=== block 1 ===
===== src/rtl/decryption_pkg.sv =====
// Shared constants for the decryption register bank.
// Address map, CTRL/STATUS bit positions and default key reset values.
package decryption_pkg;

    localparam int ADDR_SELECT = 'h00;
    localparam int ADDR_CTRL   = 'h02;
    localparam int ADDR_STATUS = 'h04;

    localparam int CTRL_COMMIT = 0;
    localparam int CTRL_LOCK   = 1;

    localparam int STAT_PENDING = 0;
    localparam int STAT_LOCKED  = 1;
    localparam int STAT_STICKY  = 2;

    localparam logic [47:0] DEFAULT_KEY_RESET =
        {16'h0002, 16'hFFFF, 16'h0000};

    // Width of the select field: enough bits to name every key.
    function automatic int sel_width(input int n);
        return (n > 1) ? $clog2(n) : 1;
    endfunction

endpackage


===== src/rtl/key_shadow_reg.sv =====
// One shadow/active register pair with write and commit enables.
// Shadowing is built only when CIPHER_KEY_REGFILE_SHADOW_EN is defined.
module key_shadow_reg #(
    parameter int               WIDTH     = 16,
    parameter logic [WIDTH-1:0] RESET_VAL = '0
) (
    input  logic             clk,
    input  logic             rst_n,
    input  logic             we,
    input  logic             ce,
    input  logic [WIDTH-1:0] wdata,
    output logic [WIDTH-1:0] shadow,
    output logic [WIDTH-1:0] active
);

`ifdef CIPHER_KEY_REGFILE_SHADOW_EN
    logic [WIDTH-1:0] shadow_q;
    logic [WIDTH-1:0] active_q;

    // Writes land in shadow; commit copies the pre-edge shadow to active.
    always_ff @(posedge clk) begin
        if (!rst_n) begin
            shadow_q <= RESET_VAL;
            active_q <= RESET_VAL;
        end else begin
            if (we)
                shadow_q <= wdata;
            if (ce)
                active_q <= shadow_q;
        end
    end

    assign shadow = shadow_q;
    assign active = active_q;
`else
    logic [WIDTH-1:0] value_q;
    logic             unused_ce;

    // Single copy: a write is visible on the outputs immediately.
    always_ff @(posedge clk) begin
        if (!rst_n)
            value_q <= RESET_VAL;
        else if (we)
            value_q <= wdata;
    end

    assign shadow    = value_q;
    assign active    = value_q;
    assign unused_ce = ce;
`endif

endmodule


===== src/rtl/cipher_key_regfile.sv =====
// Double-buffered cipher key and select bank for the decryption datapath.
// Shadow/commit path enabled by defining CIPHER_KEY_REGFILE_SHADOW_EN.
module cipher_key_regfile
    import decryption_pkg::*;
#(
    parameter int ADDR_WIDTH = 8,
    parameter int REG_WIDTH  = 16,
    parameter int NUM_KEYS   = 3,
    parameter int KEY_BASE   = 16,
    parameter int KEY_STRIDE = 2,
    parameter logic [NUM_KEYS*REG_WIDTH-1:0] KEY_RESET = DEFAULT_KEY_RESET
) (
    input  logic                          clk,
    input  logic                          rst_n,
    input  logic [ADDR_WIDTH-1:0]         addr,
    input  logic                          read,
    input  logic                          write,
    input  logic [REG_WIDTH-1:0]          wdata,
    output logic [REG_WIDTH-1:0]          rdata,
    output logic                          done,
    output logic                          error,
    input  logic                          core_busy,
    output logic [REG_WIDTH-1:0]          select,
    output logic [NUM_KEYS*REG_WIDTH-1:0] keys,
    output logic                          commit_done
);

    localparam int SW = sel_width(NUM_KEYS);

    logic [SW-1:0]        sel_shadow;
    logic [SW-1:0]        sel_active;
    logic [REG_WIDTH-1:0] key_shadow [NUM_KEYS];

    logic                 pending_q;
    logic                 locked_q;
    logic                 sticky_q;
    logic                 commit_fire;

    logic                 strobe;
    logic                 hit_sel;
    logic                 hit_ctrl;
    logic                 hit_stat;
    logic                 hit_key;
    logic [NUM_KEYS-1:0]  key_sel;
    logic [REG_WIDTH-1:0] key_rd;
    logic [REG_WIDTH-1:0] status_val;

    logic                 acc_err;
    logic [REG_WIDTH-1:0] rd_val;
    logic                 sel_we;
    logic [NUM_KEYS-1:0]  key_we;
    logic                 lock_set;
    logic                 commit_req;
    logic                 status_rd;

    assign strobe   = read | write;
    assign hit_sel  = (addr == ADDR_WIDTH'(ADDR_SELECT));
    assign hit_ctrl = (addr == ADDR_WIDTH'(ADDR_CTRL));
    assign hit_stat = (addr == ADDR_WIDTH'(ADDR_STATUS));

    // Find which key slot (if any) the address points at.
    always_comb begin
        key_sel = '0;
        key_rd  = '0;
        hit_key = 1'b0;
        for (int i = 0; i < NUM_KEYS; i++) begin
            if (addr == ADDR_WIDTH'(KEY_BASE + i * KEY_STRIDE)) begin
                key_sel[i] = 1'b1;
                key_rd     = key_shadow[i];
                hit_key    = 1'b1;
            end
        end
    end

    // Assemble the STATUS word from its flag registers.
    always_comb begin
        status_val               = '0;
        status_val[STAT_PENDING] = pending_q;
        status_val[STAT_LOCKED]  = locked_q;
        status_val[STAT_STICKY]  = sticky_q;
    end

    // Decode one bus access into register enables and a verdict.
    always_comb begin
        acc_err    = 1'b0;
        rd_val     = '0;
        sel_we     = 1'b0;
        key_we     = '0;
        lock_set   = 1'b0;
        commit_req = 1'b0;
        status_rd  = 1'b0;
        if (strobe) begin
            if (read && write) begin
                acc_err = 1'b1;
            end else begin
                unique case (1'b1)
                    hit_sel: begin
                        if (read)
                            rd_val = REG_WIDTH'(sel_shadow);
                        else if (locked_q ||
                                 wdata >= REG_WIDTH'(NUM_KEYS))
                            acc_err = 1'b1;
                        else
                            sel_we = 1'b1;
                    end
                    hit_ctrl: begin
                        if (write) begin
                            if (locked_q && !wdata[CTRL_LOCK]) begin
                                acc_err = 1'b1;
                            end else begin
                                lock_set   = wdata[CTRL_LOCK];
                                commit_req = wdata[CTRL_COMMIT];
                            end
                        end
                    end
                    hit_stat: begin
                        if (read) begin
                            rd_val    = status_val;
                            status_rd = 1'b1;
                        end else begin
                            acc_err = 1'b1;
                        end
                    end
                    hit_key: begin
                        if (read)
                            rd_val = key_rd;
                        else if (locked_q)
                            acc_err = 1'b1;
                        else
                            key_we = key_sel;
                    end
                    default: acc_err = 1'b1;
                endcase
            end
        end
    end

    // Bus response, lock bit and sticky error flag.
    always_ff @(posedge clk) begin
        if (!rst_n) begin
            rdata    <= '0;
            done     <= 1'b0;
            error    <= 1'b0;
            locked_q <= 1'b0;
            sticky_q <= 1'b0;
        end else begin
            done  <= strobe;
            error <= acc_err;
            if (read)
                rdata <= acc_err ? '0 : rd_val;
            if (lock_set)
                locked_q <= 1'b1;
            if (acc_err)
                sticky_q <= 1'b1;
            else if (status_rd)
                sticky_q <= 1'b0;
        end
    end

`ifdef CIPHER_KEY_REGFILE_SHADOW_EN
    assign commit_fire = pending_q && !core_busy;

    // Pending commit waits for the core to go idle, then pulses done.
    always_ff @(posedge clk) begin
        if (!rst_n) begin
            pending_q   <= 1'b0;
            commit_done <= 1'b0;
        end else begin
            commit_done <= commit_fire;
            if (commit_fire)
                pending_q <= 1'b0;
            else if (commit_req)
                pending_q <= 1'b1;
        end
    end
`else
    logic unused_commit;

    assign commit_fire   = 1'b0;
    assign pending_q     = 1'b0;
    assign commit_done   = 1'b0;
    assign unused_commit = commit_req ^ core_busy;
`endif

    key_shadow_reg #(
        .WIDTH     (SW),
        .RESET_VAL ('0)
    ) u_sel (
        .clk    (clk),
        .rst_n  (rst_n),
        .we     (sel_we),
        .ce     (commit_fire),
        .wdata  (wdata[SW-1:0]),
        .shadow (sel_shadow),
        .active (sel_active)
    );

    assign select = REG_WIDTH'(sel_active);

    for (genvar g = 0; g < NUM_KEYS; g++) begin : g_key
        key_shadow_reg #(
            .WIDTH     (REG_WIDTH),
            .RESET_VAL (KEY_RESET[g*REG_WIDTH +: REG_WIDTH])
        ) u_key (
            .clk    (clk),
            .rst_n  (rst_n),
            .we     (key_we[g]),
            .ce     (commit_fire),
            .wdata  (wdata),
            .shadow (key_shadow[g]),
            .active (keys[g*REG_WIDTH +: REG_WIDTH])
        );
    end

endmodule


===== config.mk =====
export PLATFORM = sky130hd
export DESIGN_NAME = cipher_key_regfile
export DESIGN_NICKNAME = d
export VERILOG_FILES = /design/src/rtl/decryption_pkg.sv /design/src/rtl/key_shadow_reg.sv /design/src/rtl/cipher_key_regfile.sv
export SDC_FILE = /design/constraint.sdc
export NUM_CORES = 1
export LEC_CHECK = 0
export CAP_MARGIN = 40
export CELL_PAD_IN_SITES_DETAIL_PLACEMENT = 2
export CELL_PAD_IN_SITES_GLOBAL_PLACEMENT = 2
export CORE_MARGIN = 1
export CORE_UTILIZATION = 28
export DETAILED_ROUTE_END_ITERATION = 16
export PLACE_DENSITY_LB_ADDON = 0.1
export SETUP_SLACK_MARGIN = 0.15
export SLEW_MARGIN = 20
export SYNTH_ARGS = -nofsm -noshare
export SYNTH_HDL_FRONTEND = slang
export SYNTH_SLANG_ARGS = --single-unit

===== constraint.sdc =====
create_clock -name clk -period 3.8 [get_ports clk]
set_input_delay 0.38 -clock clk [delete_from_list [all_inputs] [get_ports clk]]
set_output_delay 0.38 -clock clk [all_outputs]
set_load 0.005 [all_outputs]

Block 1, placement density heat map:
The die is cut into 11 by 11 equal tiles; white is low, dark blue is high, 0 to 100% covered.
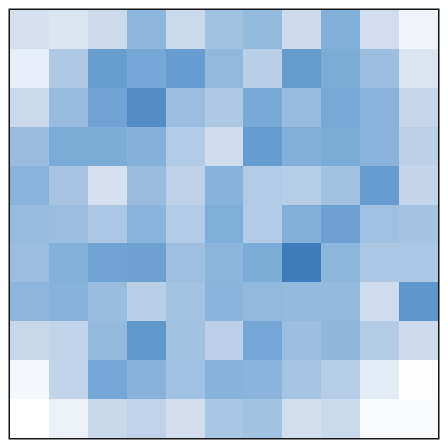
nearly empty tiles = 1.7%
mean over tiles = 36%
emptiest ninth of the die = south-east
fullest tile = 69%

==> metrics.cfg <==
[logic_synthesis]
synth.avg_cell_area_um2=8.458
ys_cells=391
synth_area_um2=3307

[status]
status=complete, no violations

[critical_path]
r2r-end=g_key[2].u_key.active[8]$_SDFFE_PN0P_
cp_data_required_time_ns=4.07
crit_type=input port to register
crit_fanout=16

[finish]
ff_count=70
final_common_cell=nand2_1
logic_gates=292

[clocking]
cts_hold_buf=0

[power_and_ir_drop]
sequentialPower_w=0.000738

[sta]
grt_setup_unrepaired=false

[floorplanning]
core_region_area_um2=11470

[logic make-up after synthesis]
family	count (synthesis)	share of synthesized area
compound gates	77	0.1506
buf+inv	43	0.07643
flops	70	0.4238
mux	22	0.06697
other cells	1	0.001134
simple gates	178	0.2811
[sequential cells by signal, indices dropped and copies added (netlist names)]
signal              count
done                    1
error                   1
g_key.u_key.active     48
locked_q                1
rdata                  16
sticky_q                1
u_sel.active            2
[layer usage]
layer  up-vias  track usage  part of all wire
met5         -            0                 0
li1       1501            -                 -
met2        82       0.3313              0.47
met1      1567       0.2689              0.48
met3        16      0.04647             0.038
met4         0      0.05511             0.016

=== block 2 ===
## config.mk

```make
export PLATFORM = sky130hd
export DESIGN_NAME = magnitude_squared_flat
export DESIGN_NICKNAME = d
export VERILOG_FILES = /design/src/rtl/magnitude_squared_pkg.sv /design/src/rtl/magnitude_squared_if.sv /design/src/rtl/magnitude_squared_dpath.sv /design/src/rtl/magnitude_squared.sv /design/src/flat_wrapper.sv
export SDC_FILE = /design/constraint.sdc
export NUM_CORES = 1
export LEC_CHECK = 0
export ABC_CLOCK_PERIOD_IN_PS = 5150
export CORE_ASPECT_RATIO = 0.7
export CORE_MARGIN = 4
export CORE_UTILIZATION = 55
export DETAILED_ROUTE_END_ITERATION = 12
export PLACE_DENSITY = 0.76
export SYNTH_ARGS = -nofsm -noshare
export SYNTH_HDL_FRONTEND = slang
export SYNTH_SLANG_ARGS = --single-unit
```

## constraint.sdc

```tcl
create_clock -name clk -period 5.15 [get_ports clk]
set_clock_uncertainty 0.15 [all_clocks]
set_input_delay 1.03 -clock clk [delete_from_list [all_inputs] [get_ports clk]]
set_output_delay 1.03 -clock clk [all_outputs]
set_load 0.005 [all_outputs]
```

## src/rtl/magnitude_squared_pkg.sv

```systemverilog
// Shared types and helpers for the iterative complex magnitude-squared unit.
package magnitude_squared_pkg;

  // Default output width; each signed input component is half of it.
  localparam int DEFAULT_BIT_WIDTH = 32;

  // Widest component the magnitude helper handles (BIT_WIDTH up to 128).
  localparam int ABS_MAX_W = 64;

  // Control states: waiting for a sample, iterating, holding the result.
  typedef enum logic [1:0] {
    IDLE = 2'd0,
    CALC = 2'd1,
    DONE = 2'd2
  } state_t;

  // Unsigned magnitude of a sign-extended component. The caller truncates the
  // result to HALF bits; |-2^(HALF-1)| = 2^(HALF-1) still fits in HALF bits
  // once viewed as unsigned.
  function automatic logic [ABS_MAX_W-1:0] abs_half(input logic signed [ABS_MAX_W-1:0] x);
    logic signed [ABS_MAX_W-1:0] neg;
    neg = -x;
    return x[ABS_MAX_W-1] ? neg : x;
  endfunction

endpackage

```

## src/rtl/magnitude_squared_if.sv

```systemverilog
// Valid/ready message channel used on both sides of the magnitude-squared unit.
interface magnitude_squared_if
  import magnitude_squared_pkg::*;
#(
  parameter int BIT_WIDTH = DEFAULT_BIT_WIDTH
);

  logic [BIT_WIDTH-1:0] msg;
  logic                 val;
  logic                 rdy;

  // Producer drives message and valid, consumer answers with ready.
  modport master (output msg, output val, input rdy);
  modport slave  (input msg, input val, output rdy);

endinterface

```

## src/rtl/magnitude_squared_dpath.sv

```systemverilog
// Datapath for re^2 + im^2: two shift-add multipliers sharing one accumulator,
// each retiring one multiplier bit per step.
module magnitude_squared_dpath
  import magnitude_squared_pkg::*;
#(
  parameter int BIT_WIDTH = DEFAULT_BIT_WIDTH
) (
  input  logic                          clk,
  input  logic                          reset,
  input  logic                          load,
  input  logic                          step,
  input  logic signed [BIT_WIDTH/2-1:0] re,
  input  logic signed [BIT_WIDTH/2-1:0] im,
  output logic        [BIT_WIDTH-1:0]   acc,
  output logic                          cnt_zero
);

  localparam int HALF  = BIT_WIDTH / 2;
  localparam int CNT_W = $clog2(HALF);

  // Multiplier bits still to consume (shifting right).
  logic [HALF-1:0]      mr;
  logic [HALF-1:0]      mi;
  // Multiplicands aligned to the current bit weight (shifting left).
  logic [BIT_WIDTH-1:0] ar;
  logic [BIT_WIDTH-1:0] ai;
  logic [CNT_W-1:0]     cnt;

  logic [HALF-1:0]      mag_re;
  logic [HALF-1:0]      mag_im;
  logic [BIT_WIDTH-1:0] pp_re;
  logic [BIT_WIDTH-1:0] pp_im;
  logic [BIT_WIDTH-1:0] acc_next;

  // Component magnitudes and the two partial products for this step. The sum
  // is bounded by 2^(BIT_WIDTH-1), so BIT_WIDTH bits never wrap.
  always_comb begin
    mag_re   = HALF'(abs_half(ABS_MAX_W'(re)));
    mag_im   = HALF'(abs_half(ABS_MAX_W'(im)));
    pp_re    = mr[0] ? ar : '0;
    pp_im    = mi[0] ? ai : '0;
    acc_next = acc + pp_re + pp_im;
  end

  // Load operands on accept, then shift and accumulate once per CALC cycle.
  always_ff @(posedge clk or negedge reset) begin
    if (!reset) begin
      mr  <= '0;
      mi  <= '0;
      ar  <= '0;
      ai  <= '0;
      acc <= '0;
      cnt <= '0;
    end else if (load) begin
      mr  <= mag_re;
      mi  <= mag_im;
      ar  <= BIT_WIDTH'(mag_re);
      ai  <= BIT_WIDTH'(mag_im);
      acc <= '0;
      cnt <= CNT_W'(HALF - 1);
    end else if (step) begin
      mr  <= mr >> 1;
      mi  <= mi >> 1;
      ar  <= ar << 1;
      ai  <= ai << 1;
      acc <= acc_next;
      cnt <= cnt - 1'b1;
    end
  end

  // The step taken while cnt is zero is the last of the HALF steps.
  assign cnt_zero = (cnt == '0);

endmodule

```

## src/rtl/magnitude_squared.sv

```systemverilog
// Iterative complex magnitude-squared unit: accepts {re, im} over valid/ready,
// returns the exact unsigned re^2 + im^2 HALF+1 cycles later.
module magnitude_squared
  import magnitude_squared_pkg::*;
#(
  parameter int BIT_WIDTH = DEFAULT_BIT_WIDTH
) (
  input  logic                  clk,
  input  logic                  reset,
  magnitude_squared_if.slave    recv,
  magnitude_squared_if.master   send
);

  localparam int HALF = BIT_WIDTH / 2;

  // Reject widths the datapath cannot represent at elaboration time.
  if ((BIT_WIDTH % 2) != 0 || BIT_WIDTH < 4 || HALF > ABS_MAX_W) begin : g_bad_width
    $error("magnitude_squared: BIT_WIDTH must be even, >= 4 and <= 2*ABS_MAX_W");
  end

  state_t                  state;
  logic                    in_rdy;
  logic                    out_val;
  logic                    load;
  logic                    step;
  logic                    cnt_zero;
  logic signed [HALF-1:0]  re;
  logic signed [HALF-1:0]  im;
  logic [BIT_WIDTH-1:0]    acc;

  assign re = recv.msg[BIT_WIDTH-1:HALF];
  assign im = recv.msg[HALF-1:0];

  // Moore outputs decoded from state only; reset forces IDLE values at once.
  assign in_rdy  = (state == IDLE);
  assign out_val = (state == DONE);

  assign load = recv.val && in_rdy;
  assign step = (state == CALC);

  // Control FSM: accept in IDLE, iterate in CALC, hold the result in DONE.
  // A new sample is never taken in DONE, so recv_rdy rises only after the
  // output handshake.
  always_ff @(posedge clk or negedge reset) begin
    if (!reset) begin
      state <= IDLE;
    end else begin
      case (state)
        IDLE:    if (recv.val && in_rdy)   state <= CALC;
        CALC:    if (cnt_zero)             state <= DONE;
        DONE:    if (out_val && send.rdy)  state <= IDLE;
        default:                           state <= IDLE;
      endcase
    end
  end

  magnitude_squared_dpath #(
    .BIT_WIDTH (BIT_WIDTH)
  ) u_dpath (
    .clk      (clk),
    .reset    (reset),
    .load     (load),
    .step     (step),
    .re       (re),
    .im       (im),
    .acc      (acc),
    .cnt_zero (cnt_zero)
  );

  assign recv.rdy = in_rdy;
  assign send.val = out_val;
  assign send.msg = acc;

endmodule

```

## src/flat_wrapper.sv

```systemverilog
// flat-port wrapper written by rule: the top's interface ports become plain ports
module magnitude_squared_flat import magnitude_squared_pkg::*;
#(
  parameter int BIT_WIDTH = DEFAULT_BIT_WIDTH
)
  (clk, reset, recv_msg, recv_val, recv_rdy, send_msg, send_val, send_rdy);
  magnitude_squared_if #(.BIT_WIDTH(BIT_WIDTH)) recv_i ();
  magnitude_squared_if #(.BIT_WIDTH(BIT_WIDTH)) send_i ();
  input  logic clk;
  input  logic reset;
  input wire logic [$bits(recv_i.msg)-1:0] recv_msg;
  input wire logic [$bits(recv_i.val)-1:0] recv_val;
  output wire logic [$bits(recv_i.rdy)-1:0] recv_rdy;
  output wire logic [$bits(send_i.msg)-1:0] send_msg;
  output wire logic [$bits(send_i.val)-1:0] send_val;
  input wire logic [$bits(send_i.rdy)-1:0] send_rdy;
  assign recv_i.msg = recv_msg;
  assign recv_i.val = recv_val;
  assign recv_rdy = recv_i.rdy;
  assign send_msg = send_i.msg;
  assign send_val = send_i.val;
  assign send_i.rdy = send_rdy;
  magnitude_squared #(.BIT_WIDTH(BIT_WIDTH)) u_core (.clk(clk), .reset(reset), .recv(recv_i), .send(send_i));
endmodule
```

Block 2, register map, names as in the netlist:
Other sequential cells in the stronger grey, the rest of the logic in the fainter grey.
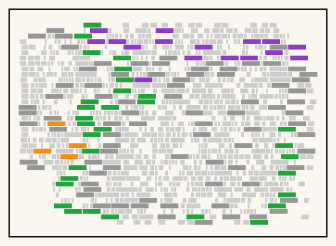
green -> u_core.u_dpath.ai  # flops 32, where spread over the die
purple -> u_core.u_dpath.mr  # flops 16
orange -> u_core.u_dpath.cnt  # flops 4, where west
not coloured = 82
final core utilization: 0.6672
Storage cell area: 3353 um2
flop share of the area: 0.3361

Block 2, M1 wires:
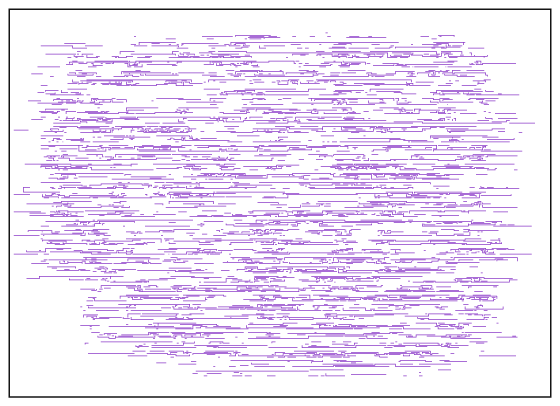
share of all routed wire = 48%
longest straight run = 49.7 um
nets with wire on the layer = 1,027
main direction = horizontal
wire length on this layer = 10,500 um

==> metrics.cfg <==
[status]
status=complete, no violations

[floorplanning]
fp_util=0.5710
row_count=37

[grt]
gr-usage-met3=0.05973
antenna_found_initial=2
grt_max_degree=99
grt_usage=0.2540

[sta]
period_used_share=0.8431
max_freq_ghz=0.2303
setup_viol=0

[power_and_ir_drop]
sequentialPower_w=0.00213
p_int_w=0.004488
combPwrFrac=0.586
power_clock_w=0.00130
p_clk_frac=0.157

[logic_synthesis]
ys_seq_share=0.3927
yosys-stat-area_um2=8538
synth.avg_cell_area_um2=8.704
simple_gate_area_frac=0.2186
synth.distinct_cells=58
top_cell=nand2_1

[finish]
antennaDiodeCount=0
syn_to_final_growth_pct=16.85

[routing]
top_layer_used=met4
via_count=7267
wl_met1_mm=10.48
wl_met2_mm=8.989
firstDrtPassIters=5

[critical_path]
crit_end=u_core.u_dpath.acc[25]$_DFFE_PN0P_
r2r_start=u_core.u_dpath.mr[0]$_DFFE_PN0P_
reg2reg_slack_ns=0.81
critPathLaunch=u_core.u_dpath.mr[0]$_DFFE_PN0P_

[clocking]
cts-resized-gates=0
cts_max_path_buffers=2

[run]
warnings=26

[place]
place_inst=1199

[min_path]
min_to=u_core.u_dpath.mi[15]$_DFFE_PN0P_

Block 2, signal wires on met2:
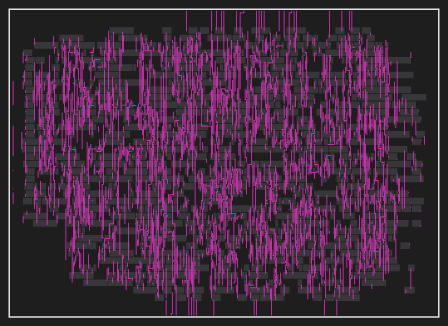
main direction = vertical
nets with wire on the layer = 894
share of all routed wire = 41%

[per-stage QoR]
step,power [W],hold slack (ns),utilization,worst slack (ns)
global route,0.008999,0.3797,0.6672,0.5399
floorplan,0.005506,0.2969,-,1.607
detailed placement,0.006890,0.3206,0.6255,0.8551
finish,0.008277,0.3367,0.6672,0.8082
global placement,0.006758,0.3150,0.6255,0.9840
CTS,0.008234,0.3376,0.6672,0.8289
[final cells by class]
class,count,share of cell area
clock buffers,21,0.04515
clock inverters,11,0.01743
inverters,15,0.005643
multi-input cells,779,0.4966
flip-flops and latches,134,0.3361
well taps,195,0.02445
repair buffers,76,0.07462

=== block 3 ===
[src/rtl/hvac_pkg.sv]
//------------------------------------------------------------------------------
//  Module   : hvac_pkg
//  Purpose  : Shared state encodings and default timing constants for the
//             HVAC actuator protection stage.
//  Revision : 1.0 - initial release
//------------------------------------------------------------------------------
`default_nettype none

package hvac_pkg;

   // Debug-visible state codes; a latched fault is also reported as 2'b11.
   typedef enum logic [1:0] {
      ST_IDLE  = 2'b00,
      ST_HEAT  = 2'b01,
      ST_COOL  = 2'b10,
      ST_PURGE = 2'b11
   } hvac_state_t;

   localparam int c_cnt_w_def    = 8;
   localparam int c_min_on_def   = 16;
   localparam int c_min_off_def  = 32;
   localparam int c_fan_tail_def = 8;

endpackage

`default_nettype wire

[src/rtl/hvac_actuator_ctrl_lockout_timer.sv]
//------------------------------------------------------------------------------
//  Module   : lockout_timer
//  Purpose  : Loadable down-counter that saturates at zero and flags when
//             the protected actuator may be restarted.
//  Revision : 1.0 - initial release
//------------------------------------------------------------------------------
`default_nettype none

module lockout_timer #(
   parameter int CNT_W    = 8,
   parameter int LOAD_VAL = 32,
   parameter int RST_VAL  = 0
) (
   input  logic clk,
   input  logic rst,
   input  logic load,
   output logic zero
);

   localparam logic [CNT_W-1:0] c_load_val = CNT_W'(LOAD_VAL);
   localparam logic [CNT_W-1:0] c_rst_val  = CNT_W'(RST_VAL);

   logic [CNT_W-1:0] r_count;

   // Reload wins over the running decrement; count parks at zero.
   always_ff @(posedge clk) begin
      if (rst) begin
         r_count <= c_rst_val;
      end else if (load) begin
         r_count <= c_load_val;
      end else if (r_count != '0) begin
         r_count <= r_count - 1'b1;
      end
   end

   assign zero = (r_count == '0);

endmodule

`default_nettype wire

[src/rtl/hvac_actuator_ctrl.sv]
//------------------------------------------------------------------------------
//  Module   : hvac_actuator_ctrl
//  Purpose  : Turns heating/cooling demand into protected heater, compressor
//             and fan drives with minimum on-time, restart lockout, mutual
//             exclusion and fan post-run.
//  Options  : ACT_FAULT_EN - latch a sticky fault when both demands are high.
//  Revision : 1.0 - initial release
//------------------------------------------------------------------------------
`default_nettype none

module hvac_actuator_ctrl
   import hvac_pkg::*;
#(
   parameter int MIN_ON   = c_min_on_def,
   parameter int MIN_OFF  = c_min_off_def,
   parameter int FAN_TAIL = c_fan_tail_def,
   parameter int CNT_W    = c_cnt_w_def
) (
   input  logic       clk,
   input  logic       rst,
   input  logic       heating_req,
   input  logic       cooling_req,
   output logic       heater_on,
   output logic       compressor_on,
   output logic       fan_on,
   output logic [1:0] state,
   output logic       fault
);

   // Run counter holds (cycles on - 1), so exit is allowed once it reaches MIN_ON-1.
   localparam logic [CNT_W-1:0] c_on_last   = CNT_W'(MIN_ON - 1);
   localparam logic [CNT_W-1:0] c_tail_last = CNT_W'(FAN_TAIL - 1);

   hvac_state_t      r_state;
   logic [CNT_W-1:0] r_run;
   logic [CNT_W-1:0] r_tail;
   logic             r_heater;
   logic             r_comp;
   logic             r_fan;

   logic w_heat_valid;
   logic w_cool_valid;
   logic w_heat_free;
   logic w_cool_free;
   logic w_heat_exit;
   logic w_cool_exit;
   logic w_fault_trip;
   logic w_faulted;

   // Both demands high at once is contradictory and never counts as a request.
   assign w_heat_valid = heating_req & ~cooling_req;
   assign w_cool_valid = cooling_req & ~heating_req;

   assign w_heat_exit = (r_state == ST_HEAT) & ~w_heat_valid & (r_run >= c_on_last);
   assign w_cool_exit = (r_state == ST_COOL) & ~w_cool_valid & (r_run >= c_on_last);

`ifdef ACT_FAULT_EN
   logic r_fault;

   assign w_fault_trip = heating_req & cooling_req & ~r_fault;
   assign w_faulted    = r_fault;

   // Sticky fault; only reset clears it.
   always_ff @(posedge clk) begin
      if (rst) begin
         r_fault <= 1'b0;
      end else if (w_fault_trip) begin
         r_fault <= 1'b1;
      end
   end
`else
   assign w_fault_trip = 1'b0;
   assign w_faulted    = 1'b0;
`endif

   // Heater lockout starts clear; compressor starts locked for power-up protection.
   lockout_timer #(
      .CNT_W    (CNT_W),
      .LOAD_VAL (MIN_OFF),
      .RST_VAL  (0)
   ) u_heat_lock (
      .clk  (clk),
      .rst  (rst),
      .load (w_heat_exit | w_fault_trip),
      .zero (w_heat_free)
   );

   lockout_timer #(
      .CNT_W    (CNT_W),
      .LOAD_VAL (MIN_OFF),
      .RST_VAL  (MIN_OFF)
   ) u_cool_lock (
      .clk  (clk),
      .rst  (rst),
      .load (w_cool_exit | w_fault_trip),
      .zero (w_cool_free)
   );

   // Mode sequencing with drives registered alongside the next state.
   always_ff @(posedge clk) begin
      if (rst) begin
         r_state  <= ST_IDLE;
         r_run    <= '0;
         r_tail   <= '0;
         r_heater <= 1'b0;
         r_comp   <= 1'b0;
         r_fan    <= 1'b0;
      end else if (w_fault_trip || w_faulted) begin
         // Fault parks on the 2'b11 code with every drive off.
         r_state  <= ST_PURGE;
         r_heater <= 1'b0;
         r_comp   <= 1'b0;
         r_fan    <= 1'b0;
      end else begin
         case (r_state)
            ST_IDLE: begin
               if (w_heat_valid && w_heat_free) begin
                  r_state  <= ST_HEAT;
                  r_run    <= '0;
                  r_heater <= 1'b1;
                  r_fan    <= 1'b1;
               end else if (w_cool_valid && w_cool_free) begin
                  r_state <= ST_COOL;
                  r_run   <= '0;
                  r_comp  <= 1'b1;
                  r_fan   <= 1'b1;
               end
            end
            ST_HEAT: begin
               if (w_heat_exit) begin
                  r_state  <= ST_PURGE;
                  r_tail   <= '0;
                  r_heater <= 1'b0;
               end else if (r_run != '1) begin
                  r_run <= r_run + 1'b1;
               end
            end
            ST_COOL: begin
               if (w_cool_exit) begin
                  r_state <= ST_PURGE;
                  r_tail  <= '0;
                  r_comp  <= 1'b0;
               end else if (r_run != '1) begin
                  r_run <= r_run + 1'b1;
               end
            end
            ST_PURGE: begin
               if (r_tail >= c_tail_last) begin
                  r_state <= ST_IDLE;
                  r_fan   <= 1'b0;
               end else begin
                  r_tail <= r_tail + 1'b1;
               end
            end
            default: begin
               r_state  <= ST_IDLE;
               r_heater <= 1'b0;
               r_comp   <= 1'b0;
               r_fan    <= 1'b0;
            end
         endcase
      end
   end

   assign heater_on     = r_heater;
   assign compressor_on = r_comp;
   assign fan_on        = r_fan;
   assign state         = r_state;
   assign fault         = w_faulted;

endmodule

`default_nettype wire
[config.mk]
export PLATFORM = sky130hd
export DESIGN_NAME = hvac_actuator_ctrl
export DESIGN_NICKNAME = d
export VERILOG_FILES = /design/src/rtl/hvac_pkg.sv /design/src/rtl/hvac_actuator_ctrl_lockout_timer.sv /design/src/rtl/hvac_actuator_ctrl.sv
export SDC_FILE = /design/constraint.sdc
export NUM_CORES = 1
export LEC_CHECK = 0
export ABC_CLOCK_PERIOD_IN_PS = 3000
export CAP_MARGIN = 20
export CORE_UTILIZATION = 50
export DETAILED_ROUTE_END_ITERATION = 12
export PLACE_DENSITY = 0.68
export SYNTH_ARGS = -nofsm -noshare
export SYNTH_HDL_FRONTEND = slang
export SYNTH_SLANG_ARGS = --single-unit
[constraint.sdc]
create_clock -name clk -period 3 [get_ports clk]
set_clock_uncertainty 0.1 [all_clocks]
set_input_delay 0.9 -clock clk [delete_from_list [all_inputs] [get_ports clk]]
set_output_delay 0.9 -clock clk [all_outputs]
set_load 0.05 [all_outputs]
==> metrics.cfg <==
[finish]
clock_buffers=7
syn_to_final_growth_pct=12.25
nets=242

[routing]
wl_met2_mm=1.892

[grt]
grtUsageMet1=0.2500
grt_most_used_layer=met2

[place]
gp_congestion=0.8336

[logic_synthesis]
synth.distinct_cells=56
fa_ha_area_frac=0.05894
synth_cells=213
top_area_cell=dfxtp_1
synth_xor_xnor_area_share=0.04126

[power_and_ir_drop]
powerComb_w=0.000974

[status]
status=complete, no violations

[critical_path]
critPathLaunch=heating_req

[stage by stage]
step	util	TNS [ns]	instance area [um2]	power, W
4_1_cts	0.5858	0	2145	0.002044
2_1_floorplan	-	0	1911	0.001462
3_5_place_dp	0.5622	-0.3674	2058	0.001687
5_1_grt	0.5858	0	2145	0.002190
6_report	0.5858	0	2145	0.002036
3_3_place_gp	0.5622	0	2058	0.001641
[cells in the final DEF, fill, tap and decap left out, types with 7 or more instances in the layout]
cell / count
dfxtp_1: 37
nor2_1: 26
nand2_1: 12
a21oi_1: 11
inv_1: 10
ha_1: 9
nand3_1: 8
clkdlybuf4s50_1: 8
xnor2_1: 7
Block 3, signal wires on met2:
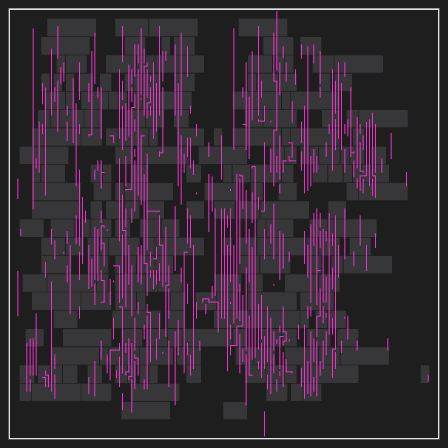
nets with wire on the layer = 210
wire length on this layer = 1,890 um


=== block 4 ===
File: src/rtl/noc_handshake_adapter_pkg.sv
// Shared constants and types for the NoC avail/valid handshake adapters (tx and rx side).
// Also provides the avail-grant helper used to compute the sender permission.
package noc_handshake_adapter_pkg;

    localparam int unsigned DEFAULT_DATA_WIDTH = 32'd64;
    localparam int unsigned DEFAULT_FIFO_DEPTH = 32'd4;
    localparam int unsigned AVAIL_MARGIN       = 32'd2;

    typedef logic [DEFAULT_DATA_WIDTH-1:0] flit_t;

    // Grant when the free slots still cover one flit possibly in flight plus one more.
    function automatic logic avail_grant(input int unsigned depth, input int unsigned occupancy);
        logic grant_s;
        if (depth >= occupancy + AVAIL_MARGIN) begin
            grant_s = 1'b1;
        end else begin
            grant_s = 1'b0;
        end
        return grant_s;
    endfunction

endpackage

File: src/rtl/noc_adapter_fifo.sv
// Register-array FIFO with naturally wrapping pointers and an occupancy counter.
// A push while full is only accepted when a pop frees a slot in the same cycle.
module noc_adapter_fifo
    import noc_handshake_adapter_pkg::*;
#(
    parameter int unsigned DATA_WIDTH = DEFAULT_DATA_WIDTH,
    parameter int unsigned FIFO_DEPTH = DEFAULT_FIFO_DEPTH
) (
    input  logic                         clk_i,
    input  logic                         rst_ni,
    input  logic                         push_i,
    input  logic                         pop_i,
    input  logic [DATA_WIDTH-1:0]        wdata_i,
    output logic [DATA_WIDTH-1:0]        rdata_o,
    output logic [$clog2(FIFO_DEPTH):0]  count_next_o,
    output logic                         empty_o,
    output logic                         full_o
);

    localparam int unsigned PTR_W = $clog2(FIFO_DEPTH);
    localparam int unsigned CNT_W = PTR_W + 1;
    localparam logic [CNT_W-1:0] DEPTH_C = CNT_W'(FIFO_DEPTH);

    typedef logic [DATA_WIDTH-1:0] data_t;

    data_t            mem_q [FIFO_DEPTH];
    logic [PTR_W-1:0] wr_ptr_q, wr_ptr_d;
    logic [PTR_W-1:0] rd_ptr_q, rd_ptr_d;
    logic [CNT_W-1:0] count_q, count_d;
    logic             empty_s, full_s, pop_s, wr_en_s;

    assign empty_s = (count_q == {CNT_W{1'b0}});
    assign full_s  = (count_q == DEPTH_C);
    assign pop_s   = pop_i & ~empty_s;
    // A full push is dropped unless the same cycle pops.
    assign wr_en_s = push_i & (~full_s | pop_s);

    // Next-state for pointers and occupancy.
    always_comb begin
        wr_ptr_d = wr_ptr_q;
        rd_ptr_d = rd_ptr_q;
        count_d  = count_q;
        if (wr_en_s) begin
            wr_ptr_d = wr_ptr_q + PTR_W'(1'b1);
        end else begin
            wr_ptr_d = wr_ptr_q;
        end
        if (pop_s) begin
            rd_ptr_d = rd_ptr_q + PTR_W'(1'b1);
        end else begin
            rd_ptr_d = rd_ptr_q;
        end
        case ({wr_en_s, pop_s})
            2'b10:   count_d = count_q + CNT_W'(1'b1);
            2'b01:   count_d = count_q - CNT_W'(1'b1);
            default: count_d = count_q;
        endcase
    end

    // Control state register.
    always_ff @(posedge clk_i or negedge rst_ni) begin
        if (!rst_ni) begin
            wr_ptr_q <= {PTR_W{1'b0}};
            rd_ptr_q <= {PTR_W{1'b0}};
            count_q  <= {CNT_W{1'b0}};
        end else begin
            wr_ptr_q <= wr_ptr_d;
            rd_ptr_q <= rd_ptr_d;
            count_q  <= count_d;
        end
    end

    // Storage array, intentionally not reset.
    always_ff @(posedge clk_i) begin
        if (wr_en_s) begin
            mem_q[wr_ptr_q] <= wdata_i;
        end
    end

    assign rdata_o      = mem_q[rd_ptr_q];
    assign count_next_o = count_d;
    assign empty_o      = empty_s;
    assign full_o       = full_s;

endmodule

File: src/rtl/noc_handshake2validready_adapter_chk.sv
// Protocol checker for the receive adapter: noc_valid_i must follow a cycle with noc_avail_o high.
// Compiled only when NOC2VR_OVERFLOW_CHECK_EN is defined.
`ifdef NOC2VR_OVERFLOW_CHECK_EN
module noc_handshake2validready_adapter_chk (
    input logic clk_i,
    input logic rst_ni,
    input logic noc_valid_i,
    input logic noc_avail_o
);

    logic avail_prev_q;

    // Remember last cycle's grant.
    always_ff @(posedge clk_i or negedge rst_ni) begin
        if (!rst_ni) begin
            avail_prev_q <= 1'b0;
        end else begin
            avail_prev_q <= noc_avail_o;
        end
    end

    property p_valid_needs_avail;
        @(posedge clk_i) disable iff (!rst_ni) noc_valid_i |-> avail_prev_q;
    endproperty

    a_valid_needs_avail: assert property (p_valid_needs_avail)
        else $error("noc_valid_i asserted without noc_avail_o in the previous cycle");

endmodule
`endif

File: src/rtl/noc_handshake2validready_adapter.sv
// Receive-side adapter: NoC avail/valid flits into a valid/ready consumer via a small FIFO.
// Optional NOC2VR_OVERFLOW_CHECK_EN adds the sticky overflow flag and the protocol checker.
module noc_handshake2validready_adapter
    import noc_handshake_adapter_pkg::*;
#(
    parameter int unsigned DATA_WIDTH = DEFAULT_DATA_WIDTH,
    parameter int unsigned FIFO_DEPTH = DEFAULT_FIFO_DEPTH
) (
    input  logic                  clk_i,
    input  logic                  rst_ni,
    input  logic [DATA_WIDTH-1:0] noc_data_i,
    input  logic                  noc_valid_i,
    output logic                  noc_avail_o,
    output logic [DATA_WIDTH-1:0] m_data_o,
    output logic                  m_valid_o,
    input  logic                  m_ready_i,
    output logic                  overflow_o
);

    localparam int unsigned CNT_W = $clog2(FIFO_DEPTH) + 1;

    logic [CNT_W-1:0] count_next_s;
    logic             empty_s, full_s, pop_s;
    logic             avail_q, avail_d;

    assign pop_s = ~empty_s & m_ready_i;

    noc_adapter_fifo #(
        .DATA_WIDTH (DATA_WIDTH),
        .FIFO_DEPTH (FIFO_DEPTH)
    ) u_fifo (
        .clk_i        (clk_i),
        .rst_ni       (rst_ni),
        .push_i       (noc_valid_i),
        .pop_i        (pop_s),
        .wdata_i      (noc_data_i),
        .rdata_o      (m_data_o),
        .count_next_o (count_next_s),
        .empty_o      (empty_s),
        .full_o       (full_s)
    );

    // Grant ignores next cycle's pop, so it may stay low one cycle longer than needed.
    always_comb begin
        avail_d = avail_grant(FIFO_DEPTH, 32'(count_next_s));
    end

    // Avail register; comes up on the first edge after reset release.
    always_ff @(posedge clk_i or negedge rst_ni) begin
        if (!rst_ni) begin
            avail_q <= 1'b0;
        end else begin
            avail_q <= avail_d;
        end
    end

    assign noc_avail_o = avail_q;
    assign m_valid_o   = ~empty_s;

`ifdef NOC2VR_OVERFLOW_CHECK_EN
    logic overflow_q, overflow_d;

    // Sticky overflow: a full push with no pop is dropped by the FIFO.
    always_comb begin
        if (noc_valid_i & full_s & ~pop_s) begin
            overflow_d = 1'b1;
        end else begin
            overflow_d = overflow_q;
        end
    end

    // Overflow flag register, cleared only by reset.
    always_ff @(posedge clk_i or negedge rst_ni) begin
        if (!rst_ni) begin
            overflow_q <= 1'b0;
        end else begin
            overflow_q <= overflow_d;
        end
    end

    assign overflow_o = overflow_q;

    noc_handshake2validready_adapter_chk u_chk (
        .clk_i       (clk_i),
        .rst_ni      (rst_ni),
        .noc_valid_i (noc_valid_i),
        .noc_avail_o (avail_q)
    );
`else
    logic unused_full_s;
    assign unused_full_s = full_s;
    assign overflow_o    = 1'b0;
`endif

endmodule

File: config.mk
export PLATFORM = sky130hd
export DESIGN_NAME = noc_handshake2validready_adapter
export DESIGN_NICKNAME = d
export VERILOG_FILES = /design/src/rtl/noc_handshake_adapter_pkg.sv /design/src/rtl/noc_adapter_fifo.sv /design/src/rtl/noc_handshake2validready_adapter_chk.sv /design/src/rtl/noc_handshake2validready_adapter.sv
export SDC_FILE = /design/constraint.sdc
export NUM_CORES = 1
export LEC_CHECK = 0
export CORE_MARGIN = 4
export CORE_UTILIZATION = 54
export CTS_CLUSTER_DIAMETER = 200
export DETAILED_ROUTE_END_ITERATION = 7
export PLACE_DENSITY = 0.83
export SYNTH_ARGS = -nofsm -noshare
export SYNTH_HDL_FRONTEND = slang
export SYNTH_HIERARCHICAL = 1
export SYNTH_SLANG_ARGS = --single-unit
File: constraint.sdc
create_clock -name clk_i -period 3.7 [get_ports clk_i]
set_input_delay 0.555 -clock clk_i [delete_from_list [all_inputs] [get_ports clk_i]]
set_output_delay 0.555 -clock clk_i [all_outputs]
set_load 0.05 [all_outputs]
Block 4, placement view:
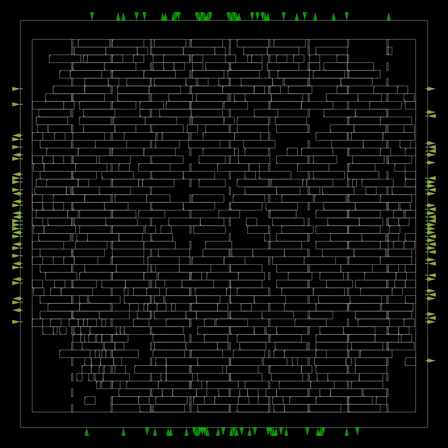
Tap Count: 225
flop count: 264
final core utilization: 0.6996
CORE AREA: 17,540 um2
fillers: 1,073

Block 4, placement density heat map:
The die is cut into 14 by 14 equal tiles; white is low, dark blue is high, 0 to 100% covered.
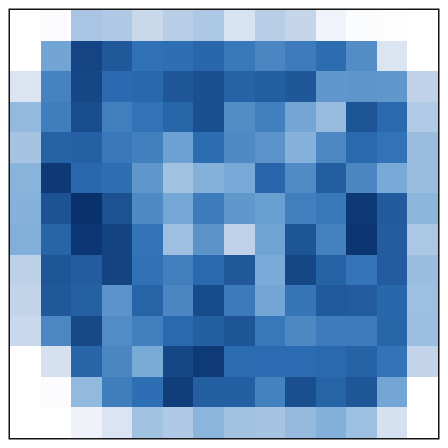
nearly empty tiles = 7.1%
tiles over 75% full = 36%
mean over tiles = 59%
fullest tile = 99%
floorplan core density: 0.5582

==> metrics.cfg <==
[grt]
grt_util_met2=0.3143

[logic_synthesis]
synth_cells=394

[finish]
seq_share=0.6435
comb_area_um2=1789

[status]
status=complete, no violations

[place]
gp_congestion=0.7797

[clocking]
cts.reportedPaths.clkPinSlew_ns=0.06

[sta]
slew_headroom=0.3697
finalCriticalPeriod_ns=3.434
setup_viol=0

[critical_path]
critPathLaunch=u_fifo/rd_ptr_q[1]$_DFFE_PN0N_
r2r_start=u_fifo/count_q[0]$_DFF_PN0_
crit_type=register to output port
crit_buf_inv=2
crit_end=m_data_o[27]
crit_fanout=62

[power_and_ir_drop]
powerComb_w=0.00466
peakVddDrop_mv=0.6342

[min_path]
hp-class=input port to async pin

[routing]
drcViolationCount=0
wl_mm=17.89

metrics by stage:
stage | area [um2] | util | setup slack (ns) | instances | power [W]
detailed placement | 11460 | 0.6534 | 0.3482 | 743 | 0.009091
finish | 12270 | 0.6996 | 0.2664 | 789 | 0.01145
floorplan | 9789 | - | 0.8465 | 394 | 0.007513
global placement | 11460 | 0.6534 | 0.5255 | 743 | 0.008970
CTS | 12270 | 0.6996 | 0.2125 | 789 | 0.01161
global route | 12270 | 0.6996 | 0.1552 | 789 | 0.01194

=== block 5 ===
===== config.mk =====
export PLATFORM = sky130hd
export DESIGN_NAME = timer_arbiter
export DESIGN_NICKNAME = d
export VERILOG_FILES = /design/src/rtl/timer_arbiter.sv
export SDC_FILE = /design/constraint.sdc
export NUM_CORES = 1
export LEC_CHECK = 0
export ABC_AREA = 1
export ABC_CLOCK_PERIOD_IN_PS = 2750
export CAP_MARGIN = 20
export CORE_UTILIZATION = 51
export DETAILED_ROUTE_END_ITERATION = 10
export PLACE_DENSITY = 0.85
export SKIP_CTS_REPAIR_TIMING = 1
export SLEW_MARGIN = 30
export SYNTH_ARGS = -nofsm -noshare
export SYNTH_HDL_FRONTEND = slang
export SYNTH_SLANG_ARGS = --single-unit

===== constraint.sdc =====
create_clock -name clk_in -period 2.75 [get_ports clk_in]
set_input_delay 0.55 -clock clk_in [delete_from_list [all_inputs] [get_ports clk_in]]
set_output_delay 0.55 -clock clk_in [all_outputs]
set_load 0.005 [all_outputs]

===== src/rtl/timer_arbiter.sv =====
// Round-robin arbiter granting a single shared prescaled delay timer to one of
// NUM_REQ requesters. The owner gets a one-cycle done pulse when its delay expires.
module timer_arbiter #(
  parameter int NUM_REQ   = 4,
  parameter int CNT_WIDTH = 16,
  parameter int PRESCALE  = 100000
) (
  input  logic                           clk_in,
  input  logic                           reset,
  input  logic [NUM_REQ-1:0]             req,
  input  logic [NUM_REQ*CNT_WIDTH-1:0]   delay,
  output logic [NUM_REQ-1:0]             grant,
  output logic [NUM_REQ-1:0]             done,
  output logic                           busy
);

  localparam int PTR_W = $clog2(NUM_REQ);
  localparam int PS_W  = (PRESCALE > 1) ? $clog2(PRESCALE) : 1;

  typedef enum logic [1:0] {
    IDLE  = 2'd0,
    COUNT = 2'd1,
    DONE  = 2'd2
  } state_e;

  state_e               state_q, state_d;
  logic [PTR_W-1:0]     rr_q, rr_d;
  logic [PTR_W-1:0]     win_q, win_d;
  logic [CNT_WIDTH-1:0] rem_q, rem_d;
  logic [PS_W-1:0]      presc_q, presc_d;
  logic [NUM_REQ-1:0]   grant_q, grant_d;
  logic [NUM_REQ-1:0]   done_q, done_d;
  logic                 busy_q, busy_d;

  logic                 win_found;
  logic [PTR_W-1:0]     win_idx;
  logic [PTR_W-1:0]     cand;
  logic [CNT_WIDTH-1:0] win_delay;
  logic                 tick;
  logic                 abort;
  logic                 last_tick;
  logic [PTR_W-1:0]     next_ptr;

  // Winner search: first set req bit at or after rr_q, wrapping.
  always_comb begin
    // NOTE: every always_comb output gets a default first, so no path can infer a latch.
    win_found = 1'b0;
    win_idx   = '0;
    cand      = '0;
    for (int i = 0; i < NUM_REQ; i++) begin
      cand = PTR_W'((int'(rr_q) + i) % NUM_REQ);
      if (!win_found && req[cand]) begin
        win_found = 1'b1;
        win_idx   = cand;
      end
    end
  end

  assign win_delay = delay[int'(win_idx)*CNT_WIDTH +: CNT_WIDTH];
  assign tick      = (presc_q == PS_W'(PRESCALE - 1));
  assign abort     = !req[win_q];
  assign last_tick = tick && (rem_q == CNT_WIDTH'(1));
  assign next_ptr  = PTR_W'((int'(win_q) + 1) % NUM_REQ);

  // State and datapath registers; reset is synchronous and wins over everything.
  always_ff @(posedge clk_in) begin
    // NOTE: sequential state uses non-blocking assignments so every register samples pre-edge values.
    if (!reset) begin
      state_q <= IDLE;
      rr_q    <= '0;
      win_q   <= '0;
      rem_q   <= '0;
      presc_q <= '0;
      grant_q <= '0;
      done_q  <= '0;
      busy_q  <= 1'b0;
    end else begin
      state_q <= state_d;
      rr_q    <= rr_d;
      win_q   <= win_d;
      rem_q   <= rem_d;
      presc_q <= presc_d;
      grant_q <= grant_d;
      done_q  <= done_d;
      busy_q  <= busy_d;
    end
  end

  // Next-state and datapath.
  always_comb begin
    state_d = state_q;
    rr_d    = rr_q;
    win_d   = win_q;
    rem_d   = rem_q;
    presc_d = presc_q;
    unique case (state_q)
      IDLE: begin
        if (win_found) begin
          win_d   = win_idx;
          rem_d   = win_delay;
          presc_d = '0;
          state_d = (win_delay != '0) ? COUNT : DONE;
        end
      end
      COUNT: begin
        if (abort) begin
          state_d = IDLE;
          rr_d    = next_ptr;
        end else begin
          presc_d = tick ? '0 : presc_q + PS_W'(1);
          if (tick) begin
            rem_d = rem_q - CNT_WIDTH'(1);
            if (last_tick) state_d = DONE;
          end
        end
      end
      DONE: begin
        // A zero delay enters DONE with done still low; the pulse comes one cycle later.
        if (done_q) begin
          state_d = IDLE;
          rr_d    = next_ptr;
        end
      end
      default: state_d = IDLE;
    endcase
  end

  // Registered-output next values.
  always_comb begin
    grant_d = grant_q;
    done_d  = '0;
    busy_d  = (state_d != IDLE);
    unique case (state_q)
      IDLE: begin
        grant_d = win_found ? (NUM_REQ'(1) << win_idx) : '0;
      end
      COUNT: begin
        if (abort)          grant_d = '0;
        else if (last_tick) done_d  = grant_q;
      end
      DONE: begin
        if (done_q) grant_d = '0;
        else        done_d  = grant_q;
      end
      default: grant_d = '0;
    endcase
  end

  assign grant = grant_q;
  assign done  = done_q;
  assign busy  = busy_q;

endmodule


==> metrics.cfg <==
[clocking]
htree_num_levels=2

[critical_path]
cp_data_required_time_ns=2.96
r2r-end=busy$_SDFF_PN0_
critPathTopFamily=simple AND/OR/NAND/NOR gates
critPathLaunch=rr_q[0]$_SDFFE_PN0P_

[finish]
comb_area_um2=2168
nonClockInverterCount=88
logic_gates=433

[logic_synthesis]
ys_seq_share=0.2740
yosysWarnings=0
top_cells_by_count=nand2_1 (177), inv_1 (80), nand3_1 (55)
top_cell=nand2_1
syn_nets=665
synth_area_um2=3507

[status]
violations=DRC
status=finished with violations

[power_and_ir_drop]
sequentialPower_w=0.000945
combPwrFrac=0.678
p_leak_nw=2.261

[routing]
drcViolationCount=2
wl_mm=9.858

[floorplanning]
die_area_um2=7212

[place]
place_inst=769

[sta]
tns_ns=0

[grt]
first_global_vias=3901

## per-layer routing
layer,vias to the layer above,track usage,wire length [um]
li1,2159,-,-
met3,19,0.05058,499
met2,139,0.5018,4949
met1,1882,0.3323,4246
met4,0,0.09553,163
met5,-,0,0
## cell families after synthesis
kind of cell | count (synthesis) | synth area share
compound gates | 104 | 0.1684
xor+xnor | 2 | 0.004996
fa+ha+maj | 7 | 0.02497
buf+inv | 107 | 0.1245
flops | 48 | 0.2740
simple gates | 320 | 0.4031
## registers in the layout (all words and copies together) (netlist names)
name and cells:
done 4, presc_q 17, rr_q 2, grant 4, rem_q 16, state_q 2, busy 1, win_q 2
Block 5, placement view:
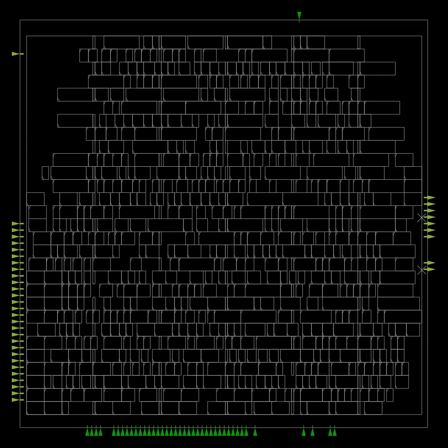
CORE AREA: 6495 um2
non-filler cells, final: 783
fillers: 507
FP Rows: 29

Block 5, signal wires on met2:
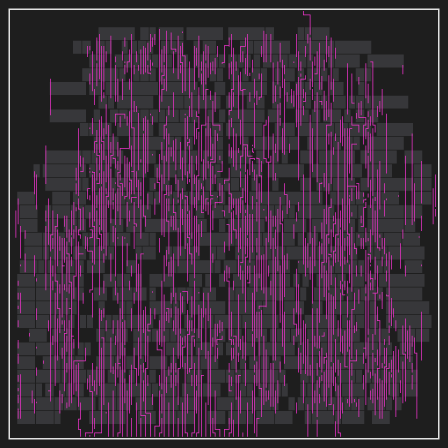
wire length on this layer = 4,950 um
nets with wire on the layer = 637
longest straight run = 28.6 um
share of all routed wire = 50%

Block 5, M1 wires:
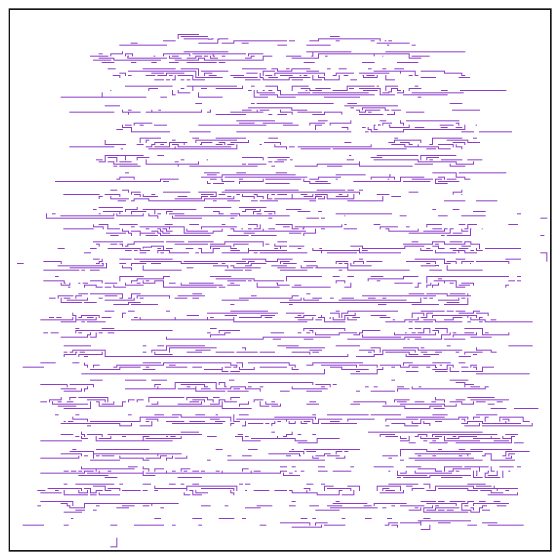
main direction = horizontal
share of all routed wire = 43%


=== block 6 ===
Block 6, placement density heat map:
The die is cut into 11 by 16 equal tiles; white is low, dark blue is high, 0 to 100% covered.
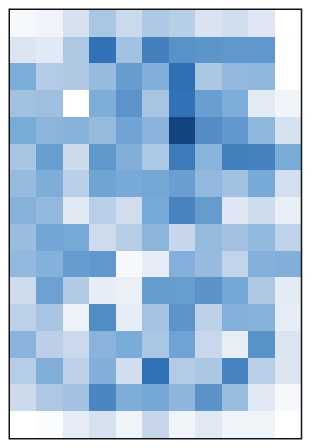
Block 6, placement view:
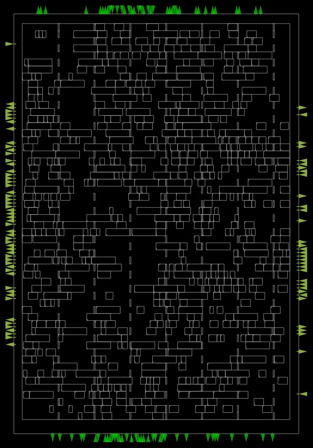
Block 6, M1 wires:
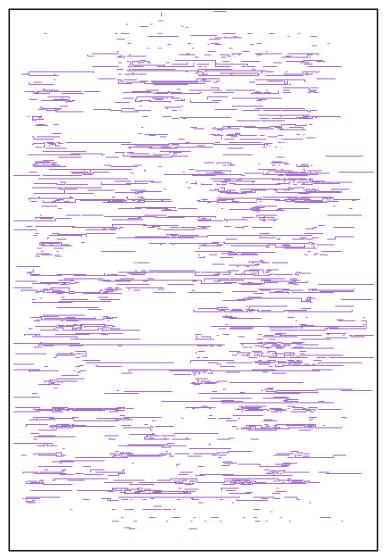
File: config.mk
export PLATFORM = sky130hd
export DESIGN_NAME = decode_ctrl
export DESIGN_NICKNAME = d
export VERILOG_FILES = /design/src/rtl/decode_ctrl.sv
export SDC_FILE = /design/constraint.sdc
export NUM_CORES = 1
export LEC_CHECK = 0
export ABC_CLOCK_PERIOD_IN_PS = 2600
export CAP_MARGIN = 10
export CELL_PAD_IN_SITES_DETAIL_PLACEMENT = 0
export CELL_PAD_IN_SITES_GLOBAL_PLACEMENT = 2
export CORE_ASPECT_RATIO = 1.5
export CORE_MARGIN = 3
export CORE_UTILIZATION = 26
export CTS_CLUSTER_DIAMETER = 120
export DETAILED_ROUTE_END_ITERATION = 10
export GPL_ROUTABILITY_DRIVEN = 1
export PLACE_DENSITY_LB_ADDON = 0.1
export SLEW_MARGIN = 20
export SYNTH_ARGS = -nofsm -noshare
export SYNTH_HDL_FRONTEND = slang
export SYNTH_SLANG_ARGS = --single-unit
export TNS_END_PERCENT = 5
File: constraint.sdc
create_clock -name clk -period 2.6 [get_ports clk]
set_input_delay 0.52 -clock clk [delete_from_list [all_inputs] [get_ports clk]]
set_output_delay 0.52 -clock clk [all_outputs]
set_load 0.01 [all_outputs]
File: src/rtl/decode_ctrl.sv
// Registered RV32I(M) decode/issue stage: ID/EX register with load-use bubbles and M-op hold.
// Define DECODE_CTRL_RV32M_EN to decode M-ops and enable the MD_BUSY multi-cycle sequencing.
package decode_ctrl_pkg;

    localparam logic [6:0] OP_LUI   = 7'b0110111;
    localparam logic [6:0] OP_AUIPC = 7'b0010111;
    localparam logic [6:0] OP_JAL   = 7'b1101111;
    localparam logic [6:0] OP_JALR  = 7'b1100111;
    localparam logic [6:0] OP_BR    = 7'b1100011;
    localparam logic [6:0] OP_LOAD  = 7'b0000011;
    localparam logic [6:0] OP_STORE = 7'b0100011;
    localparam logic [6:0] OP_IMM   = 7'b0010011;
    localparam logic [6:0] OP_REG   = 7'b0110011;

    // ALU encodings line up with funct3 for add/sll/xor/srl/or/and
    localparam logic [2:0] ALU_ADD = 3'd0;
    localparam logic [2:0] ALU_SLL = 3'd1;
    localparam logic [2:0] ALU_SRA = 3'd2;
    localparam logic [2:0] ALU_SUB = 3'd3;
    localparam logic [2:0] ALU_XOR = 3'd4;
    localparam logic [2:0] ALU_SRL = 3'd5;
    localparam logic [2:0] ALU_OR  = 3'd6;
    localparam logic [2:0] ALU_AND = 3'd7;

    localparam logic [2:0] CMP_BLT  = 3'b100;
    localparam logic [2:0] CMP_BLTU = 3'b110;

    localparam logic       ALUMUX1_RS1 = 1'b0;
    localparam logic       ALUMUX1_PC  = 1'b1;
    localparam logic [2:0] ALUMUX2_I_IMM = 3'd0;
    localparam logic [2:0] ALUMUX2_U_IMM = 3'd1;
    localparam logic [2:0] ALUMUX2_B_IMM = 3'd2;
    localparam logic [2:0] ALUMUX2_S_IMM = 3'd3;
    localparam logic [2:0] ALUMUX2_J_IMM = 3'd4;
    localparam logic [2:0] ALUMUX2_RS2   = 3'd5;
    localparam logic       CMPMUX_RS2   = 1'b0;
    localparam logic       CMPMUX_I_IMM = 1'b1;

    localparam logic [3:0] RFMUX_ALU_OUT  = 4'd0;
    localparam logic [3:0] RFMUX_BR_EN    = 4'd1;
    localparam logic [3:0] RFMUX_U_IMM    = 4'd2;
    localparam logic [3:0] RFMUX_LW       = 4'd3;
    localparam logic [3:0] RFMUX_PC_PLUS4 = 4'd4;
    localparam logic [3:0] RFMUX_LB       = 4'd5;
    localparam logic [3:0] RFMUX_LBU      = 4'd6;
    localparam logic [3:0] RFMUX_LH       = 4'd7;
    localparam logic [3:0] RFMUX_LHU      = 4'd8;

    typedef struct packed {
        logic [6:0] opcode;
        logic [2:0] funct3;
        logic [2:0] aluop;
        logic [2:0] cmpop;
        logic       load_regfile;
        logic       alumux1_sel;
        logic [2:0] alumux2_sel;
        logic       cmpmux_sel;
        logic [3:0] regfilemux_sel;
        logic       mem_read;
        logic       mem_write;
        logic [3:0] mem_byte_enable;
        logic       branch;
        logic       jump;
        logic       muldiv;
    } rv32i_control_word;

endpackage

module decode_ctrl
    import decode_ctrl_pkg::*;
#(
    parameter int unsigned MUL_LAT = 3,
    parameter int unsigned DIV_LAT = 33
) (
    input  logic              clk,
    input  logic              rst,
    input  logic              if_valid,
    input  logic [31:0]       if_instr,
    input  logic [31:0]       if_pc,
    output logic              id_ready,
    input  logic              flush,
    input  logic              ex_ready,
    output logic              ex_valid,
    output rv32i_control_word ex_ctrl,
    output logic [31:0]       ex_pc,
    output logic [4:0]        ex_rs1,
    output logic [4:0]        ex_rs2,
    output logic [4:0]        ex_rd,
    output logic              ex_illegal,
    output logic              muldiv_start,
    output logic [2:0]        muldiv_op,
    output logic              muldiv_busy,
    output logic              muldiv_done
);

    if (MUL_LAT < 1 || DIV_LAT < 1) begin : g_lat_check
        $error("decode_ctrl: MUL_LAT and DIV_LAT must be at least 1");
    end

    logic [6:0] opcode, funct7;
    logic [2:0] funct3;
    logic [4:0] rs1, rs2, rd;

    assign opcode = if_instr[6:0];
    assign rd     = if_instr[11:7];
    assign funct3 = if_instr[14:12];
    assign rs1    = if_instr[19:15];
    assign rs2    = if_instr[24:20];
    assign funct7 = if_instr[31:25];

    rv32i_control_word ctrl;
    logic              illegal;

    always_comb begin : decode
        ctrl        = '0;
        ctrl.opcode = opcode;
        ctrl.funct3 = funct3;
        illegal     = 1'b0;
        case (opcode)
            OP_LUI: begin
                ctrl.load_regfile   = 1'b1;
                ctrl.regfilemux_sel = RFMUX_U_IMM;
            end
            OP_AUIPC: begin
                ctrl.load_regfile = 1'b1;
                ctrl.alumux1_sel  = ALUMUX1_PC;
                ctrl.alumux2_sel  = ALUMUX2_U_IMM;
            end
            OP_JAL: begin
                ctrl.load_regfile   = 1'b1;
                ctrl.jump           = 1'b1;
                ctrl.alumux1_sel    = ALUMUX1_PC;
                ctrl.alumux2_sel    = ALUMUX2_J_IMM;
                ctrl.regfilemux_sel = RFMUX_PC_PLUS4;
            end
            OP_JALR: begin
                ctrl.load_regfile   = 1'b1;
                ctrl.jump           = 1'b1;
                ctrl.alumux2_sel    = ALUMUX2_I_IMM;
                ctrl.regfilemux_sel = RFMUX_PC_PLUS4;
            end
            OP_BR: begin
                ctrl.branch      = 1'b1;
                ctrl.cmpop       = funct3;
                ctrl.cmpmux_sel  = CMPMUX_RS2;
                ctrl.alumux1_sel = ALUMUX1_PC;
                ctrl.alumux2_sel = ALUMUX2_B_IMM;
            end
            OP_LOAD: begin
                ctrl.load_regfile = 1'b1;
                ctrl.mem_read     = 1'b1;
                ctrl.alumux2_sel  = ALUMUX2_I_IMM;
                case (funct3)
                    3'b000:  ctrl.regfilemux_sel = RFMUX_LB;
                    3'b001:  ctrl.regfilemux_sel = RFMUX_LH;
                    3'b100:  ctrl.regfilemux_sel = RFMUX_LBU;
                    3'b101:  ctrl.regfilemux_sel = RFMUX_LHU;
                    default: ctrl.regfilemux_sel = RFMUX_LW;
                endcase
            end
            OP_STORE: begin
                ctrl.mem_write   = 1'b1;
                ctrl.alumux2_sel = ALUMUX2_S_IMM;
                case (funct3)
                    3'b000:  ctrl.mem_byte_enable = 4'b0001;
                    3'b001:  ctrl.mem_byte_enable = 4'b0011;
                    default: ctrl.mem_byte_enable = 4'b1111;
                endcase
            end
            OP_IMM: begin
                ctrl.load_regfile = 1'b1;
                ctrl.alumux2_sel  = ALUMUX2_I_IMM;
                ctrl.aluop        = funct3;
                if (funct3 == 3'b010 || funct3 == 3'b011) begin
                    ctrl.cmpop          = (funct3 == 3'b010) ? CMP_BLT : CMP_BLTU;
                    ctrl.cmpmux_sel     = CMPMUX_I_IMM;
                    ctrl.regfilemux_sel = RFMUX_BR_EN;
                end else if (funct3 == 3'b101) begin
                    ctrl.aluop = funct7[5] ? ALU_SRA : ALU_SRL;
                end
            end
            OP_REG: begin
                if (funct7 == 7'b0000001) begin
`ifdef DECODE_CTRL_RV32M_EN
                    ctrl.load_regfile = 1'b1;
                    ctrl.muldiv       = 1'b1;
                    ctrl.alumux2_sel  = ALUMUX2_RS2;
`else
                    illegal = 1'b1;
`endif
                end else begin
                    ctrl.load_regfile = 1'b1;
                    ctrl.alumux2_sel  = ALUMUX2_RS2;
                    ctrl.aluop        = funct3;
                    if (funct3 == 3'b010 || funct3 == 3'b011) begin
                        ctrl.cmpop          = (funct3 == 3'b010) ? CMP_BLT : CMP_BLTU;
                        ctrl.cmpmux_sel     = CMPMUX_RS2;
                        ctrl.regfilemux_sel = RFMUX_BR_EN;
                    end else if (funct3 == 3'b000) begin
                        ctrl.aluop = funct7[5] ? ALU_SUB : ALU_ADD;
                    end else if (funct3 == 3'b101) begin
                        ctrl.aluop = funct7[5] ? ALU_SRA : ALU_SRL;
                    end
                end
            end
            default: illegal = 1'b1;
        endcase
    end

    rv32i_control_word ex_ctrl_q;
    logic              ex_valid_q, ex_valid_d, ex_illegal_q;
    logic [31:0]       ex_pc_q;
    logic [4:0]        ex_rs1_q, ex_rs2_q, ex_rd_q;
    logic              uses_rs1, uses_rs2, hazard, load;
    logic              run, md_issue, md_last;

    assign uses_rs1 = !(opcode inside {OP_LUI, OP_AUIPC, OP_JAL});
    assign uses_rs2 = opcode inside {OP_BR, OP_STORE, OP_REG};

    // x0 as a load destination never creates a dependency
    assign hazard = ex_valid_q && (ex_ctrl_q.opcode == OP_LOAD) && (ex_rd_q != 5'd0) &&
                    ((uses_rs1 && rs1 == ex_rd_q) || (uses_rs2 && rs2 == ex_rd_q));

    assign id_ready = rst && run && !flush && !hazard && (!ex_valid_q || ex_ready);
    assign load     = id_ready && if_valid;

`ifdef DECODE_CTRL_RV32M_EN
    localparam logic [0:0] StRun    = 1'b0;
    localparam logic [0:0] StMdBusy = 1'b1;
    localparam int unsigned MaxLat = (DIV_LAT > MUL_LAT) ? DIV_LAT : MUL_LAT;
    localparam int unsigned CntW   = $clog2(MaxLat + 1);

    logic [0:0]      state_q, state_d;
    logic [CntW-1:0] cnt_q, cnt_d;
    logic [2:0]      md_op_q;
    logic            is_mop;

    assign is_mop   = (opcode == OP_REG) && (funct7 == 7'b0000001);
    assign run      = (state_q == StRun);
    assign md_issue = load && is_mop;
    assign md_last  = (cnt_q == '0);

    always_comb begin : md_next
        state_d = state_q;
        cnt_d   = cnt_q;
        if (flush) begin
            state_d = StRun;
            cnt_d   = '0;
        end else if (state_q == StMdBusy) begin
            if (md_last) state_d = StRun;
            else         cnt_d   = cnt_q - CntW'(1);
        end else if (md_issue) begin
            state_d = StMdBusy;
            cnt_d   = funct3[2] ? CntW'(DIV_LAT - 1) : CntW'(MUL_LAT - 1);
        end
    end

    always_ff @(posedge clk or negedge rst) begin
        if (!rst) begin
            state_q <= StRun;
            cnt_q   <= '0;
            md_op_q <= 3'b000;
        end else begin
            state_q <= state_d;
            cnt_q   <= cnt_d;
            if (md_issue) md_op_q <= funct3;
        end
    end

    assign muldiv_start = md_issue;
    assign muldiv_op    = md_op_q;
    assign muldiv_busy  = (state_q == StMdBusy);
    assign muldiv_done  = muldiv_busy && md_last && !flush;
`else
    assign run          = 1'b1;
    assign md_issue     = 1'b0;
    assign md_last      = 1'b0;
    assign muldiv_start = 1'b0;
    assign muldiv_op    = 3'b000;
    assign muldiv_busy  = 1'b0;
    assign muldiv_done  = 1'b0;
`endif

    // An issuing M-op stays invisible to EX until its last busy cycle has elapsed
    always_comb begin : valid_next
        ex_valid_d = ex_valid_q;
        if (flush)                      ex_valid_d = 1'b0;
        else if (!run)                  ex_valid_d = md_last;
        else if (load)                  ex_valid_d = !md_issue;
        else if (ex_valid_q && ex_ready) ex_valid_d = 1'b0;
    end

    always_ff @(posedge clk or negedge rst) begin
        if (!rst) begin
            ex_valid_q   <= 1'b0;
            ex_ctrl_q    <= '0;
            ex_pc_q      <= '0;
            ex_rs1_q     <= '0;
            ex_rs2_q     <= '0;
            ex_rd_q      <= '0;
            ex_illegal_q <= 1'b0;
        end else begin
            ex_valid_q <= ex_valid_d;
            if (load) begin
                ex_ctrl_q    <= ctrl;
                ex_pc_q      <= if_pc;
                ex_rs1_q     <= rs1;
                ex_rs2_q     <= rs2;
                ex_rd_q      <= rd;
                ex_illegal_q <= illegal;
            end
        end
    end

    assign ex_valid   = ex_valid_q;
    assign ex_ctrl    = ex_ctrl_q;
    assign ex_pc      = ex_pc_q;
    assign ex_rs1     = ex_rs1_q;
    assign ex_rs2     = ex_rs2_q;
    assign ex_rd      = ex_rd_q;
    assign ex_illegal = ex_illegal_q;

endmodule

==> metrics.cfg <==
[finish]
nets=693
largest_class=buffers
logic_gates=308

[critical_path]
r2r-end=ex_rs1[3]$_DFFE_PN0P_
crit_type=input port to output port
critPathLaunch=if_instr[20]
crit_buf_inv=3

[routing]
firstDrtPassIters=4
via_count=4291

[logic_synthesis]
synth_xor_xnor_area_share=0.02299
fa_ha_area_frac=0
aoi_share=0.2024
yosys-stat-area_um2=4192
synth_cells=438
mux_area_frac=0
synth_area_um2=4192

[place]
io_buffer_count=152
gp_congestion=0.8464

[power_and_ir_drop]
p_per_area_nw_per_um2=599.8
finalPower_w=0.004034

[clocking]
post_cts_buffers=5
cts_max_path_buffers=2

[floorplanning]
die_area_um2=17710

[status]
status=complete, no violations

[sta]
setup_viol=0

[run]
cap_violations=0

## Picture notes: 'placement density heat map' of block 6
tiles over 75% full = 0.60%
densest ninth of the die = north
fullest tile = 92%
mean over tiles = 37%
floorplan core density: 0.2671
final core utilization: 0.4285
CORE AREA: 15,700 um2

## Picture notes: 'placement view' of block 6
FP Rows: 56
non-filler cells, final: 830

## Picture notes: 'M1 wires' of block 6
longest straight run = 55.7 um
main direction = horizontal
nets with wire on the layer = 596
wire length on this layer = 6,680 um

==> power by group <==
group / internal (W) / leakage [nW] / switching, W
Clock: 0.000955 / 0.162 / 0.000522
Sequential: 0.00142 / 1.04 / 0.000101
Combinational: 0.000581 / 1.70 / 0.000458
Total: 0.00295 / 2.91 / 0.00108
==> per-layer routing <==
metal,GRT usage,share of wire
met1,0.2288,0.41
met2,0.3166,0.52
met3,0.04438,0.056
met4,0.05956,0.021
met5,0,0

=== block 7 ===
==> src/rtl/jtbubl_snd_pkg.sv <==
// Shared definitions for the Bubble Bobble main/sound communication block:
// register offsets, status bit positions and the default reset stretch.
package jtbubl_snd_pkg;

   typedef enum logic [1:0] {
      REG_CMD  = 2'd0,
      REG_STAT = 2'd1,
      REG_RST  = 2'd2,
      REG_IRQ  = 2'd3
   } reg_e;

   localparam int STAT_SND  = 0;
   localparam int STAT_MAIN = 1;
   localparam int STAT_IRQ  = 2;

   localparam int RST_LEN_DEF = 16;

   // Status byte seen by the main CPU; unused upper bits read as 1
   function automatic logic [7:0] stat_byte(input logic irq, input logic main, input logic snd);
      logic [7:0] s;
      s            = 8'hff;
      s[STAT_IRQ]  = irq;
      s[STAT_MAIN] = main;
      s[STAT_SND]  = snd;
      return s;
   endfunction

endpackage

==> src/rtl/jtbubl_snd_comm_if.sv <==
// Main CPU bus as seen by the sound communication registers.
interface jtbubl_snd_comm_if;
   logic       cs;
   logic [1:0] addr;
   logic       wr_n;
   logic       rd_n;
   logic [7:0] din;
   logic [7:0] dout;

   modport master (output cs, addr, wr_n, rd_n, din, input  dout);
   modport slave  (input  cs, addr, wr_n, rd_n, din, output dout);
endinterface

==> src/rtl/jtbubl_rst_stretch.sv <==
// Sound CPU reset stretcher: a hold bit forces reset, and the release is
// delayed by RST_LEN cen pulses. Shared with the Tokio variant.
module jtbubl_rst_stretch
   import jtbubl_snd_pkg::*;
#(
   parameter int RST_LEN = RST_LEN_DEF
)(
   input  logic clk,
   input  logic rstn,
   input  logic cen,
   input  logic hold_we,
   input  logic hold_din,
   output logic hold,
   output logic snd_rstn
);

   localparam logic [7:0] LEN = 8'(RST_LEN);

   logic [7:0] cnt;

   // hold bit, only cleared by the system reset
   always_ff @(posedge clk or negedge rstn) begin
      if (!rstn)        hold <= 1'b0;
      else if (hold_we) hold <= hold_din;
   end

   // reload while held so a release always gets the full stretch
   always_ff @(posedge clk or negedge rstn) begin
      if (!rstn)                   cnt <= LEN;
      else if (hold)               cnt <= LEN;
      else if (cen && cnt != 8'd0) cnt <= cnt - 8'd1;
   end

   // registered output: release lands one clk after the count expires
   always_ff @(posedge clk or negedge rstn) begin
      if (!rstn) snd_rstn <= 1'b0;
      else       snd_rstn <= (cnt == 8'd0) & ~hold;
   end

endmodule

==> src/rtl/jtbubl_snd_comm.sv <==
// Main-CPU side of the main/sound channel: command latch and strobe,
// reply capture with pending flag, status register, sound CPU reset.
// Optional macro JTBUBL_SNDIRQ_EN adds the reply interrupt (offset 3).
module jtbubl_snd_comm
   import jtbubl_snd_pkg::*;
#(
   parameter int RST_LEN = RST_LEN_DEF
)(
   input  logic             clk,
   input  logic             rstn,
   input  logic             cen,
   jtbubl_snd_comm_if.slave bus,
   output logic [7:0]       snd_latch,
   output logic             snd_stb,
   input  logic             snd_flag,
   input  logic [7:0]       main_latch,
   input  logic             main_stb,
   output logic             main_flag,
   output logic             snd_rstn,
   output logic             irq_n
);

   logic       wr_act, rd_act, wr_l, rd_l, stb_l;
   logic       wr_edge, rd_edge, stb_edge;
   logic [7:0] reply, dout_r, rd_mux;
   logic       irq_en, stat_irq, hold;

   assign wr_act   = bus.cs & ~bus.wr_n;
   assign rd_act   = bus.cs & ~bus.rd_n;
   assign wr_edge  = wr_act & ~wr_l;
   assign rd_edge  = rd_act & ~rd_l;
   assign stb_edge = main_stb & ~stb_l;

   // previous-cycle copies for edge detection
   always_ff @(posedge clk or negedge rstn) begin
      if (!rstn) begin
         wr_l  <= 1'b0;
         rd_l  <= 1'b0;
         stb_l <= 1'b0;
      end else begin
         wr_l  <= wr_act;
         rd_l  <= rd_act;
         stb_l <= main_stb;
      end
   end

   // command latch with a single-clk strobe per access
   always_ff @(posedge clk or negedge rstn) begin
      if (!rstn) begin
         snd_latch <= 8'd0;
         snd_stb   <= 1'b0;
      end else begin
         snd_stb <= 1'b0;
         if (wr_edge && bus.addr == REG_CMD) begin
            snd_latch <= bus.din;
            snd_stb   <= 1'b1;
         end
      end
   end

   // reply capture; a capture beats a same-cycle clearing read
   always_ff @(posedge clk or negedge rstn) begin
      if (!rstn) begin
         reply     <= 8'd0;
         main_flag <= 1'b0;
      end else if (stb_edge) begin
         reply     <= main_latch;
         main_flag <= 1'b1;
      end else if (rd_edge && bus.addr == REG_CMD) begin
         main_flag <= 1'b0;
      end
   end

`ifdef JTBUBL_SNDIRQ_EN
   // interrupt enable, survives the sound CPU reset
   always_ff @(posedge clk or negedge rstn) begin
      if (!rstn)                                 irq_en <= 1'b0;
      else if (wr_edge && bus.addr == REG_IRQ)   irq_en <= bus.din[0];
   end

   // interrupt follows the pending flag one clk later
   always_ff @(posedge clk or negedge rstn) begin
      if (!rstn) irq_n <= 1'b1;
      else       irq_n <= ~(irq_en & main_flag);
   end

   assign stat_irq = irq_en;
`else
   assign irq_en   = 1'b0;
   assign irq_n    = 1'b1;
   assign stat_irq = 1'b1;
`endif

   // read data selection
   always_comb begin
      rd_mux = 8'hff;
      case (bus.addr)
         REG_CMD:  rd_mux = reply;
         REG_STAT: rd_mux = stat_byte(stat_irq, main_flag, snd_flag);
         default:  rd_mux = 8'hff;
      endcase
   end

   // read data register, valid one clk after the read starts
   always_ff @(posedge clk or negedge rstn) begin
      if (!rstn) dout_r <= 8'hff;
      else       dout_r <= rd_act ? rd_mux : 8'hff;
   end

   assign bus.dout = bus.cs ? dout_r : 8'hff;

   jtbubl_rst_stretch #(.RST_LEN(RST_LEN)) u_rst (
      .clk      (clk),
      .rstn     (rstn),
      .cen      (cen),
      .hold_we  (wr_edge && bus.addr == REG_RST),
      .hold_din (bus.din[0]),
      .hold     (hold),
      .snd_rstn (snd_rstn)
   );

endmodule
==> src/flat_wrapper.sv <==
// flat-port wrapper written by rule: the top's interface ports become plain ports
module jtbubl_snd_comm_flat import jtbubl_snd_pkg::*;
#(
   parameter int RST_LEN = RST_LEN_DEF
)
  (clk, rstn, cen, snd_latch, snd_stb, snd_flag, main_latch, main_stb, main_flag, snd_rstn, irq_n, bus_cs, bus_addr, bus_wr_n, bus_rd_n, bus_din, bus_dout);
  jtbubl_snd_comm_if bus_i ();
  input  logic clk;
  input  logic rstn;
  input  logic cen;
  output logic [7:0] snd_latch;
  output logic snd_stb;
  input  logic snd_flag;
  input  logic [7:0] main_latch;
  input  logic main_stb;
  output logic main_flag;
  output logic snd_rstn;
  output logic irq_n;
  input wire logic [$bits(bus_i.cs)-1:0] bus_cs;
  input wire logic [$bits(bus_i.addr)-1:0] bus_addr;
  input wire logic [$bits(bus_i.wr_n)-1:0] bus_wr_n;
  input wire logic [$bits(bus_i.rd_n)-1:0] bus_rd_n;
  input wire logic [$bits(bus_i.din)-1:0] bus_din;
  output wire logic [$bits(bus_i.dout)-1:0] bus_dout;
  assign bus_i.cs = bus_cs;
  assign bus_i.addr = bus_addr;
  assign bus_i.wr_n = bus_wr_n;
  assign bus_i.rd_n = bus_rd_n;
  assign bus_i.din = bus_din;
  assign bus_dout = bus_i.dout;
  jtbubl_snd_comm #(.RST_LEN(RST_LEN)) u_core (.clk(clk), .rstn(rstn), .cen(cen), .bus(bus_i), .snd_latch(snd_latch), .snd_stb(snd_stb), .snd_flag(snd_flag), .main_latch(main_latch), .main_stb(main_stb), .main_flag(main_flag), .snd_rstn(snd_rstn), .irq_n(irq_n));
endmodule
==> config.mk <==
export PLATFORM = sky130hd
export DESIGN_NAME = jtbubl_snd_comm_flat
export DESIGN_NICKNAME = d
export VERILOG_FILES = /design/src/rtl/jtbubl_snd_pkg.sv /design/src/rtl/jtbubl_snd_comm_if.sv /design/src/rtl/jtbubl_rst_stretch.sv /design/src/rtl/jtbubl_snd_comm.sv /design/src/flat_wrapper.sv
export SDC_FILE = /design/constraint.sdc
export NUM_CORES = 1
export LEC_CHECK = 0
export CAP_MARGIN = 40
export CORE_MARGIN = 4
export CORE_UTILIZATION = 40
export CTS_BUF_LIST = sky130_fd_sc_hd__clkbuf_2
export CTS_CLUSTER_SIZE = 20
export DETAILED_ROUTE_END_ITERATION = 12
export PLACE_DENSITY = 0.73
export SYNTH_ARGS = -nofsm -noshare
export SYNTH_HDL_FRONTEND = slang
export SYNTH_HIERARCHICAL = 1
export SYNTH_SLANG_ARGS = --single-unit
==> constraint.sdc <==
create_clock -name clk -period 4.8 [get_ports clk]
set_input_delay 0.72 -clock clk [delete_from_list [all_inputs] [get_ports clk]]
set_output_delay 0.72 -clock clk [all_outputs]
set_load 0.005 [all_outputs]
Block 7, logic cells by family:
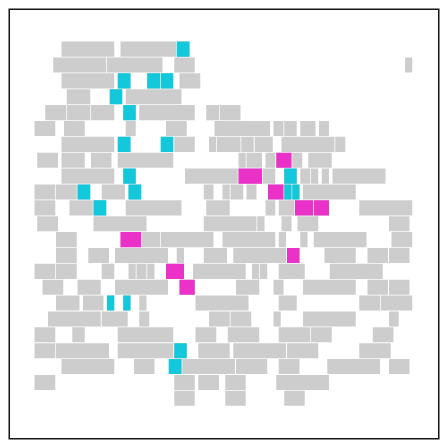
cyan -> NAND gates  # cells 19, most used nand2b_1
magenta -> AND and OR gates  # cells 9, most used or4_1
non-filler cells, final: 230
most used logic cell in the final layout: clkdlybuf4s50_1
Comb/total area: 0.3058

Block 7, placement density heat map:
The die is cut into 7 by 7 equal tiles; white is low, dark blue is high, 0 to 100% covered.
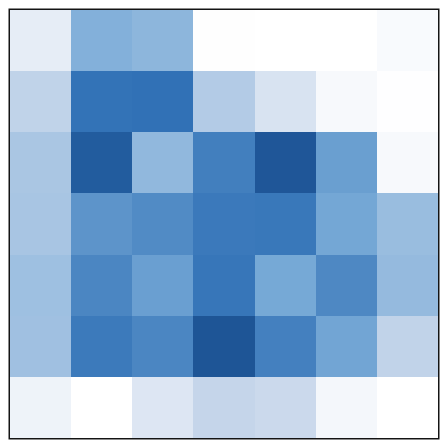
tiles over 75% full = 6.1%
densest ninth of the die = centre
mean over tiles = 40%
nearly empty tiles = 12%
emptiest ninth of the die = north-east
fullest tile = 85%

==> metrics.cfg <==
[status]
status=complete, no violations

[logic_synthesis]
synth_area_um2=1708

[finish]
clock_buffers=5
finish.instance_area_um2=2213
largest_class=registers
seq_share=0.4460
final_core_util=0.5455
logic_gates=86
final_layout_top_logic_cells=clkdlybuf4s50_1 (43), dfrtp_1 (30), nand2b_1 (15), mux2_2 (12), nor2_1 (10)
syn_to_final_growth_pct=29.60
nonClkBufAreaFrac=0.1967
drive_gt1_frac=0.2333

[place]
place_inst=222
dpl.hpwl_mm=2.437
gp_congestion=0.7657
dp_slack_ns=2.037

[routing]
vias_per_cell=5.061
wl_mm=3.263
firstDrtPassIters=4
drt-initial-drc-count=73
post_drt_wl_per_cell_um=14.19
wl_met2_mm=1.669

[critical_path]
reg2reg_slack_ns=2.83

[sta]
skew_ns=0.01248

[grt]
grt_util_met2=0.2383

Block 7, placement view:
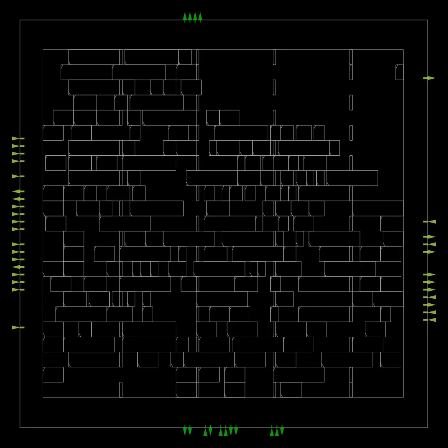
CORE AREA: 4058 um2
Tap Count: 50
fillers: 353
FP Rows: 23

-- where the power goes --
| part | leakage, nW | switching (W) | internal [W] | total (W) |
|---|---|---|---|---|
| clock network | 0.0241 | 0.000105 | 0.0000325 | 0.000137 |
| logic | 0.421 | 0.0000884 | 0.000142 | 0.000231 |
| registers | 0.466 | 0.0000427 | 0.000383 | 0.000425 |
| total | 0.910 | 0.000236 | 0.000557 | 0.000793 |
-- worst max-delay path: stages --
cell	delay, ns
clkdlybuf4s50_1	0.61
nand2b_1	0.17
clkdlybuf4s50_1	0.52

=== block 8 ===
==> config.mk <==
export PLATFORM = sky130hd
export DESIGN_NAME = apb_regr_ctrl
export DESIGN_NICKNAME = d
export VERILOG_FILES = /design/src/rtl/apb_regr_ctrl.sv
export SDC_FILE = /design/constraint.sdc
export NUM_CORES = 1
export LEC_CHECK = 0
export ABC_AREA = 1
export ABC_CLOCK_PERIOD_IN_PS = 4350
export CAP_MARGIN = 20
export CORE_AREA = 8 8 64 66
export DETAILED_ROUTE_END_ITERATION = 10
export DIE_AREA = 0 0 72 74
export GPL_TIMING_DRIVEN = 0
export PLACE_DENSITY = 0.82
export SYNTH_ARGS = -nofsm -noshare
export SYNTH_HDL_FRONTEND = slang
export SYNTH_SLANG_ARGS = --single-unit
==> constraint.sdc <==
create_clock -name PCLK -period 4.35 [get_ports PCLK]
set_input_delay 0.6525 -clock PCLK [delete_from_list [all_inputs] [get_ports PCLK]]
set_output_delay 0.6525 -clock PCLK [all_outputs]
set_load 0.01 [all_outputs]
==> src/rtl/apb_regr_ctrl.sv <==
// apb_regr_ctrl -- APB slave exposing REGRN read-only registers with a
// programmable number of wait states.
//
// Transfer flow: IDLE -> WAIT (WAIT_CYC-1 extra edges) -> RESP -> IDLE.
// A setup phase sampled in IDLE starts a transfer. With WAIT_CYC=0 the FSM
// jumps straight to RESP on that edge. PREADY, PRDATA and PSLVERR are non-zero
// only in RESP. All outputs come directly from flops.
//
// Optional feature: define APB_SLVERR_EN to raise PSLVERR together with PREADY
// for writes and for out-of-range reads. When it is not defined, PSLVERR stays
// 0 and these transfers finish silently with PRDATA=0.
//
// Ports
//   PCLK, PRESETn           clock; asynchronous active-low reset
//   PSEL, PENABLE, PWRITE   APB control
//   PADDR   [AWIDTH]        register word index
//   regr_in [REGRN*DWIDTH]  register sources; slice i = [i*DWIDTH +: DWIDTH]
//   PRDATA  [DWIDTH]        read data (valid in RESP)
//   PREADY, PSLVERR         completion / error response
//   pselr   [REGRN]         one-hot select of the register being read
//   busy                    high whenever the FSM is not in IDLE
module apb_regr_ctrl #(
  parameter int DWIDTH   = 8,
  parameter int REGRN    = 3,
  parameter int AWIDTH   = 4,
  parameter int WAIT_CYC = 1
) (
  input  logic                    PCLK,
  input  logic                    PRESETn,
  input  logic                    PSEL,
  input  logic                    PENABLE,
  input  logic                    PWRITE,
  input  logic [AWIDTH-1:0]       PADDR,
  input  logic [REGRN*DWIDTH-1:0] regr_in,
  output logic [DWIDTH-1:0]       PRDATA,
  output logic                    PREADY,
  output logic                    PSLVERR,
  output logic [REGRN-1:0]        pselr,
  output logic                    busy
);

  typedef enum logic [1:0] {S_IDLE, S_WAIT, S_RESP} state_e;

  localparam logic [3:0]      WAIT_C  = 4'(WAIT_CYC);
  localparam logic [AWIDTH:0] REGRN_W = (AWIDTH+1)'(REGRN);

  state_e              state_q, state_d;
  logic [3:0]          cnt_q, cnt_d;
  logic [AWIDTH-1:0]   addr_q, addr_d;
  logic                write_q, write_d;
  logic [DWIDTH-1:0]   prdata_q, prdata_d;
  logic                pready_q, pready_d;
  logic                pslverr_q, pslverr_d;
  logic [REGRN-1:0]    pselr_q, pselr_d;
  logic                busy_q, busy_d;

  // Decode the transfer in progress. In IDLE this is the live bus, because a
  // zero-wait transfer must select and sample on the setup edge itself.
  // After that edge the latched copy is used.
  logic [AWIDTH-1:0]   cur_addr;
  logic                cur_write, rd_ok, slverr_resp;
  logic [DWIDTH-1:0]   rd_data;
  logic [REGRN-1:0]    rd_sel;

  always_comb begin
    cur_addr  = (state_q == S_IDLE) ? PADDR  : addr_q;
    cur_write = (state_q == S_IDLE) ? PWRITE : write_q;
    rd_ok     = !cur_write && ({1'b0, cur_addr} < REGRN_W);
    rd_data   = '0;
    rd_sel    = '0;
    for (int i = 0; i < REGRN; i++) begin
      if (rd_ok && cur_addr == AWIDTH'(i)) begin
        rd_data   = regr_in[i*DWIDTH +: DWIDTH];
        rd_sel[i] = 1'b1;
      end
    end
  end

`ifdef APB_SLVERR_EN
  assign slverr_resp = !rd_ok;
`else
  assign slverr_resp = 1'b0;
`endif

  logic clr;

  always_comb begin
    state_d   = state_q;
    cnt_d     = cnt_q;
    addr_d    = addr_q;
    write_d   = write_q;
    prdata_d  = prdata_q;
    pready_d  = pready_q;
    pslverr_d = pslverr_q;
    pselr_d   = pselr_q;
    clr       = 1'b0;
    case (state_q)
      S_IDLE: begin
        if (PSEL && !PENABLE) begin
          addr_d  = PADDR;
          write_d = PWRITE;
          cnt_d   = WAIT_C;
          pselr_d = rd_sel;
          if (WAIT_CYC == 0) begin
            state_d   = S_RESP;
            prdata_d  = rd_data;
            pready_d  = 1'b1;
            pslverr_d = slverr_resp;
          end else begin
            state_d = S_WAIT;
          end
        end
      end
      S_WAIT: begin
        if (!PSEL) begin
          clr = 1'b1;
        end else if (cnt_q <= 4'd1) begin
          // regr_in is captured here, so changes made during WAIT are visible.
          state_d   = S_RESP;
          cnt_d     = 4'd0;
          prdata_d  = rd_data;
          pready_d  = 1'b1;
          pslverr_d = slverr_resp;
        end else begin
          cnt_d = cnt_q - 4'd1;
        end
      end
      S_RESP: begin
        // PRDATA stays frozen while the FSM waits for the access phase.
        if (!PSEL || (PENABLE && pready_q)) clr = 1'b1;
      end
      default: clr = 1'b1;
    endcase
    if (clr) begin
      state_d   = S_IDLE;
      cnt_d     = 4'd0;
      prdata_d  = '0;
      pready_d  = 1'b0;
      pslverr_d = 1'b0;
      pselr_d   = '0;
    end
    busy_d = (state_d != S_IDLE);
  end

  always_ff @(posedge PCLK or negedge PRESETn) begin
    if (!PRESETn) begin
      state_q   <= S_IDLE;
      cnt_q     <= 4'd0;
      addr_q    <= '0;
      write_q   <= 1'b0;
      prdata_q  <= '0;
      pready_q  <= 1'b0;
      pslverr_q <= 1'b0;
      pselr_q   <= '0;
      busy_q    <= 1'b0;
    end else begin
      state_q   <= state_d;
      cnt_q     <= cnt_d;
      addr_q    <= addr_d;
      write_q   <= write_d;
      prdata_q  <= prdata_d;
      pready_q  <= pready_d;
      pslverr_q <= pslverr_d;
      pselr_q   <= pselr_d;
      busy_q    <= busy_d;
    end
  end

  assign PRDATA  = prdata_q;
  assign PREADY  = pready_q;
  assign PSLVERR = pslverr_q;
  assign pselr   = pselr_q;
  assign busy    = busy_q;

endmodule

Block 8, placement density heat map:
The die is cut into 7 by 7 equal tiles; white is low, dark blue is high, 0 to 100% covered.
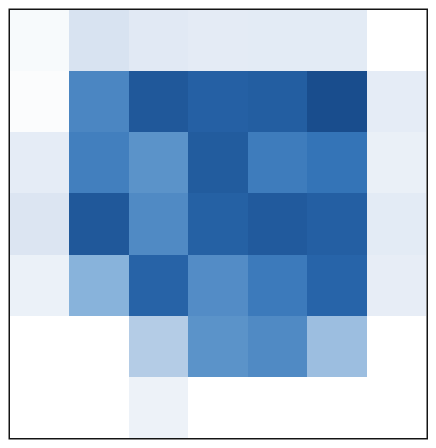
tiles over 75% full = 22%
nearly empty tiles = 20%
fullest tile = 88%
densest ninth of the die = centre

Block 8, M1 wires:
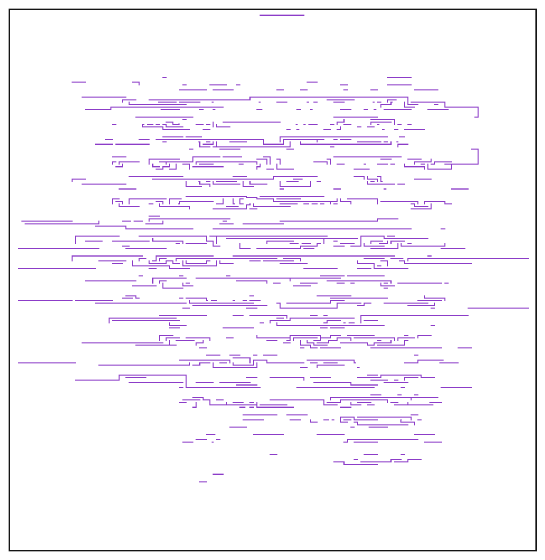
longest straight run = 27.1 um
main direction = horizontal
share of all routed wire = 47%
wire length on this layer = 1,770 um
nets with wire on the layer = 273
via count: 1,460
Post-Route WL: 3.791 mm

==> registers in the layout, indices dropped and copies added (netlist names) <==
name / cells
cnt_q: 4
PRDATA: 8
busy: 1
state_q: 2
pselr: 3
PREADY: 1
addr_q: 4
write_q: 1
==> cell type report <==
class / count / share of cell area
Tap cell: 46 / 0.02803
Clock buffer: 3 / 0.01097
Sequential cell: 24 / 0.2925
Inverter: 39 / 0.07130
Multi-Input combinational cell: 146 / 0.3352
Clock inverter: 1 / 0.01463
Buffer: 5 / 0.02072
Timing Repair Buffer: 46 / 0.2267
==> metrics.cfg <==
[clocking]
cts.sinks=24
cts.reportedPaths.clkPinSlew_ns=0.13
clk_latency_ns=0.33

[finish]
fillCellCount=277
seqCellArea_um2=600.6
layout.cells.non_filler=310

[sta]
tightestPinTransition_ns=0.6360
grt_setup_unrepaired=false
whs_ns=0.4935

[grt]
grt_usage=0.1455
grt_max_degree=25
gr-usage-met3=0.02561

[critical_path]
crit_fanout=8
arrival_ns=2.29
cp_data_required_time_ns=4.62
r2r_start=cnt_q[0]$_DFFE_PN0P_

[power_and_ir_drop]
p_clk_frac=0.150

[status]
status=complete, no violations

[min_path]
min-delay-start=PRDATA[5]$_DFFE_PN0P_

[routing]
antenna_left=0
post_drt_wl_per_cell_um=12.23

[place]
place_area_um2=1986

[floorplanning]
core_region_area_um2=3179

[logic_synthesis]
synth.avg_cell_area_um2=6.905
synth_xor_xnor_area_share=0.01185

[run]
warnings=27


=== block 9 ===
<file path="config.mk">
export PLATFORM = sky130hd
export DESIGN_NAME = trig_job_scheduler
export DESIGN_NICKNAME = d
export VERILOG_FILES = /design/src/rtl/trig_job_scheduler.sv
export SDC_FILE = /design/constraint.sdc
export NUM_CORES = 1
export LEC_CHECK = 0
export ABC_AREA = 1
export CELL_PAD_IN_SITES_DETAIL_PLACEMENT = 1
export CELL_PAD_IN_SITES_GLOBAL_PLACEMENT = 1
export CORE_MARGIN = 10
export CORE_UTILIZATION = 28
export DETAILED_ROUTE_END_ITERATION = 12
export PLACE_DENSITY = 0.86
export SYNTH_ARGS = -nofsm -noshare
export SYNTH_HDL_FRONTEND = slang
export SYNTH_SLANG_ARGS = --single-unit
</file>
<file path="constraint.sdc">
create_clock -name clk -period 1.8 [get_ports clk]
set_input_delay 0.18 -clock clk [delete_from_list [all_inputs] [get_ports clk]]
set_output_delay 0.18 -clock clk [all_outputs]
set_load 0.005 [all_outputs]
</file>
<file path="src/rtl/trig_job_scheduler.sv">
// Round-robin front end sharing one trig engine between two requesters.
// One job in flight; result returned on a valid/ready channel tagged with the requester id.
module trig_job_scheduler #(
  parameter int unsigned TIMEOUT = 64,
  parameter int unsigned CNT_W   = 8
) (
  input  logic             clk,
  input  logic             rst,
  input  logic             req0_valid,
  input  logic [31:0]      req0_angle,
  output logic             req0_ready,
  input  logic             req1_valid,
  input  logic [31:0]      req1_angle,
  output logic             req1_ready,
  output logic             eng_start,
  output logic [31:0]      eng_angle,
  input  logic             eng_done,
  input  logic [31:0]      eng_result,
  output logic             resp_valid,
  input  logic             resp_ready,
  output logic [31:0]      resp_data,
  output logic             resp_id,
  output logic             resp_err,
  output logic             busy,
  output logic [CNT_W-1:0] stale_cnt
);

  typedef enum logic [1:0] {StIdle, StIssue, StWait, StResp} state_e;

  // Counter value seen on the last permitted WAIT cycle.
  localparam logic [CNT_W-1:0] TimeoutLast = CNT_W'(TIMEOUT - 1);
  localparam logic [CNT_W-1:0] CntOne      = CNT_W'(1);

  state_e           state_q, state_d;
  logic             last_grant_q, last_grant_d;
  logic [31:0]      angle_q, angle_d;
  logic [31:0]      data_q, data_d;
  logic             id_q, id_d;
  logic             err_q, err_d;
  logic [CNT_W-1:0] cnt_q, cnt_d;
  logic [CNT_W-1:0] stale_q, stale_d;

  // State and datapath registers; reset abandons any job in flight without a response.
  always_ff @(posedge clk) begin
    if (rst) begin
      state_q      <= StIdle;
      last_grant_q <= 1'b1;
      angle_q      <= '0;
      data_q       <= '0;
      id_q         <= 1'b0;
      err_q        <= 1'b0;
      cnt_q        <= '0;
      stale_q      <= '0;
    end else begin
      state_q      <= state_d;
      last_grant_q <= last_grant_d;
      angle_q      <= angle_d;
      data_q       <= data_d;
      id_q         <= id_d;
      err_q        <= err_d;
      cnt_q        <= cnt_d;
      stale_q      <= stale_d;
    end
  end

  // Arbitration, job sequencing and stale-completion accounting.
  always_comb begin
    state_d      = state_q;
    last_grant_d = last_grant_q;
    angle_d      = angle_q;
    data_d       = data_q;
    id_d         = id_q;
    err_d        = err_q;
    cnt_d        = cnt_q;
    stale_d      = stale_q;
    req0_ready   = 1'b0;
    req1_ready   = 1'b0;
    eng_start    = 1'b0;

    unique case (state_q)
      StIdle: begin
        // Requester 0 wins unless requester 1 is also waiting and 0 was served last.
        if (req0_valid && (!req1_valid || last_grant_q)) begin
          req0_ready   = 1'b1;
          angle_d      = req0_angle;
          id_d         = 1'b0;
          last_grant_d = 1'b0;
          state_d      = StIssue;
        end else if (req1_valid) begin
          req1_ready   = 1'b1;
          angle_d      = req1_angle;
          id_d         = 1'b1;
          last_grant_d = 1'b1;
          state_d      = StIssue;
        end
      end
      StIssue: begin
        eng_start = 1'b1;
        cnt_d     = '0;
        state_d   = StWait;
      end
      StWait: begin
        // Completion takes priority over a timeout in the same cycle.
        if (eng_done) begin
          data_d  = eng_result;
          err_d   = 1'b0;
          state_d = StResp;
        end else if (cnt_q == TimeoutLast) begin
          data_d  = '0;
          err_d   = 1'b1;
          state_d = StResp;
        end else begin
          cnt_d = cnt_q + CntOne;
        end
      end
      StResp: begin
        if (resp_ready) state_d = StIdle;
      end
      default: state_d = StIdle;
    endcase

    // Completions outside WAIT belong to no live job; count them, saturating.
    if (eng_done && (state_q != StWait) && (stale_q != '1)) begin
      stale_d = stale_q + CntOne;
    end
  end

  assign eng_angle  = angle_q;
  assign resp_valid = (state_q == StResp);
  assign resp_data  = data_q;
  assign resp_id    = id_q;
  assign resp_err   = err_q;
  assign busy       = (state_q != StIdle);
  assign stale_cnt  = stale_q;

endmodule
</file>
==> metrics.cfg <==
[status]
status=complete, no violations

[floorplanning]
die_area_um2=18810
die_w_um=137.2

[critical_path]
cp-end-kind=output port
r2r-end=resp_data[6]$_SDFFE_PP0P_
crit_buf_inv=2
reg2reg_slack_ns=0.20

[sta]
max_freq_ghz=0.5906
whs_ns=0.3987
slew_viol_final=0
period_used_share=0.9406
tns_ns=0
finalCriticalPeriod_ns=1.693

[grt]
antenna_found_initial=0
grt_most_used_layer=met2
first_global_vias=4692
grt_first_pass_wirelength_mm=23.96
grtUsageMet1=0.1593

[logic_synthesis]
edf_count=0
synth_top_area_share=0.4427
synth_area_um2=3844
simple_gate_area_frac=0.3226
yosysWarnings=0
aoi_share=0.1247
mux_area_frac=0
top_area_cell=dfxtp_1

[clocking]
post_cts_buffers=0
cts_buffers=9

[routing]
via_count=4277
wl_met1_mm=5.582
firstDrtPassIters=4

[finish]
syn_to_final_growth_pct=58.82

[power_and_ir_drop]
p_per_area_nw_per_um2=1119
finalPower_w=0.006830

power by group:
group,leakage (nW),internal (W),switching [W]
registers,0.696,0.00224,0.000212
logic,1.69,0.00125,0.00127
clock network,0.138,0.00112,0.000740
area by class of cell:
cell class	instances	area, um2
sequential	85	1707
clock inverter	1	30.03
inverter	29	113.9
clock buffer	15	257.7
timing repair buffer	193	1912
fill	1688	7243
multi-input combinational	417	1864
tap	176	220.2
Block 9, placement view:
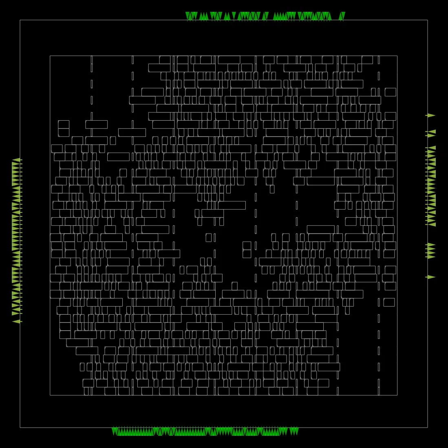
CORE AREA: 13,350 um2
Tap Count: 176


=== block 10 ===
$ cat config.mk
export PLATFORM = sky130hd
export DESIGN_NAME = serial_subtractor_flat
export DESIGN_NICKNAME = d
export VERILOG_FILES = /design/src/rtl/serial_subtractor_if.sv /design/src/rtl/serial_subtractor.sv /design/src/flat_wrapper.sv
export SDC_FILE = /design/constraint.sdc
export NUM_CORES = 1
export LEC_CHECK = 0
export ABC_AREA = 1
export ABC_CLOCK_PERIOD_IN_PS = 1900
export CORE_ASPECT_RATIO = 1.1
export CORE_UTILIZATION = 57
export DETAILED_ROUTE_END_ITERATION = 7
export PLACE_DENSITY = 0.84
export SLEW_MARGIN = 5
export SYNTH_ARGS = -nofsm -noshare
export SYNTH_HDL_FRONTEND = slang
export SYNTH_SLANG_ARGS = --single-unit
$ cat constraint.sdc
create_clock -name clk -period 1.9 [get_ports clk]
set_clock_uncertainty 0.1 [all_clocks]
set_input_delay 0.38 -clock clk [delete_from_list [all_inputs] [get_ports clk]]
set_output_delay 0.38 -clock clk [all_outputs]
set_load 0.03 [all_outputs]
$ cat src/rtl/serial_subtractor_if.sv
// serial_subtractor_if: handshake and operand/result bundle for serial_subtractor.
//
// Signals:
//   start       master -> slave  request a new operation; a and b sampled on the same edge
//   a           master -> slave  minuend, WIDTH bits
//   b           master -> slave  subtrahend, WIDTH bits
//   busy        slave -> master  high while bits are being shifted
//   done        slave -> master  one-cycle pulse when diff/borrow_out are updated
//   diff        slave -> master  registered result a - b mod 2^WIDTH
//   borrow_out  slave -> master  registered final borrow (a < b unsigned)
//   ovf         slave -> master  signed overflow, present only with SERIAL_SUB_OVF_EN
//
// Optional feature macro: SERIAL_SUB_OVF_EN.

interface serial_subtractor_if #(
  parameter int unsigned WIDTH = 8
) ();

  logic             start;
  logic [WIDTH-1:0] a;
  logic [WIDTH-1:0] b;
  logic             busy;
  logic             done;
  logic [WIDTH-1:0] diff;
  logic             borrow_out;
`ifdef SERIAL_SUB_OVF_EN
  logic             ovf;

  modport master (
    output start, a, b,
    input  busy, done, diff, borrow_out, ovf
  );

  modport slave (
    input  start, a, b,
    output busy, done, diff, borrow_out, ovf
  );
`else
  modport master (
    output start, a, b,
    input  busy, done, diff, borrow_out
  );

  modport slave (
    input  start, a, b,
    output busy, done, diff, borrow_out
  );
`endif

endinterface

$ cat src/rtl/serial_subtractor.sv
// serial_subtractor: bit-serial WIDTH-bit subtractor, diff = a - b, LSB first, one bit per clock.
// A single full-subtractor cell and a borrow flop are sequenced by a three-state FSM
// (idle / shift / done) with a start/busy/done handshake.
//
// Ports:
//   clk  input   rising-edge clock
//   rst  input   synchronous reset, active-high
//   bus  slave   serial_subtractor_if: start, a, b in; busy, done, diff, borrow_out (, ovf) out
//
// Timing: start sampled at edge k -> done high in the cycle after edge k+WIDTH.
// diff/borrow_out (and ovf) only change on entry to the done state or on reset.
//
// Optional feature macro: SERIAL_SUB_OVF_EN adds the registered two's-complement
// overflow flag bus.ovf, computed from the operand MSBs captured at start.

module serial_subtractor #(
  parameter int unsigned WIDTH = 8
) (
  input logic                clk,
  input logic                rst,
  serial_subtractor_if.slave bus
);

  // Counter only has to reach WIDTH-1.
  localparam int unsigned    CntW    = (WIDTH > 1) ? $clog2(WIDTH) : 1;
  localparam logic [CntW-1:0] CntLast = CntW'(WIDTH - 1);

  typedef enum logic [1:0] {
    StIdle,
    StShift,
    StDone
  } state_e;

  state_e           r_state;
  logic [WIDTH-1:0] r_a_sh;
  logic [WIDTH-1:0] r_b_sh;
  logic [WIDTH-1:0] r_res;
  logic [CntW-1:0]  r_cnt;
  logic             r_borrow;
  logic             r_busy;
  logic             r_done;
  logic [WIDTH-1:0] r_diff;
  logic             r_borrow_out;
`ifdef SERIAL_SUB_OVF_EN
  logic             r_a_msb;
  logic             r_b_msb;
  logic             r_ovf;
`endif

  // Full-subtractor cell on the current LSBs.
  logic             w_d;
  logic             w_borrow_nxt;
  logic [WIDTH-1:0] w_res_nxt;

  assign w_d          = r_a_sh[0] ^ r_b_sh[0] ^ r_borrow;
  assign w_borrow_nxt = (~r_a_sh[0] & r_b_sh[0]) | (~(r_a_sh[0] ^ r_b_sh[0]) & r_borrow);
  // New bit enters at the MSB; after WIDTH shifts the first (LSB) bit lands in bit 0.
  assign w_res_nxt    = {w_d, r_res[WIDTH-1:1]};

  always_ff @(posedge clk) begin
    if (rst) begin
      r_state      <= StIdle;
      r_a_sh       <= '0;
      r_b_sh       <= '0;
      r_res        <= '0;
      r_cnt        <= '0;
      r_borrow     <= 1'b0;
      r_busy       <= 1'b0;
      r_done       <= 1'b0;
      r_diff       <= '0;
      r_borrow_out <= 1'b0;
`ifdef SERIAL_SUB_OVF_EN
      r_a_msb      <= 1'b0;
      r_b_msb      <= 1'b0;
      r_ovf        <= 1'b0;
`endif
    end else begin
      // done is a single-cycle pulse; only the final shift edge raises it.
      r_done <= 1'b0;

      unique case (r_state)
        // The done state accepts start exactly like idle, allowing back-to-back operation.
        StIdle, StDone: begin
          if (bus.start) begin
            r_a_sh   <= bus.a;
            r_b_sh   <= bus.b;
            r_res    <= '0;
            r_borrow <= 1'b0;
            r_cnt    <= '0;
            r_busy   <= 1'b1;
`ifdef SERIAL_SUB_OVF_EN
            r_a_msb  <= bus.a[WIDTH-1];
            r_b_msb  <= bus.b[WIDTH-1];
`endif
            r_state  <= StShift;
          end else begin
            r_state  <= StIdle;
          end
        end

        // start is ignored here; the operands were captured on entry.
        StShift: begin
          r_a_sh   <= r_a_sh >> 1;
          r_b_sh   <= r_b_sh >> 1;
          r_res    <= w_res_nxt;
          r_borrow <= w_borrow_nxt;
          if (r_cnt == CntLast) begin
            // Clear rather than increment so the counter never wraps.
            r_cnt        <= '0;
            r_diff       <= w_res_nxt;
            r_borrow_out <= w_borrow_nxt;
`ifdef SERIAL_SUB_OVF_EN
            // w_d is the result MSB on this edge.
            r_ovf        <= (r_a_msb ^ r_b_msb) & (r_a_msb ^ w_d);
`endif
            r_busy       <= 1'b0;
            r_done       <= 1'b1;
            r_state      <= StDone;
          end else begin
            r_cnt        <= r_cnt + 1'b1;
          end
        end

        default: begin
          r_busy  <= 1'b0;
          r_state <= StIdle;
        end
      endcase
    end
  end

  assign bus.busy       = r_busy;
  assign bus.done       = r_done;
  assign bus.diff       = r_diff;
  assign bus.borrow_out = r_borrow_out;
`ifdef SERIAL_SUB_OVF_EN
  assign bus.ovf        = r_ovf;
`endif

endmodule

$ cat src/flat_wrapper.sv
// flat-port wrapper written by rule: the top's interface ports become plain ports
module serial_subtractor_flat 
#(
  parameter int unsigned WIDTH = 8
)
  (clk, rst, bus_start, bus_a, bus_b, bus_busy, bus_done, bus_diff, bus_borrow_out);
  serial_subtractor_if #(.WIDTH(WIDTH)) bus_i ();
  input logic clk;
  input logic rst;
  input wire logic [$bits(bus_i.start)-1:0] bus_start;
  input wire logic [$bits(bus_i.a)-1:0] bus_a;
  input wire logic [$bits(bus_i.b)-1:0] bus_b;
  output wire logic [$bits(bus_i.busy)-1:0] bus_busy;
  output wire logic [$bits(bus_i.done)-1:0] bus_done;
  output wire logic [$bits(bus_i.diff)-1:0] bus_diff;
  output wire logic [$bits(bus_i.borrow_out)-1:0] bus_borrow_out;
  assign bus_i.start = bus_start;
  assign bus_i.a = bus_a;
  assign bus_i.b = bus_b;
  assign bus_busy = bus_i.busy;
  assign bus_done = bus_i.done;
  assign bus_diff = bus_i.diff;
  assign bus_borrow_out = bus_i.borrow_out;
  serial_subtractor #(.WIDTH(WIDTH)) u_core (.clk(clk), .rst(rst), .bus(bus_i));
endmodule
Block 10, register map, names as in the netlist:
Other sequential cells in the stronger grey, the rest of the logic in the fainter grey.
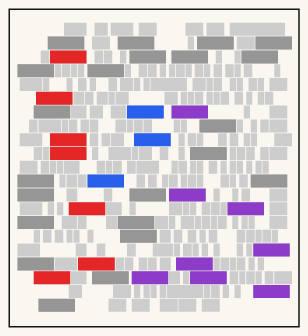
purple -> u_core.r_a_sh  # flops 8
red -> u_core.r_res  # flops 7
blue -> u_core.r_cnt  # flops 3
not coloured = 22
final core utilization: 0.7244
seq pwr: 0.000900 W

## stage by stage
step	instance area, um2	power [W]	TNS, ns
final	2246	0.001737	0
after CTS	2226	0.001754	0
after global placement	2150	0.001201	0
after detailed placement	2150	0.001208	0
after global routing	2246	0.001843	-0.00008049
after floorplan	1883	0.001140	0
## what timing repair did
item,CTS,global route
buffers inserted,0,0
resized,0,8
endpoints found under the hold margin,0,0
setup endpoints to repair,0,8
## cells by family after synthesis
logic type / after synthesis
adder cells (fa/ha/maj): 3
AND/OR/NAND/NOR: 142
AND-OR/OR-AND: 18
buffers and inverters: 54
flip-flops: 40
==> metrics.cfg <==
[status]
status=finished with violations
violations=DRC

[grt]
antenna_found_initial=0
grt_util_met2=0.3438

[logic_synthesis]
ys_seq_share=0.4252
simple_gate_area_frac=0.3442
yosysWarnings=0
fa_ha_area_frac=0.02392

[clocking]
cts.sinks=40

[finish]
seq_share=0.3565
buffers=36

[power_and_ir_drop]
p_leak_nw=1.169
power_clock_w=0.000548

[critical_path]
reg2reg_depth=5
r2r-end=u_core.r_a_sh[0]$_SDFFE_PP0P_
critPathLaunch=u_core.bus.busy$_SDFFE_PP0P_
cp-end-kind=output port
crit_buf_inv=1
crit_fanout=2

[sta]
finalCriticalPeriod_ns=1.839

[floorplanning]
row_count=21

[routing]
post_drt_wl_per_cell_um=11.13
drcViolationCount=2

[run]
cap_violations=0


=== block 11 ===
Block 11, M1 wires:
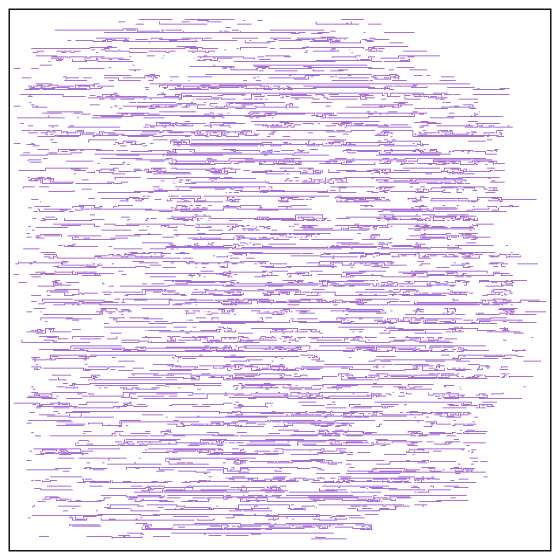
Block 11, signal wires on met2:
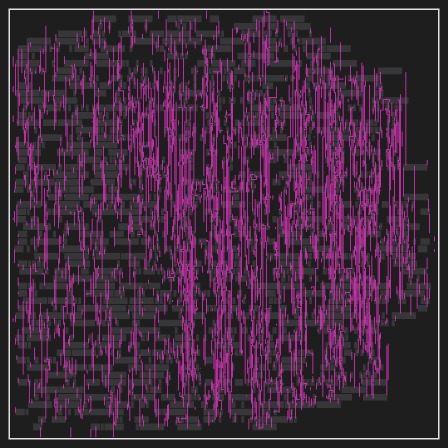
Block 11, logic cells by family:
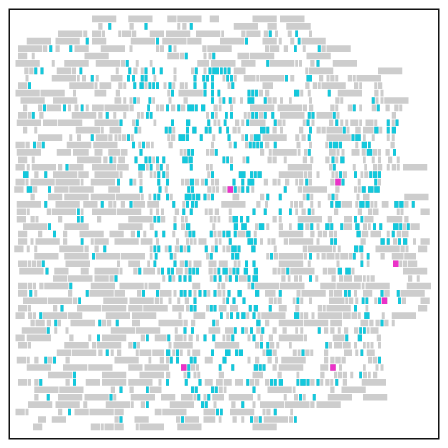
==> src/rtl/pulse_generator_pkg.sv <==
// Shared peripheral definitions for the pulse generator: FSM encodings and
// register address map.
package pulse_generator_pkg;

  typedef enum logic [1:0] {
    ST_IDLE = 2'd0,
    ST_HIGH = 2'd1,
    ST_LOW  = 2'd2
  } pg_state_t;

  localparam logic ADDR_WIDTH  = 1'b0;
  localparam logic ADDR_PERIOD = 1'b1;

endpackage

==> src/rtl/pulse_generator.sv <==
// Bus-programmed pulse generator: one-shot or continuous pulse train with a
// sticky completion interrupt raised on every falling edge of pulse_out.
module pulse_generator
  import pulse_generator_pkg::*;
#(
  parameter int BUS_WIDTH = 32
) (
  input  logic                 clk,
  input  logic                 rst,
  input  logic                 i_we,
  input  logic                 i_addr,
  input  logic [BUS_WIDTH-1:0] i_wdata,
  input  logic                 i_start,
  input  logic                 i_stop,
  input  logic                 i_repeat_en,
  input  logic                 i_int_clr,
  output logic                 o_pulse_out,
  output logic                 o_busy,
  output logic                 o_int
);

  localparam logic [BUS_WIDTH-1:0] ONE = BUS_WIDTH'(1);

  pg_state_t            r_state;
  logic [BUS_WIDTH-1:0] r_width;
  logic [BUS_WIDTH-1:0] r_period;
  logic [BUS_WIDTH-1:0] r_w;
  logic [BUS_WIDTH-1:0] r_p;
  logic                 r_rep;
  logic [BUS_WIDTH-1:0] r_cnt;
  logic                 r_pulse;
  logic                 r_busy;
  logic                 r_int;

  logic [BUS_WIDTH-1:0] w_low_len;
  logic                 w_width_ok;

  // Low time is Pe-W; when P<=W the effective period is W+1 (saturating for
  // an all-ones W), which always leaves exactly one low cycle.
  assign w_low_len  = (r_p > r_w) ? (r_p - r_w) : ONE;
  assign w_width_ok = (r_width != '0);

  always_ff @(posedge clk or posedge rst) begin
    if (rst) begin
      r_state  <= ST_IDLE;
      r_width  <= '0;
      r_period <= '0;
      r_w      <= '0;
      r_p      <= '0;
      r_rep    <= 1'b0;
      r_cnt    <= '0;
      r_pulse  <= 1'b0;
      r_busy   <= 1'b0;
      r_int    <= 1'b0;
    end else begin
      if (i_we) begin
        if (i_addr == ADDR_WIDTH) r_width  <= i_wdata;
        else                      r_period <= i_wdata;
      end

      // Any set below is a later assignment and therefore wins over the clear.
      if (i_int_clr) r_int <= 1'b0;

      if (i_stop) begin
        r_state <= ST_IDLE;
        r_cnt   <= '0;
        r_pulse <= 1'b0;
        r_busy  <= 1'b0;
      end else if (i_start && w_width_ok) begin
        // Launch or retrigger; a zero width start is ignored in every state.
        r_state <= ST_HIGH;
        r_w     <= r_width;
        r_p     <= r_period;
        r_rep   <= i_repeat_en;
        r_cnt   <= r_width;
        r_pulse <= 1'b1;
        r_busy  <= 1'b1;
      end else begin
        case (r_state)
          ST_HIGH: begin
            if (r_cnt == ONE) begin
              r_int   <= 1'b1;
              r_pulse <= 1'b0;
              if (r_rep) begin
                r_state <= ST_LOW;
                r_cnt   <= w_low_len;
              end else begin
                r_state <= ST_IDLE;
                r_cnt   <= '0;
                r_busy  <= 1'b0;
              end
            end else begin
              r_cnt <= r_cnt - ONE;
            end
          end
          ST_LOW: begin
            if (r_cnt == ONE) begin
              r_w   <= r_width;
              r_p   <= r_period;
              r_rep <= i_repeat_en;
              if (i_repeat_en && w_width_ok) begin
                r_state <= ST_HIGH;
                r_cnt   <= r_width;
                r_pulse <= 1'b1;
              end else begin
                r_state <= ST_IDLE;
                r_cnt   <= '0;
                r_busy  <= 1'b0;
              end
            end else begin
              r_cnt <= r_cnt - ONE;
            end
          end
          default: begin
            r_state <= ST_IDLE;
          end
        endcase
      end
    end
  end

  assign o_pulse_out = r_pulse;
  assign o_busy      = r_busy;
  assign o_int       = r_int;

endmodule

==> config.mk <==
export PLATFORM = sky130hd
export DESIGN_NAME = pulse_generator
export DESIGN_NICKNAME = d
export VERILOG_FILES = /design/src/rtl/pulse_generator_pkg.sv /design/src/rtl/pulse_generator.sv
export SDC_FILE = /design/constraint.sdc
export NUM_CORES = 1
export LEC_CHECK = 0
export ABC_AREA = 1
export CORE_UTILIZATION = 45
export CTS_BUF_LIST = sky130_fd_sc_hd__clkbuf_16
export CTS_CLUSTER_DIAMETER = 100
export CTS_CLUSTER_SIZE = 28
export DETAILED_ROUTE_END_ITERATION = 8
export PLACE_DENSITY_LB_ADDON = 0.15
export SETUP_SLACK_MARGIN = 0.2
export SKIP_LAST_GASP = 1
export SLEW_MARGIN = 10
export SYNTH_ARGS = -nofsm -noshare
export SYNTH_HDL_FRONTEND = slang
export SYNTH_SLANG_ARGS = --single-unit
export TNS_END_PERCENT = 1
==> constraint.sdc <==
create_clock -name clk -period 8.1 [get_ports clk]
set_input_delay 1.62 -clock clk [delete_from_list [all_inputs] [get_ports clk]]
set_output_delay 1.62 -clock clk [all_outputs]
set_load 0.005 [all_outputs]
==> metrics.cfg <==
[status]
status=complete, no violations

[grt]
overflow=0
grt_most_used_layer=met1

[sta]
whs_ns=0.4831
slew_headroom=0.2267
finalCriticalPeriod_ns=4.130
skew_ns=0.01891

[run]
cap_violations=0

[logic_synthesis]
ys_cells=1535
synth_top_area_share=0.3845

[clocking]
cts.sinks=166
htree_num_levels=4

[floorplanning]
fp_util=0.4589
ios=43
core_region_area_um2=23540

[finish]
final_core_util=0.5121

[place]
gp_congestion=0.9556

[critical_path]
r2r-end=r_cnt[12]$_DFFE_PP0N_

[power_and_ir_drop]
p_per_area_nw_per_um2=251.5

[routing]
vias_per_cell=5.013

Notes on 'M1 wires' of block 11 above:
main direction = horizontal
wire length on this layer = 15,200 um
share of all routed wire = 51%
longest straight run = 92.9 um
nets with wire on the layer = 1,545
met1 Use GR: 0.3866
via count: 9,454
Post-Route WL: 29.73 mm

Notes on 'signal wires on met2' of block 11 above:
main direction = vertical
longest straight run = 70.2 um
met2 Use GR: 0.3716

Notes on 'logic cells by family' of block 11 above:
magenta -> AND and OR gates  # cells 6, most used or2_2
cyan -> NAND gates  # cells 503, most used nand2_1

[sequential cells by signal, summed over array words and instances (netlist names)]
register,cells
r_w,32
r_p,32
r_state,2
o_pulse_out,1
r_cnt,32
r_period,32
o_int,1
r_width,32
r_rep,1
o_busy,1
[layout make-up]
class	instances	area [um2]	area share
repair buffers	46	450.4	0.03736
inverters	262	988.4	0.08198
multi-input cells	1061	5456	0.4526
flip-flops and latches	166	4154	0.3445
well taps	319	399.1	0.03310
clock inverters	15	182.7	0.01515
clock buffers	17	425.4	0.03528

=== block 12 ===
File: config.mk
export PLATFORM = sky130hd
export DESIGN_NAME = call_register
export DESIGN_NICKNAME = d
export VERILOG_FILES = /design/src/rtl/call_register.sv
export SDC_FILE = /design/constraint.sdc
export NUM_CORES = 1
export LEC_CHECK = 0
export CORE_MARGIN = 2
export CORE_UTILIZATION = 54
export DETAILED_ROUTE_END_ITERATION = 16
export GPL_ROUTABILITY_DRIVEN = 0
export PLACE_DENSITY = 0.84
export SLEW_MARGIN = 15
export SYNTH_ARGS = -nofsm -noshare
export SYNTH_HDL_FRONTEND = slang
export SYNTH_SLANG_ARGS = --single-unit
File: constraint.sdc
create_clock -name clk -period 5 [get_ports clk]
set_clock_uncertainty 0.05 [all_clocks]
set_input_delay 1 -clock clk [delete_from_list [all_inputs] [get_ports clk]]
set_output_delay 1 -clock clk [all_outputs]
set_load 0.01 [all_outputs]
File: src/rtl/call_register.sv
// Elevator call register: edge-detected car/hall buttons latched into pending
// call sets, cleared on serve, with registered next-target selection.
module call_register #(
  parameter int FLOORS     = 6,
  parameter int FLOOR_BITS = 3
) (
  input  logic                  clk,
  input  logic                  reset,
  input  logic [FLOORS-1:0]     btn_num_in,
  input  logic [FLOORS-1:0]     btn_up_out,
  input  logic [FLOORS-1:0]     btn_down_out,
  input  logic                  service,
  input  logic [FLOOR_BITS-1:0] current_floor,
  input  logic                  dir_up,
  input  logic                  serve,
  output logic [FLOORS-1:0]     pending_car,
  output logic [FLOORS-1:0]     pending_up,
  output logic [FLOORS-1:0]     pending_down,
  output logic [FLOOR_BITS-1:0] target_floor,
  output logic                  target_valid,
  output logic                  req_here
);

  // No up call exists at the top floor and no down call at the ground floor.
  localparam logic [FLOORS-1:0]   UP_MASK    = {1'b0, {(FLOORS-1){1'b1}}};
  localparam logic [FLOORS-1:0]   DOWN_MASK  = {{(FLOORS-1){1'b1}}, 1'b0};
  localparam logic [FLOORS-1:0]   GROUND_BIT = {{(FLOORS-1){1'b0}}, 1'b1};
  localparam logic [FLOORS-1:0]   TOP_BIT    = {1'b1, {(FLOORS-1){1'b0}}};
  localparam logic [FLOOR_BITS:0] FLOORS_W   = FLOORS[FLOOR_BITS:0];

  logic [FLOORS-1:0] car_q, car_qq, up_q, up_qq, down_q, down_qq;

  logic                  in_range;
  logic [FLOORS-1:0]     cur_onehot;
  logic [FLOORS-1:0]     clr_car, clr_up, clr_down;
  logic [FLOORS-1:0]     nxt_car, nxt_up, nxt_down, all_calls;
  logic                  found_above, found_below;
  logic [FLOOR_BITS-1:0] above_idx, below_idx;
  logic                  nxt_here, nxt_valid;
  logic [FLOOR_BITS-1:0] nxt_target;

  always_comb begin
    // NOTE: every variable gets a default before any conditional assignment so no latch is inferred.
    in_range    = ({1'b0, current_floor} < FLOORS_W);
    cur_onehot  = '0;
    found_above = 1'b0;
    found_below = 1'b0;
    above_idx   = '0;
    below_idx   = '0;
    for (int i = 0; i < FLOORS; i++) begin
      cur_onehot[i] = in_range && (current_floor == FLOOR_BITS'(i));
    end

    // Floor 0 always clears the up call, the top floor always clears the down call.
    clr_car  = serve ? cur_onehot : '0;
    clr_up   = serve ? (cur_onehot & (dir_up ? '1 : GROUND_BIT)) : '0;
    clr_down = serve ? (cur_onehot & (dir_up ? TOP_BIT : '1)) : '0;

    // Clear is applied after set, so a press coinciding with serve is dropped.
    nxt_car  = service ? '0 : ((pending_car  | (car_q  & ~car_qq))             & ~clr_car);
    nxt_up   = service ? '0 : ((pending_up   | (up_q   & ~up_qq   & UP_MASK))   & ~clr_up);
    nxt_down = service ? '0 : ((pending_down | (down_q & ~down_qq & DOWN_MASK)) & ~clr_down);
    all_calls = nxt_car | nxt_up | nxt_down;

    // Descending scan leaves the lowest hit above; ascending leaves the highest below.
    for (int i = FLOORS - 1; i >= 0; i--) begin
      if (all_calls[i] && (FLOOR_BITS'(i) > current_floor)) begin
        found_above = 1'b1;
        above_idx   = FLOOR_BITS'(i);
      end
    end
    for (int i = 0; i < FLOORS; i++) begin
      if (all_calls[i] && (FLOOR_BITS'(i) < current_floor)) begin
        found_below = 1'b1;
        below_idx   = FLOOR_BITS'(i);
      end
    end

    nxt_here   = !service && in_range && |(all_calls & cur_onehot);
    nxt_valid  = 1'b0;
    nxt_target = target_floor;
    if (!service && in_range) begin
      if (dir_up && found_above) begin
        nxt_valid  = 1'b1;
        nxt_target = above_idx;
      end else if (!dir_up && found_below) begin
        nxt_valid  = 1'b1;
        nxt_target = below_idx;
      end else if (dir_up && found_below) begin
        nxt_valid  = 1'b1;
        nxt_target = below_idx;
      end else if (!dir_up && found_above) begin
        nxt_valid  = 1'b1;
        nxt_target = above_idx;
      end else if (nxt_here) begin
        nxt_valid  = 1'b1;
        nxt_target = current_floor;
      end
    end
  end

  always_ff @(posedge clk) begin
    // NOTE: sequential state uses non-blocking assignments so all registers update from pre-edge values.
    car_q  <= btn_num_in;
    up_q   <= btn_up_out;
    down_q <= btn_down_out;
    if (reset) begin
      // History takes the live levels so buttons held through reset do not latch.
      car_qq       <= btn_num_in;
      up_qq        <= btn_up_out;
      down_qq      <= btn_down_out;
      pending_car  <= '0;
      pending_up   <= '0;
      pending_down <= '0;
      target_floor <= '0;
      target_valid <= 1'b0;
      req_here     <= 1'b0;
    end else begin
      car_qq       <= car_q;
      up_qq        <= up_q;
      down_qq      <= down_q;
      pending_car  <= nxt_car;
      pending_up   <= nxt_up;
      pending_down <= nxt_down;
      target_floor <= nxt_target;
      target_valid <= nxt_valid;
      req_here     <= nxt_here;
    end
  end

endmodule

Block 12, signal wires on met2:
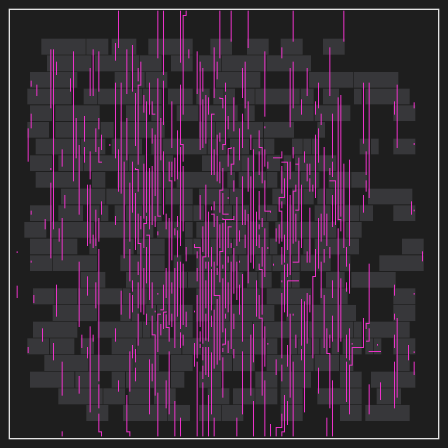
share of all routed wire = 48%
wire length on this layer = 2,330 um
longest straight run = 29.2 um
nets with wire on the layer = 269
main direction = vertical

Block 12, register map, names as in the netlist:
Other sequential cells in the stronger grey, the rest of the logic in the fainter grey.
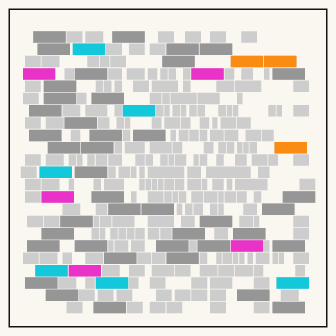
cyan -> car_qq  # flops 6
orange -> target_floor  # flops 3
magenta -> down_q  # flops 5

Block 12, placement density heat map:
The die is cut into 7 by 7 equal tiles; white is low, dark blue is high, 0 to 100% covered.
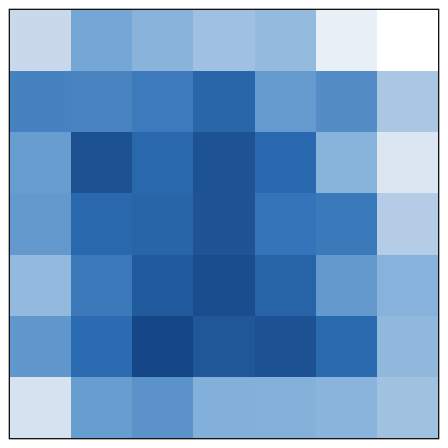
mean over tiles = 58%
fullest tile = 91%
nearly empty tiles = 2.0%
densest ninth of the die = centre
floorplan core density: 0.5738
final core utilization: 0.7100
CORE AREA: 4086 um2

-- worst paths after layout --
kind / startpoint / to / slack [ns] / cells after the start
max: current_floor[1] / target_floor[1]$_SDFFE_PP0P_ / 1.31 / 10
min reg2reg: target_floor[0]$_SDFFE_PP0P_ / target_floor[0]$_SDFFE_PP0P_ / 0.42 / 2
min: target_floor[0]$_SDFFE_PP0P_ / target_floor[0]$_SDFFE_PP0P_ / 0.42 / 2
max reg2reg: car_q[5]$_DFF_P_ / target_floor[2]$_SDFFE_PP0P_ / 2.47 / 9
==> metrics.cfg <==
[run]
warnings=28
cap_violations=0

[finish]
antennaDiodeCount=0
layout.cells.non_filler=329
seqCellArea_um2=1101

[logic_synthesis]
top_area_cell=dfxtp_1
simple_gate_area_frac=0.1825
mux_area_frac=0.09072
edf_count=0

[grt]
grt_usage=0.2128

[routing]
drt-initial-drc-count=133

[power_and_ir_drop]
p_int_w=0.0006435
peakVddDrop_mv=0.2530

[place]
place_area_um2=2816

[floorplanning]
ios=49

[status]
status=complete, no violations

[sta]
whs_ns=0.4184
period_used_share=0.7386

[min_path]
hp-class=register to register

[critical_path]
crit_fanout=18

[clocking]
cts.sinks=55



==> notes/layouts.md <==
Pictures saved along the way, in no particular order.

Placement density heat map.
image #1
The die is cut into 8 by 8 equal tiles; white is low, dark blue is high, 0 to 100% covered.
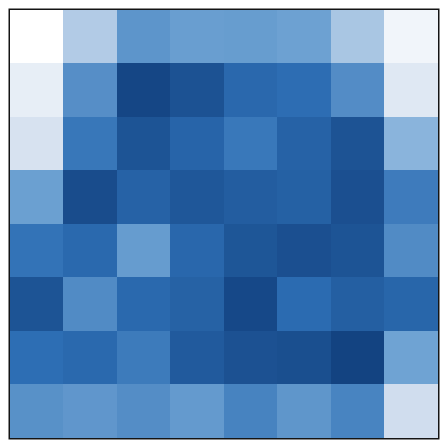
image #2
The die is cut into 16 by 16 equal tiles; white is low, dark blue is high, 0 to 100% covered.
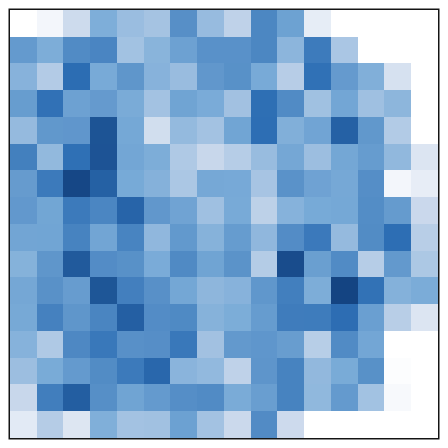
image #3
The die is cut into 14 by 14 equal tiles; white is low, dark blue is high, 0 to 100% covered.
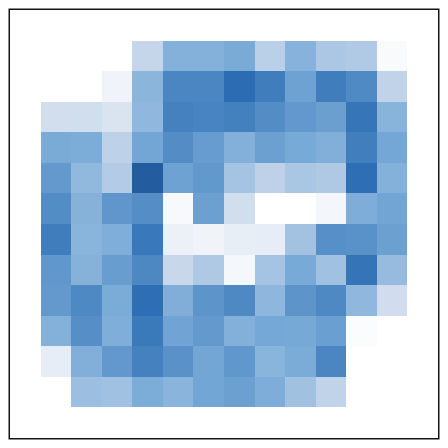
image #4
The die is cut into 16 by 11 equal tiles; white is low, dark blue is high, 0 to 100% covered.
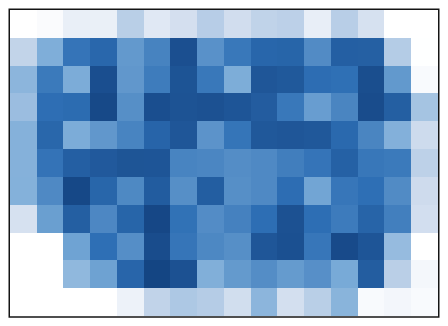
image #5
The die is cut into 6 by 6 equal tiles; white is low, dark blue is high, 0 to 100% covered.
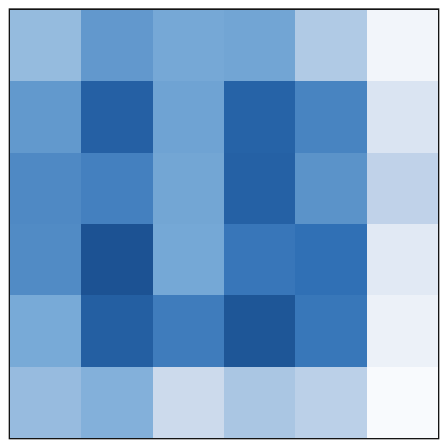
image #6
The die is cut into 6 by 6 equal tiles; white is low, dark blue is high, 0 to 100% covered.
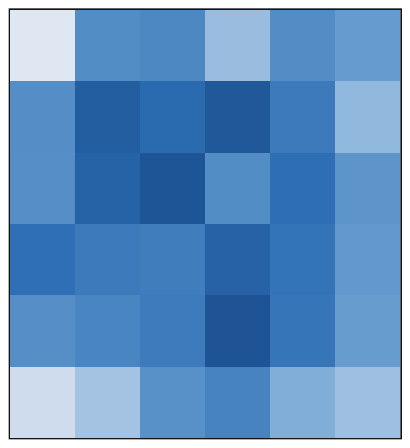
- block 5 = image #1
- block 9 = image #3
- block 11 = image #2
- block 2 = image #4
- block 3 = image #5
- block 10 = image #6


==> gallery <==
Signal wires on met2.
panel A
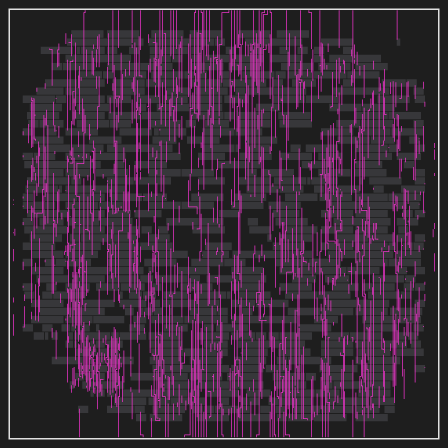
panel B
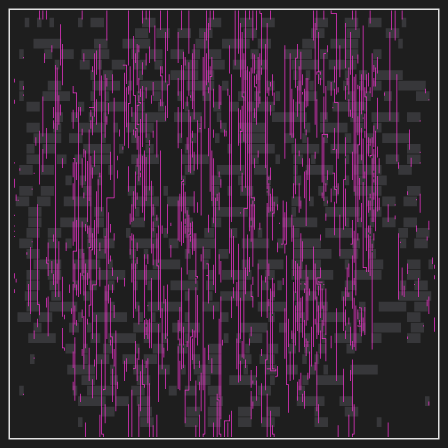
panel C
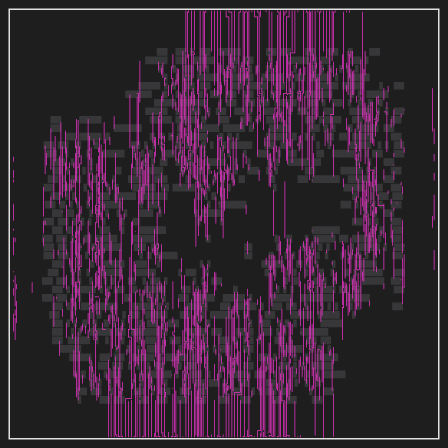
panel D
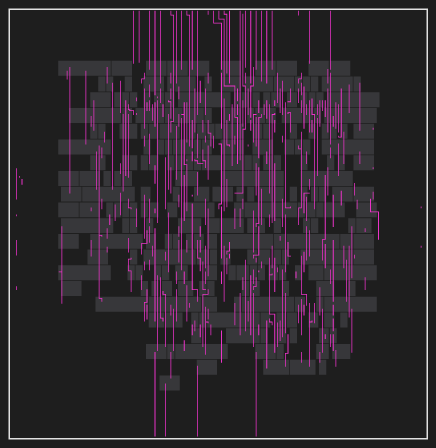
panel E
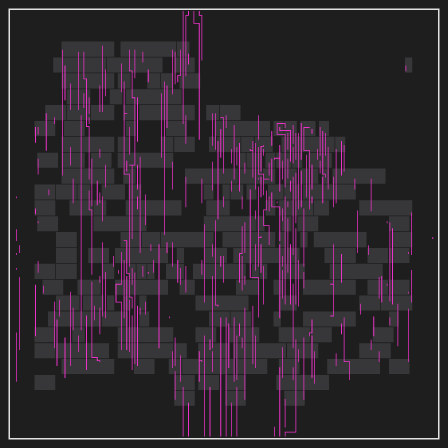
panel F
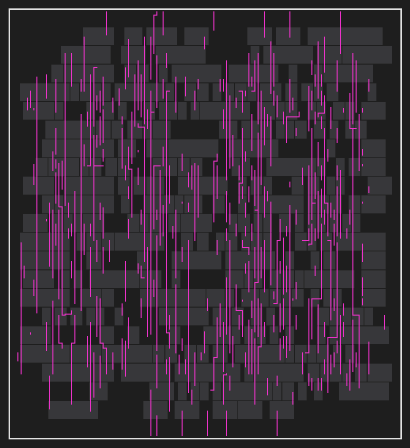
block 1: panel B
block 8: panel D
block 4: panel A
block 7: panel E
block 10: panel F
block 9: panel C

Key to panel D:
longest straight run = 26.4 um
nets with wire on the layer = 225
main direction = vertical

Power is estimated from default activity; no workload was simulated.
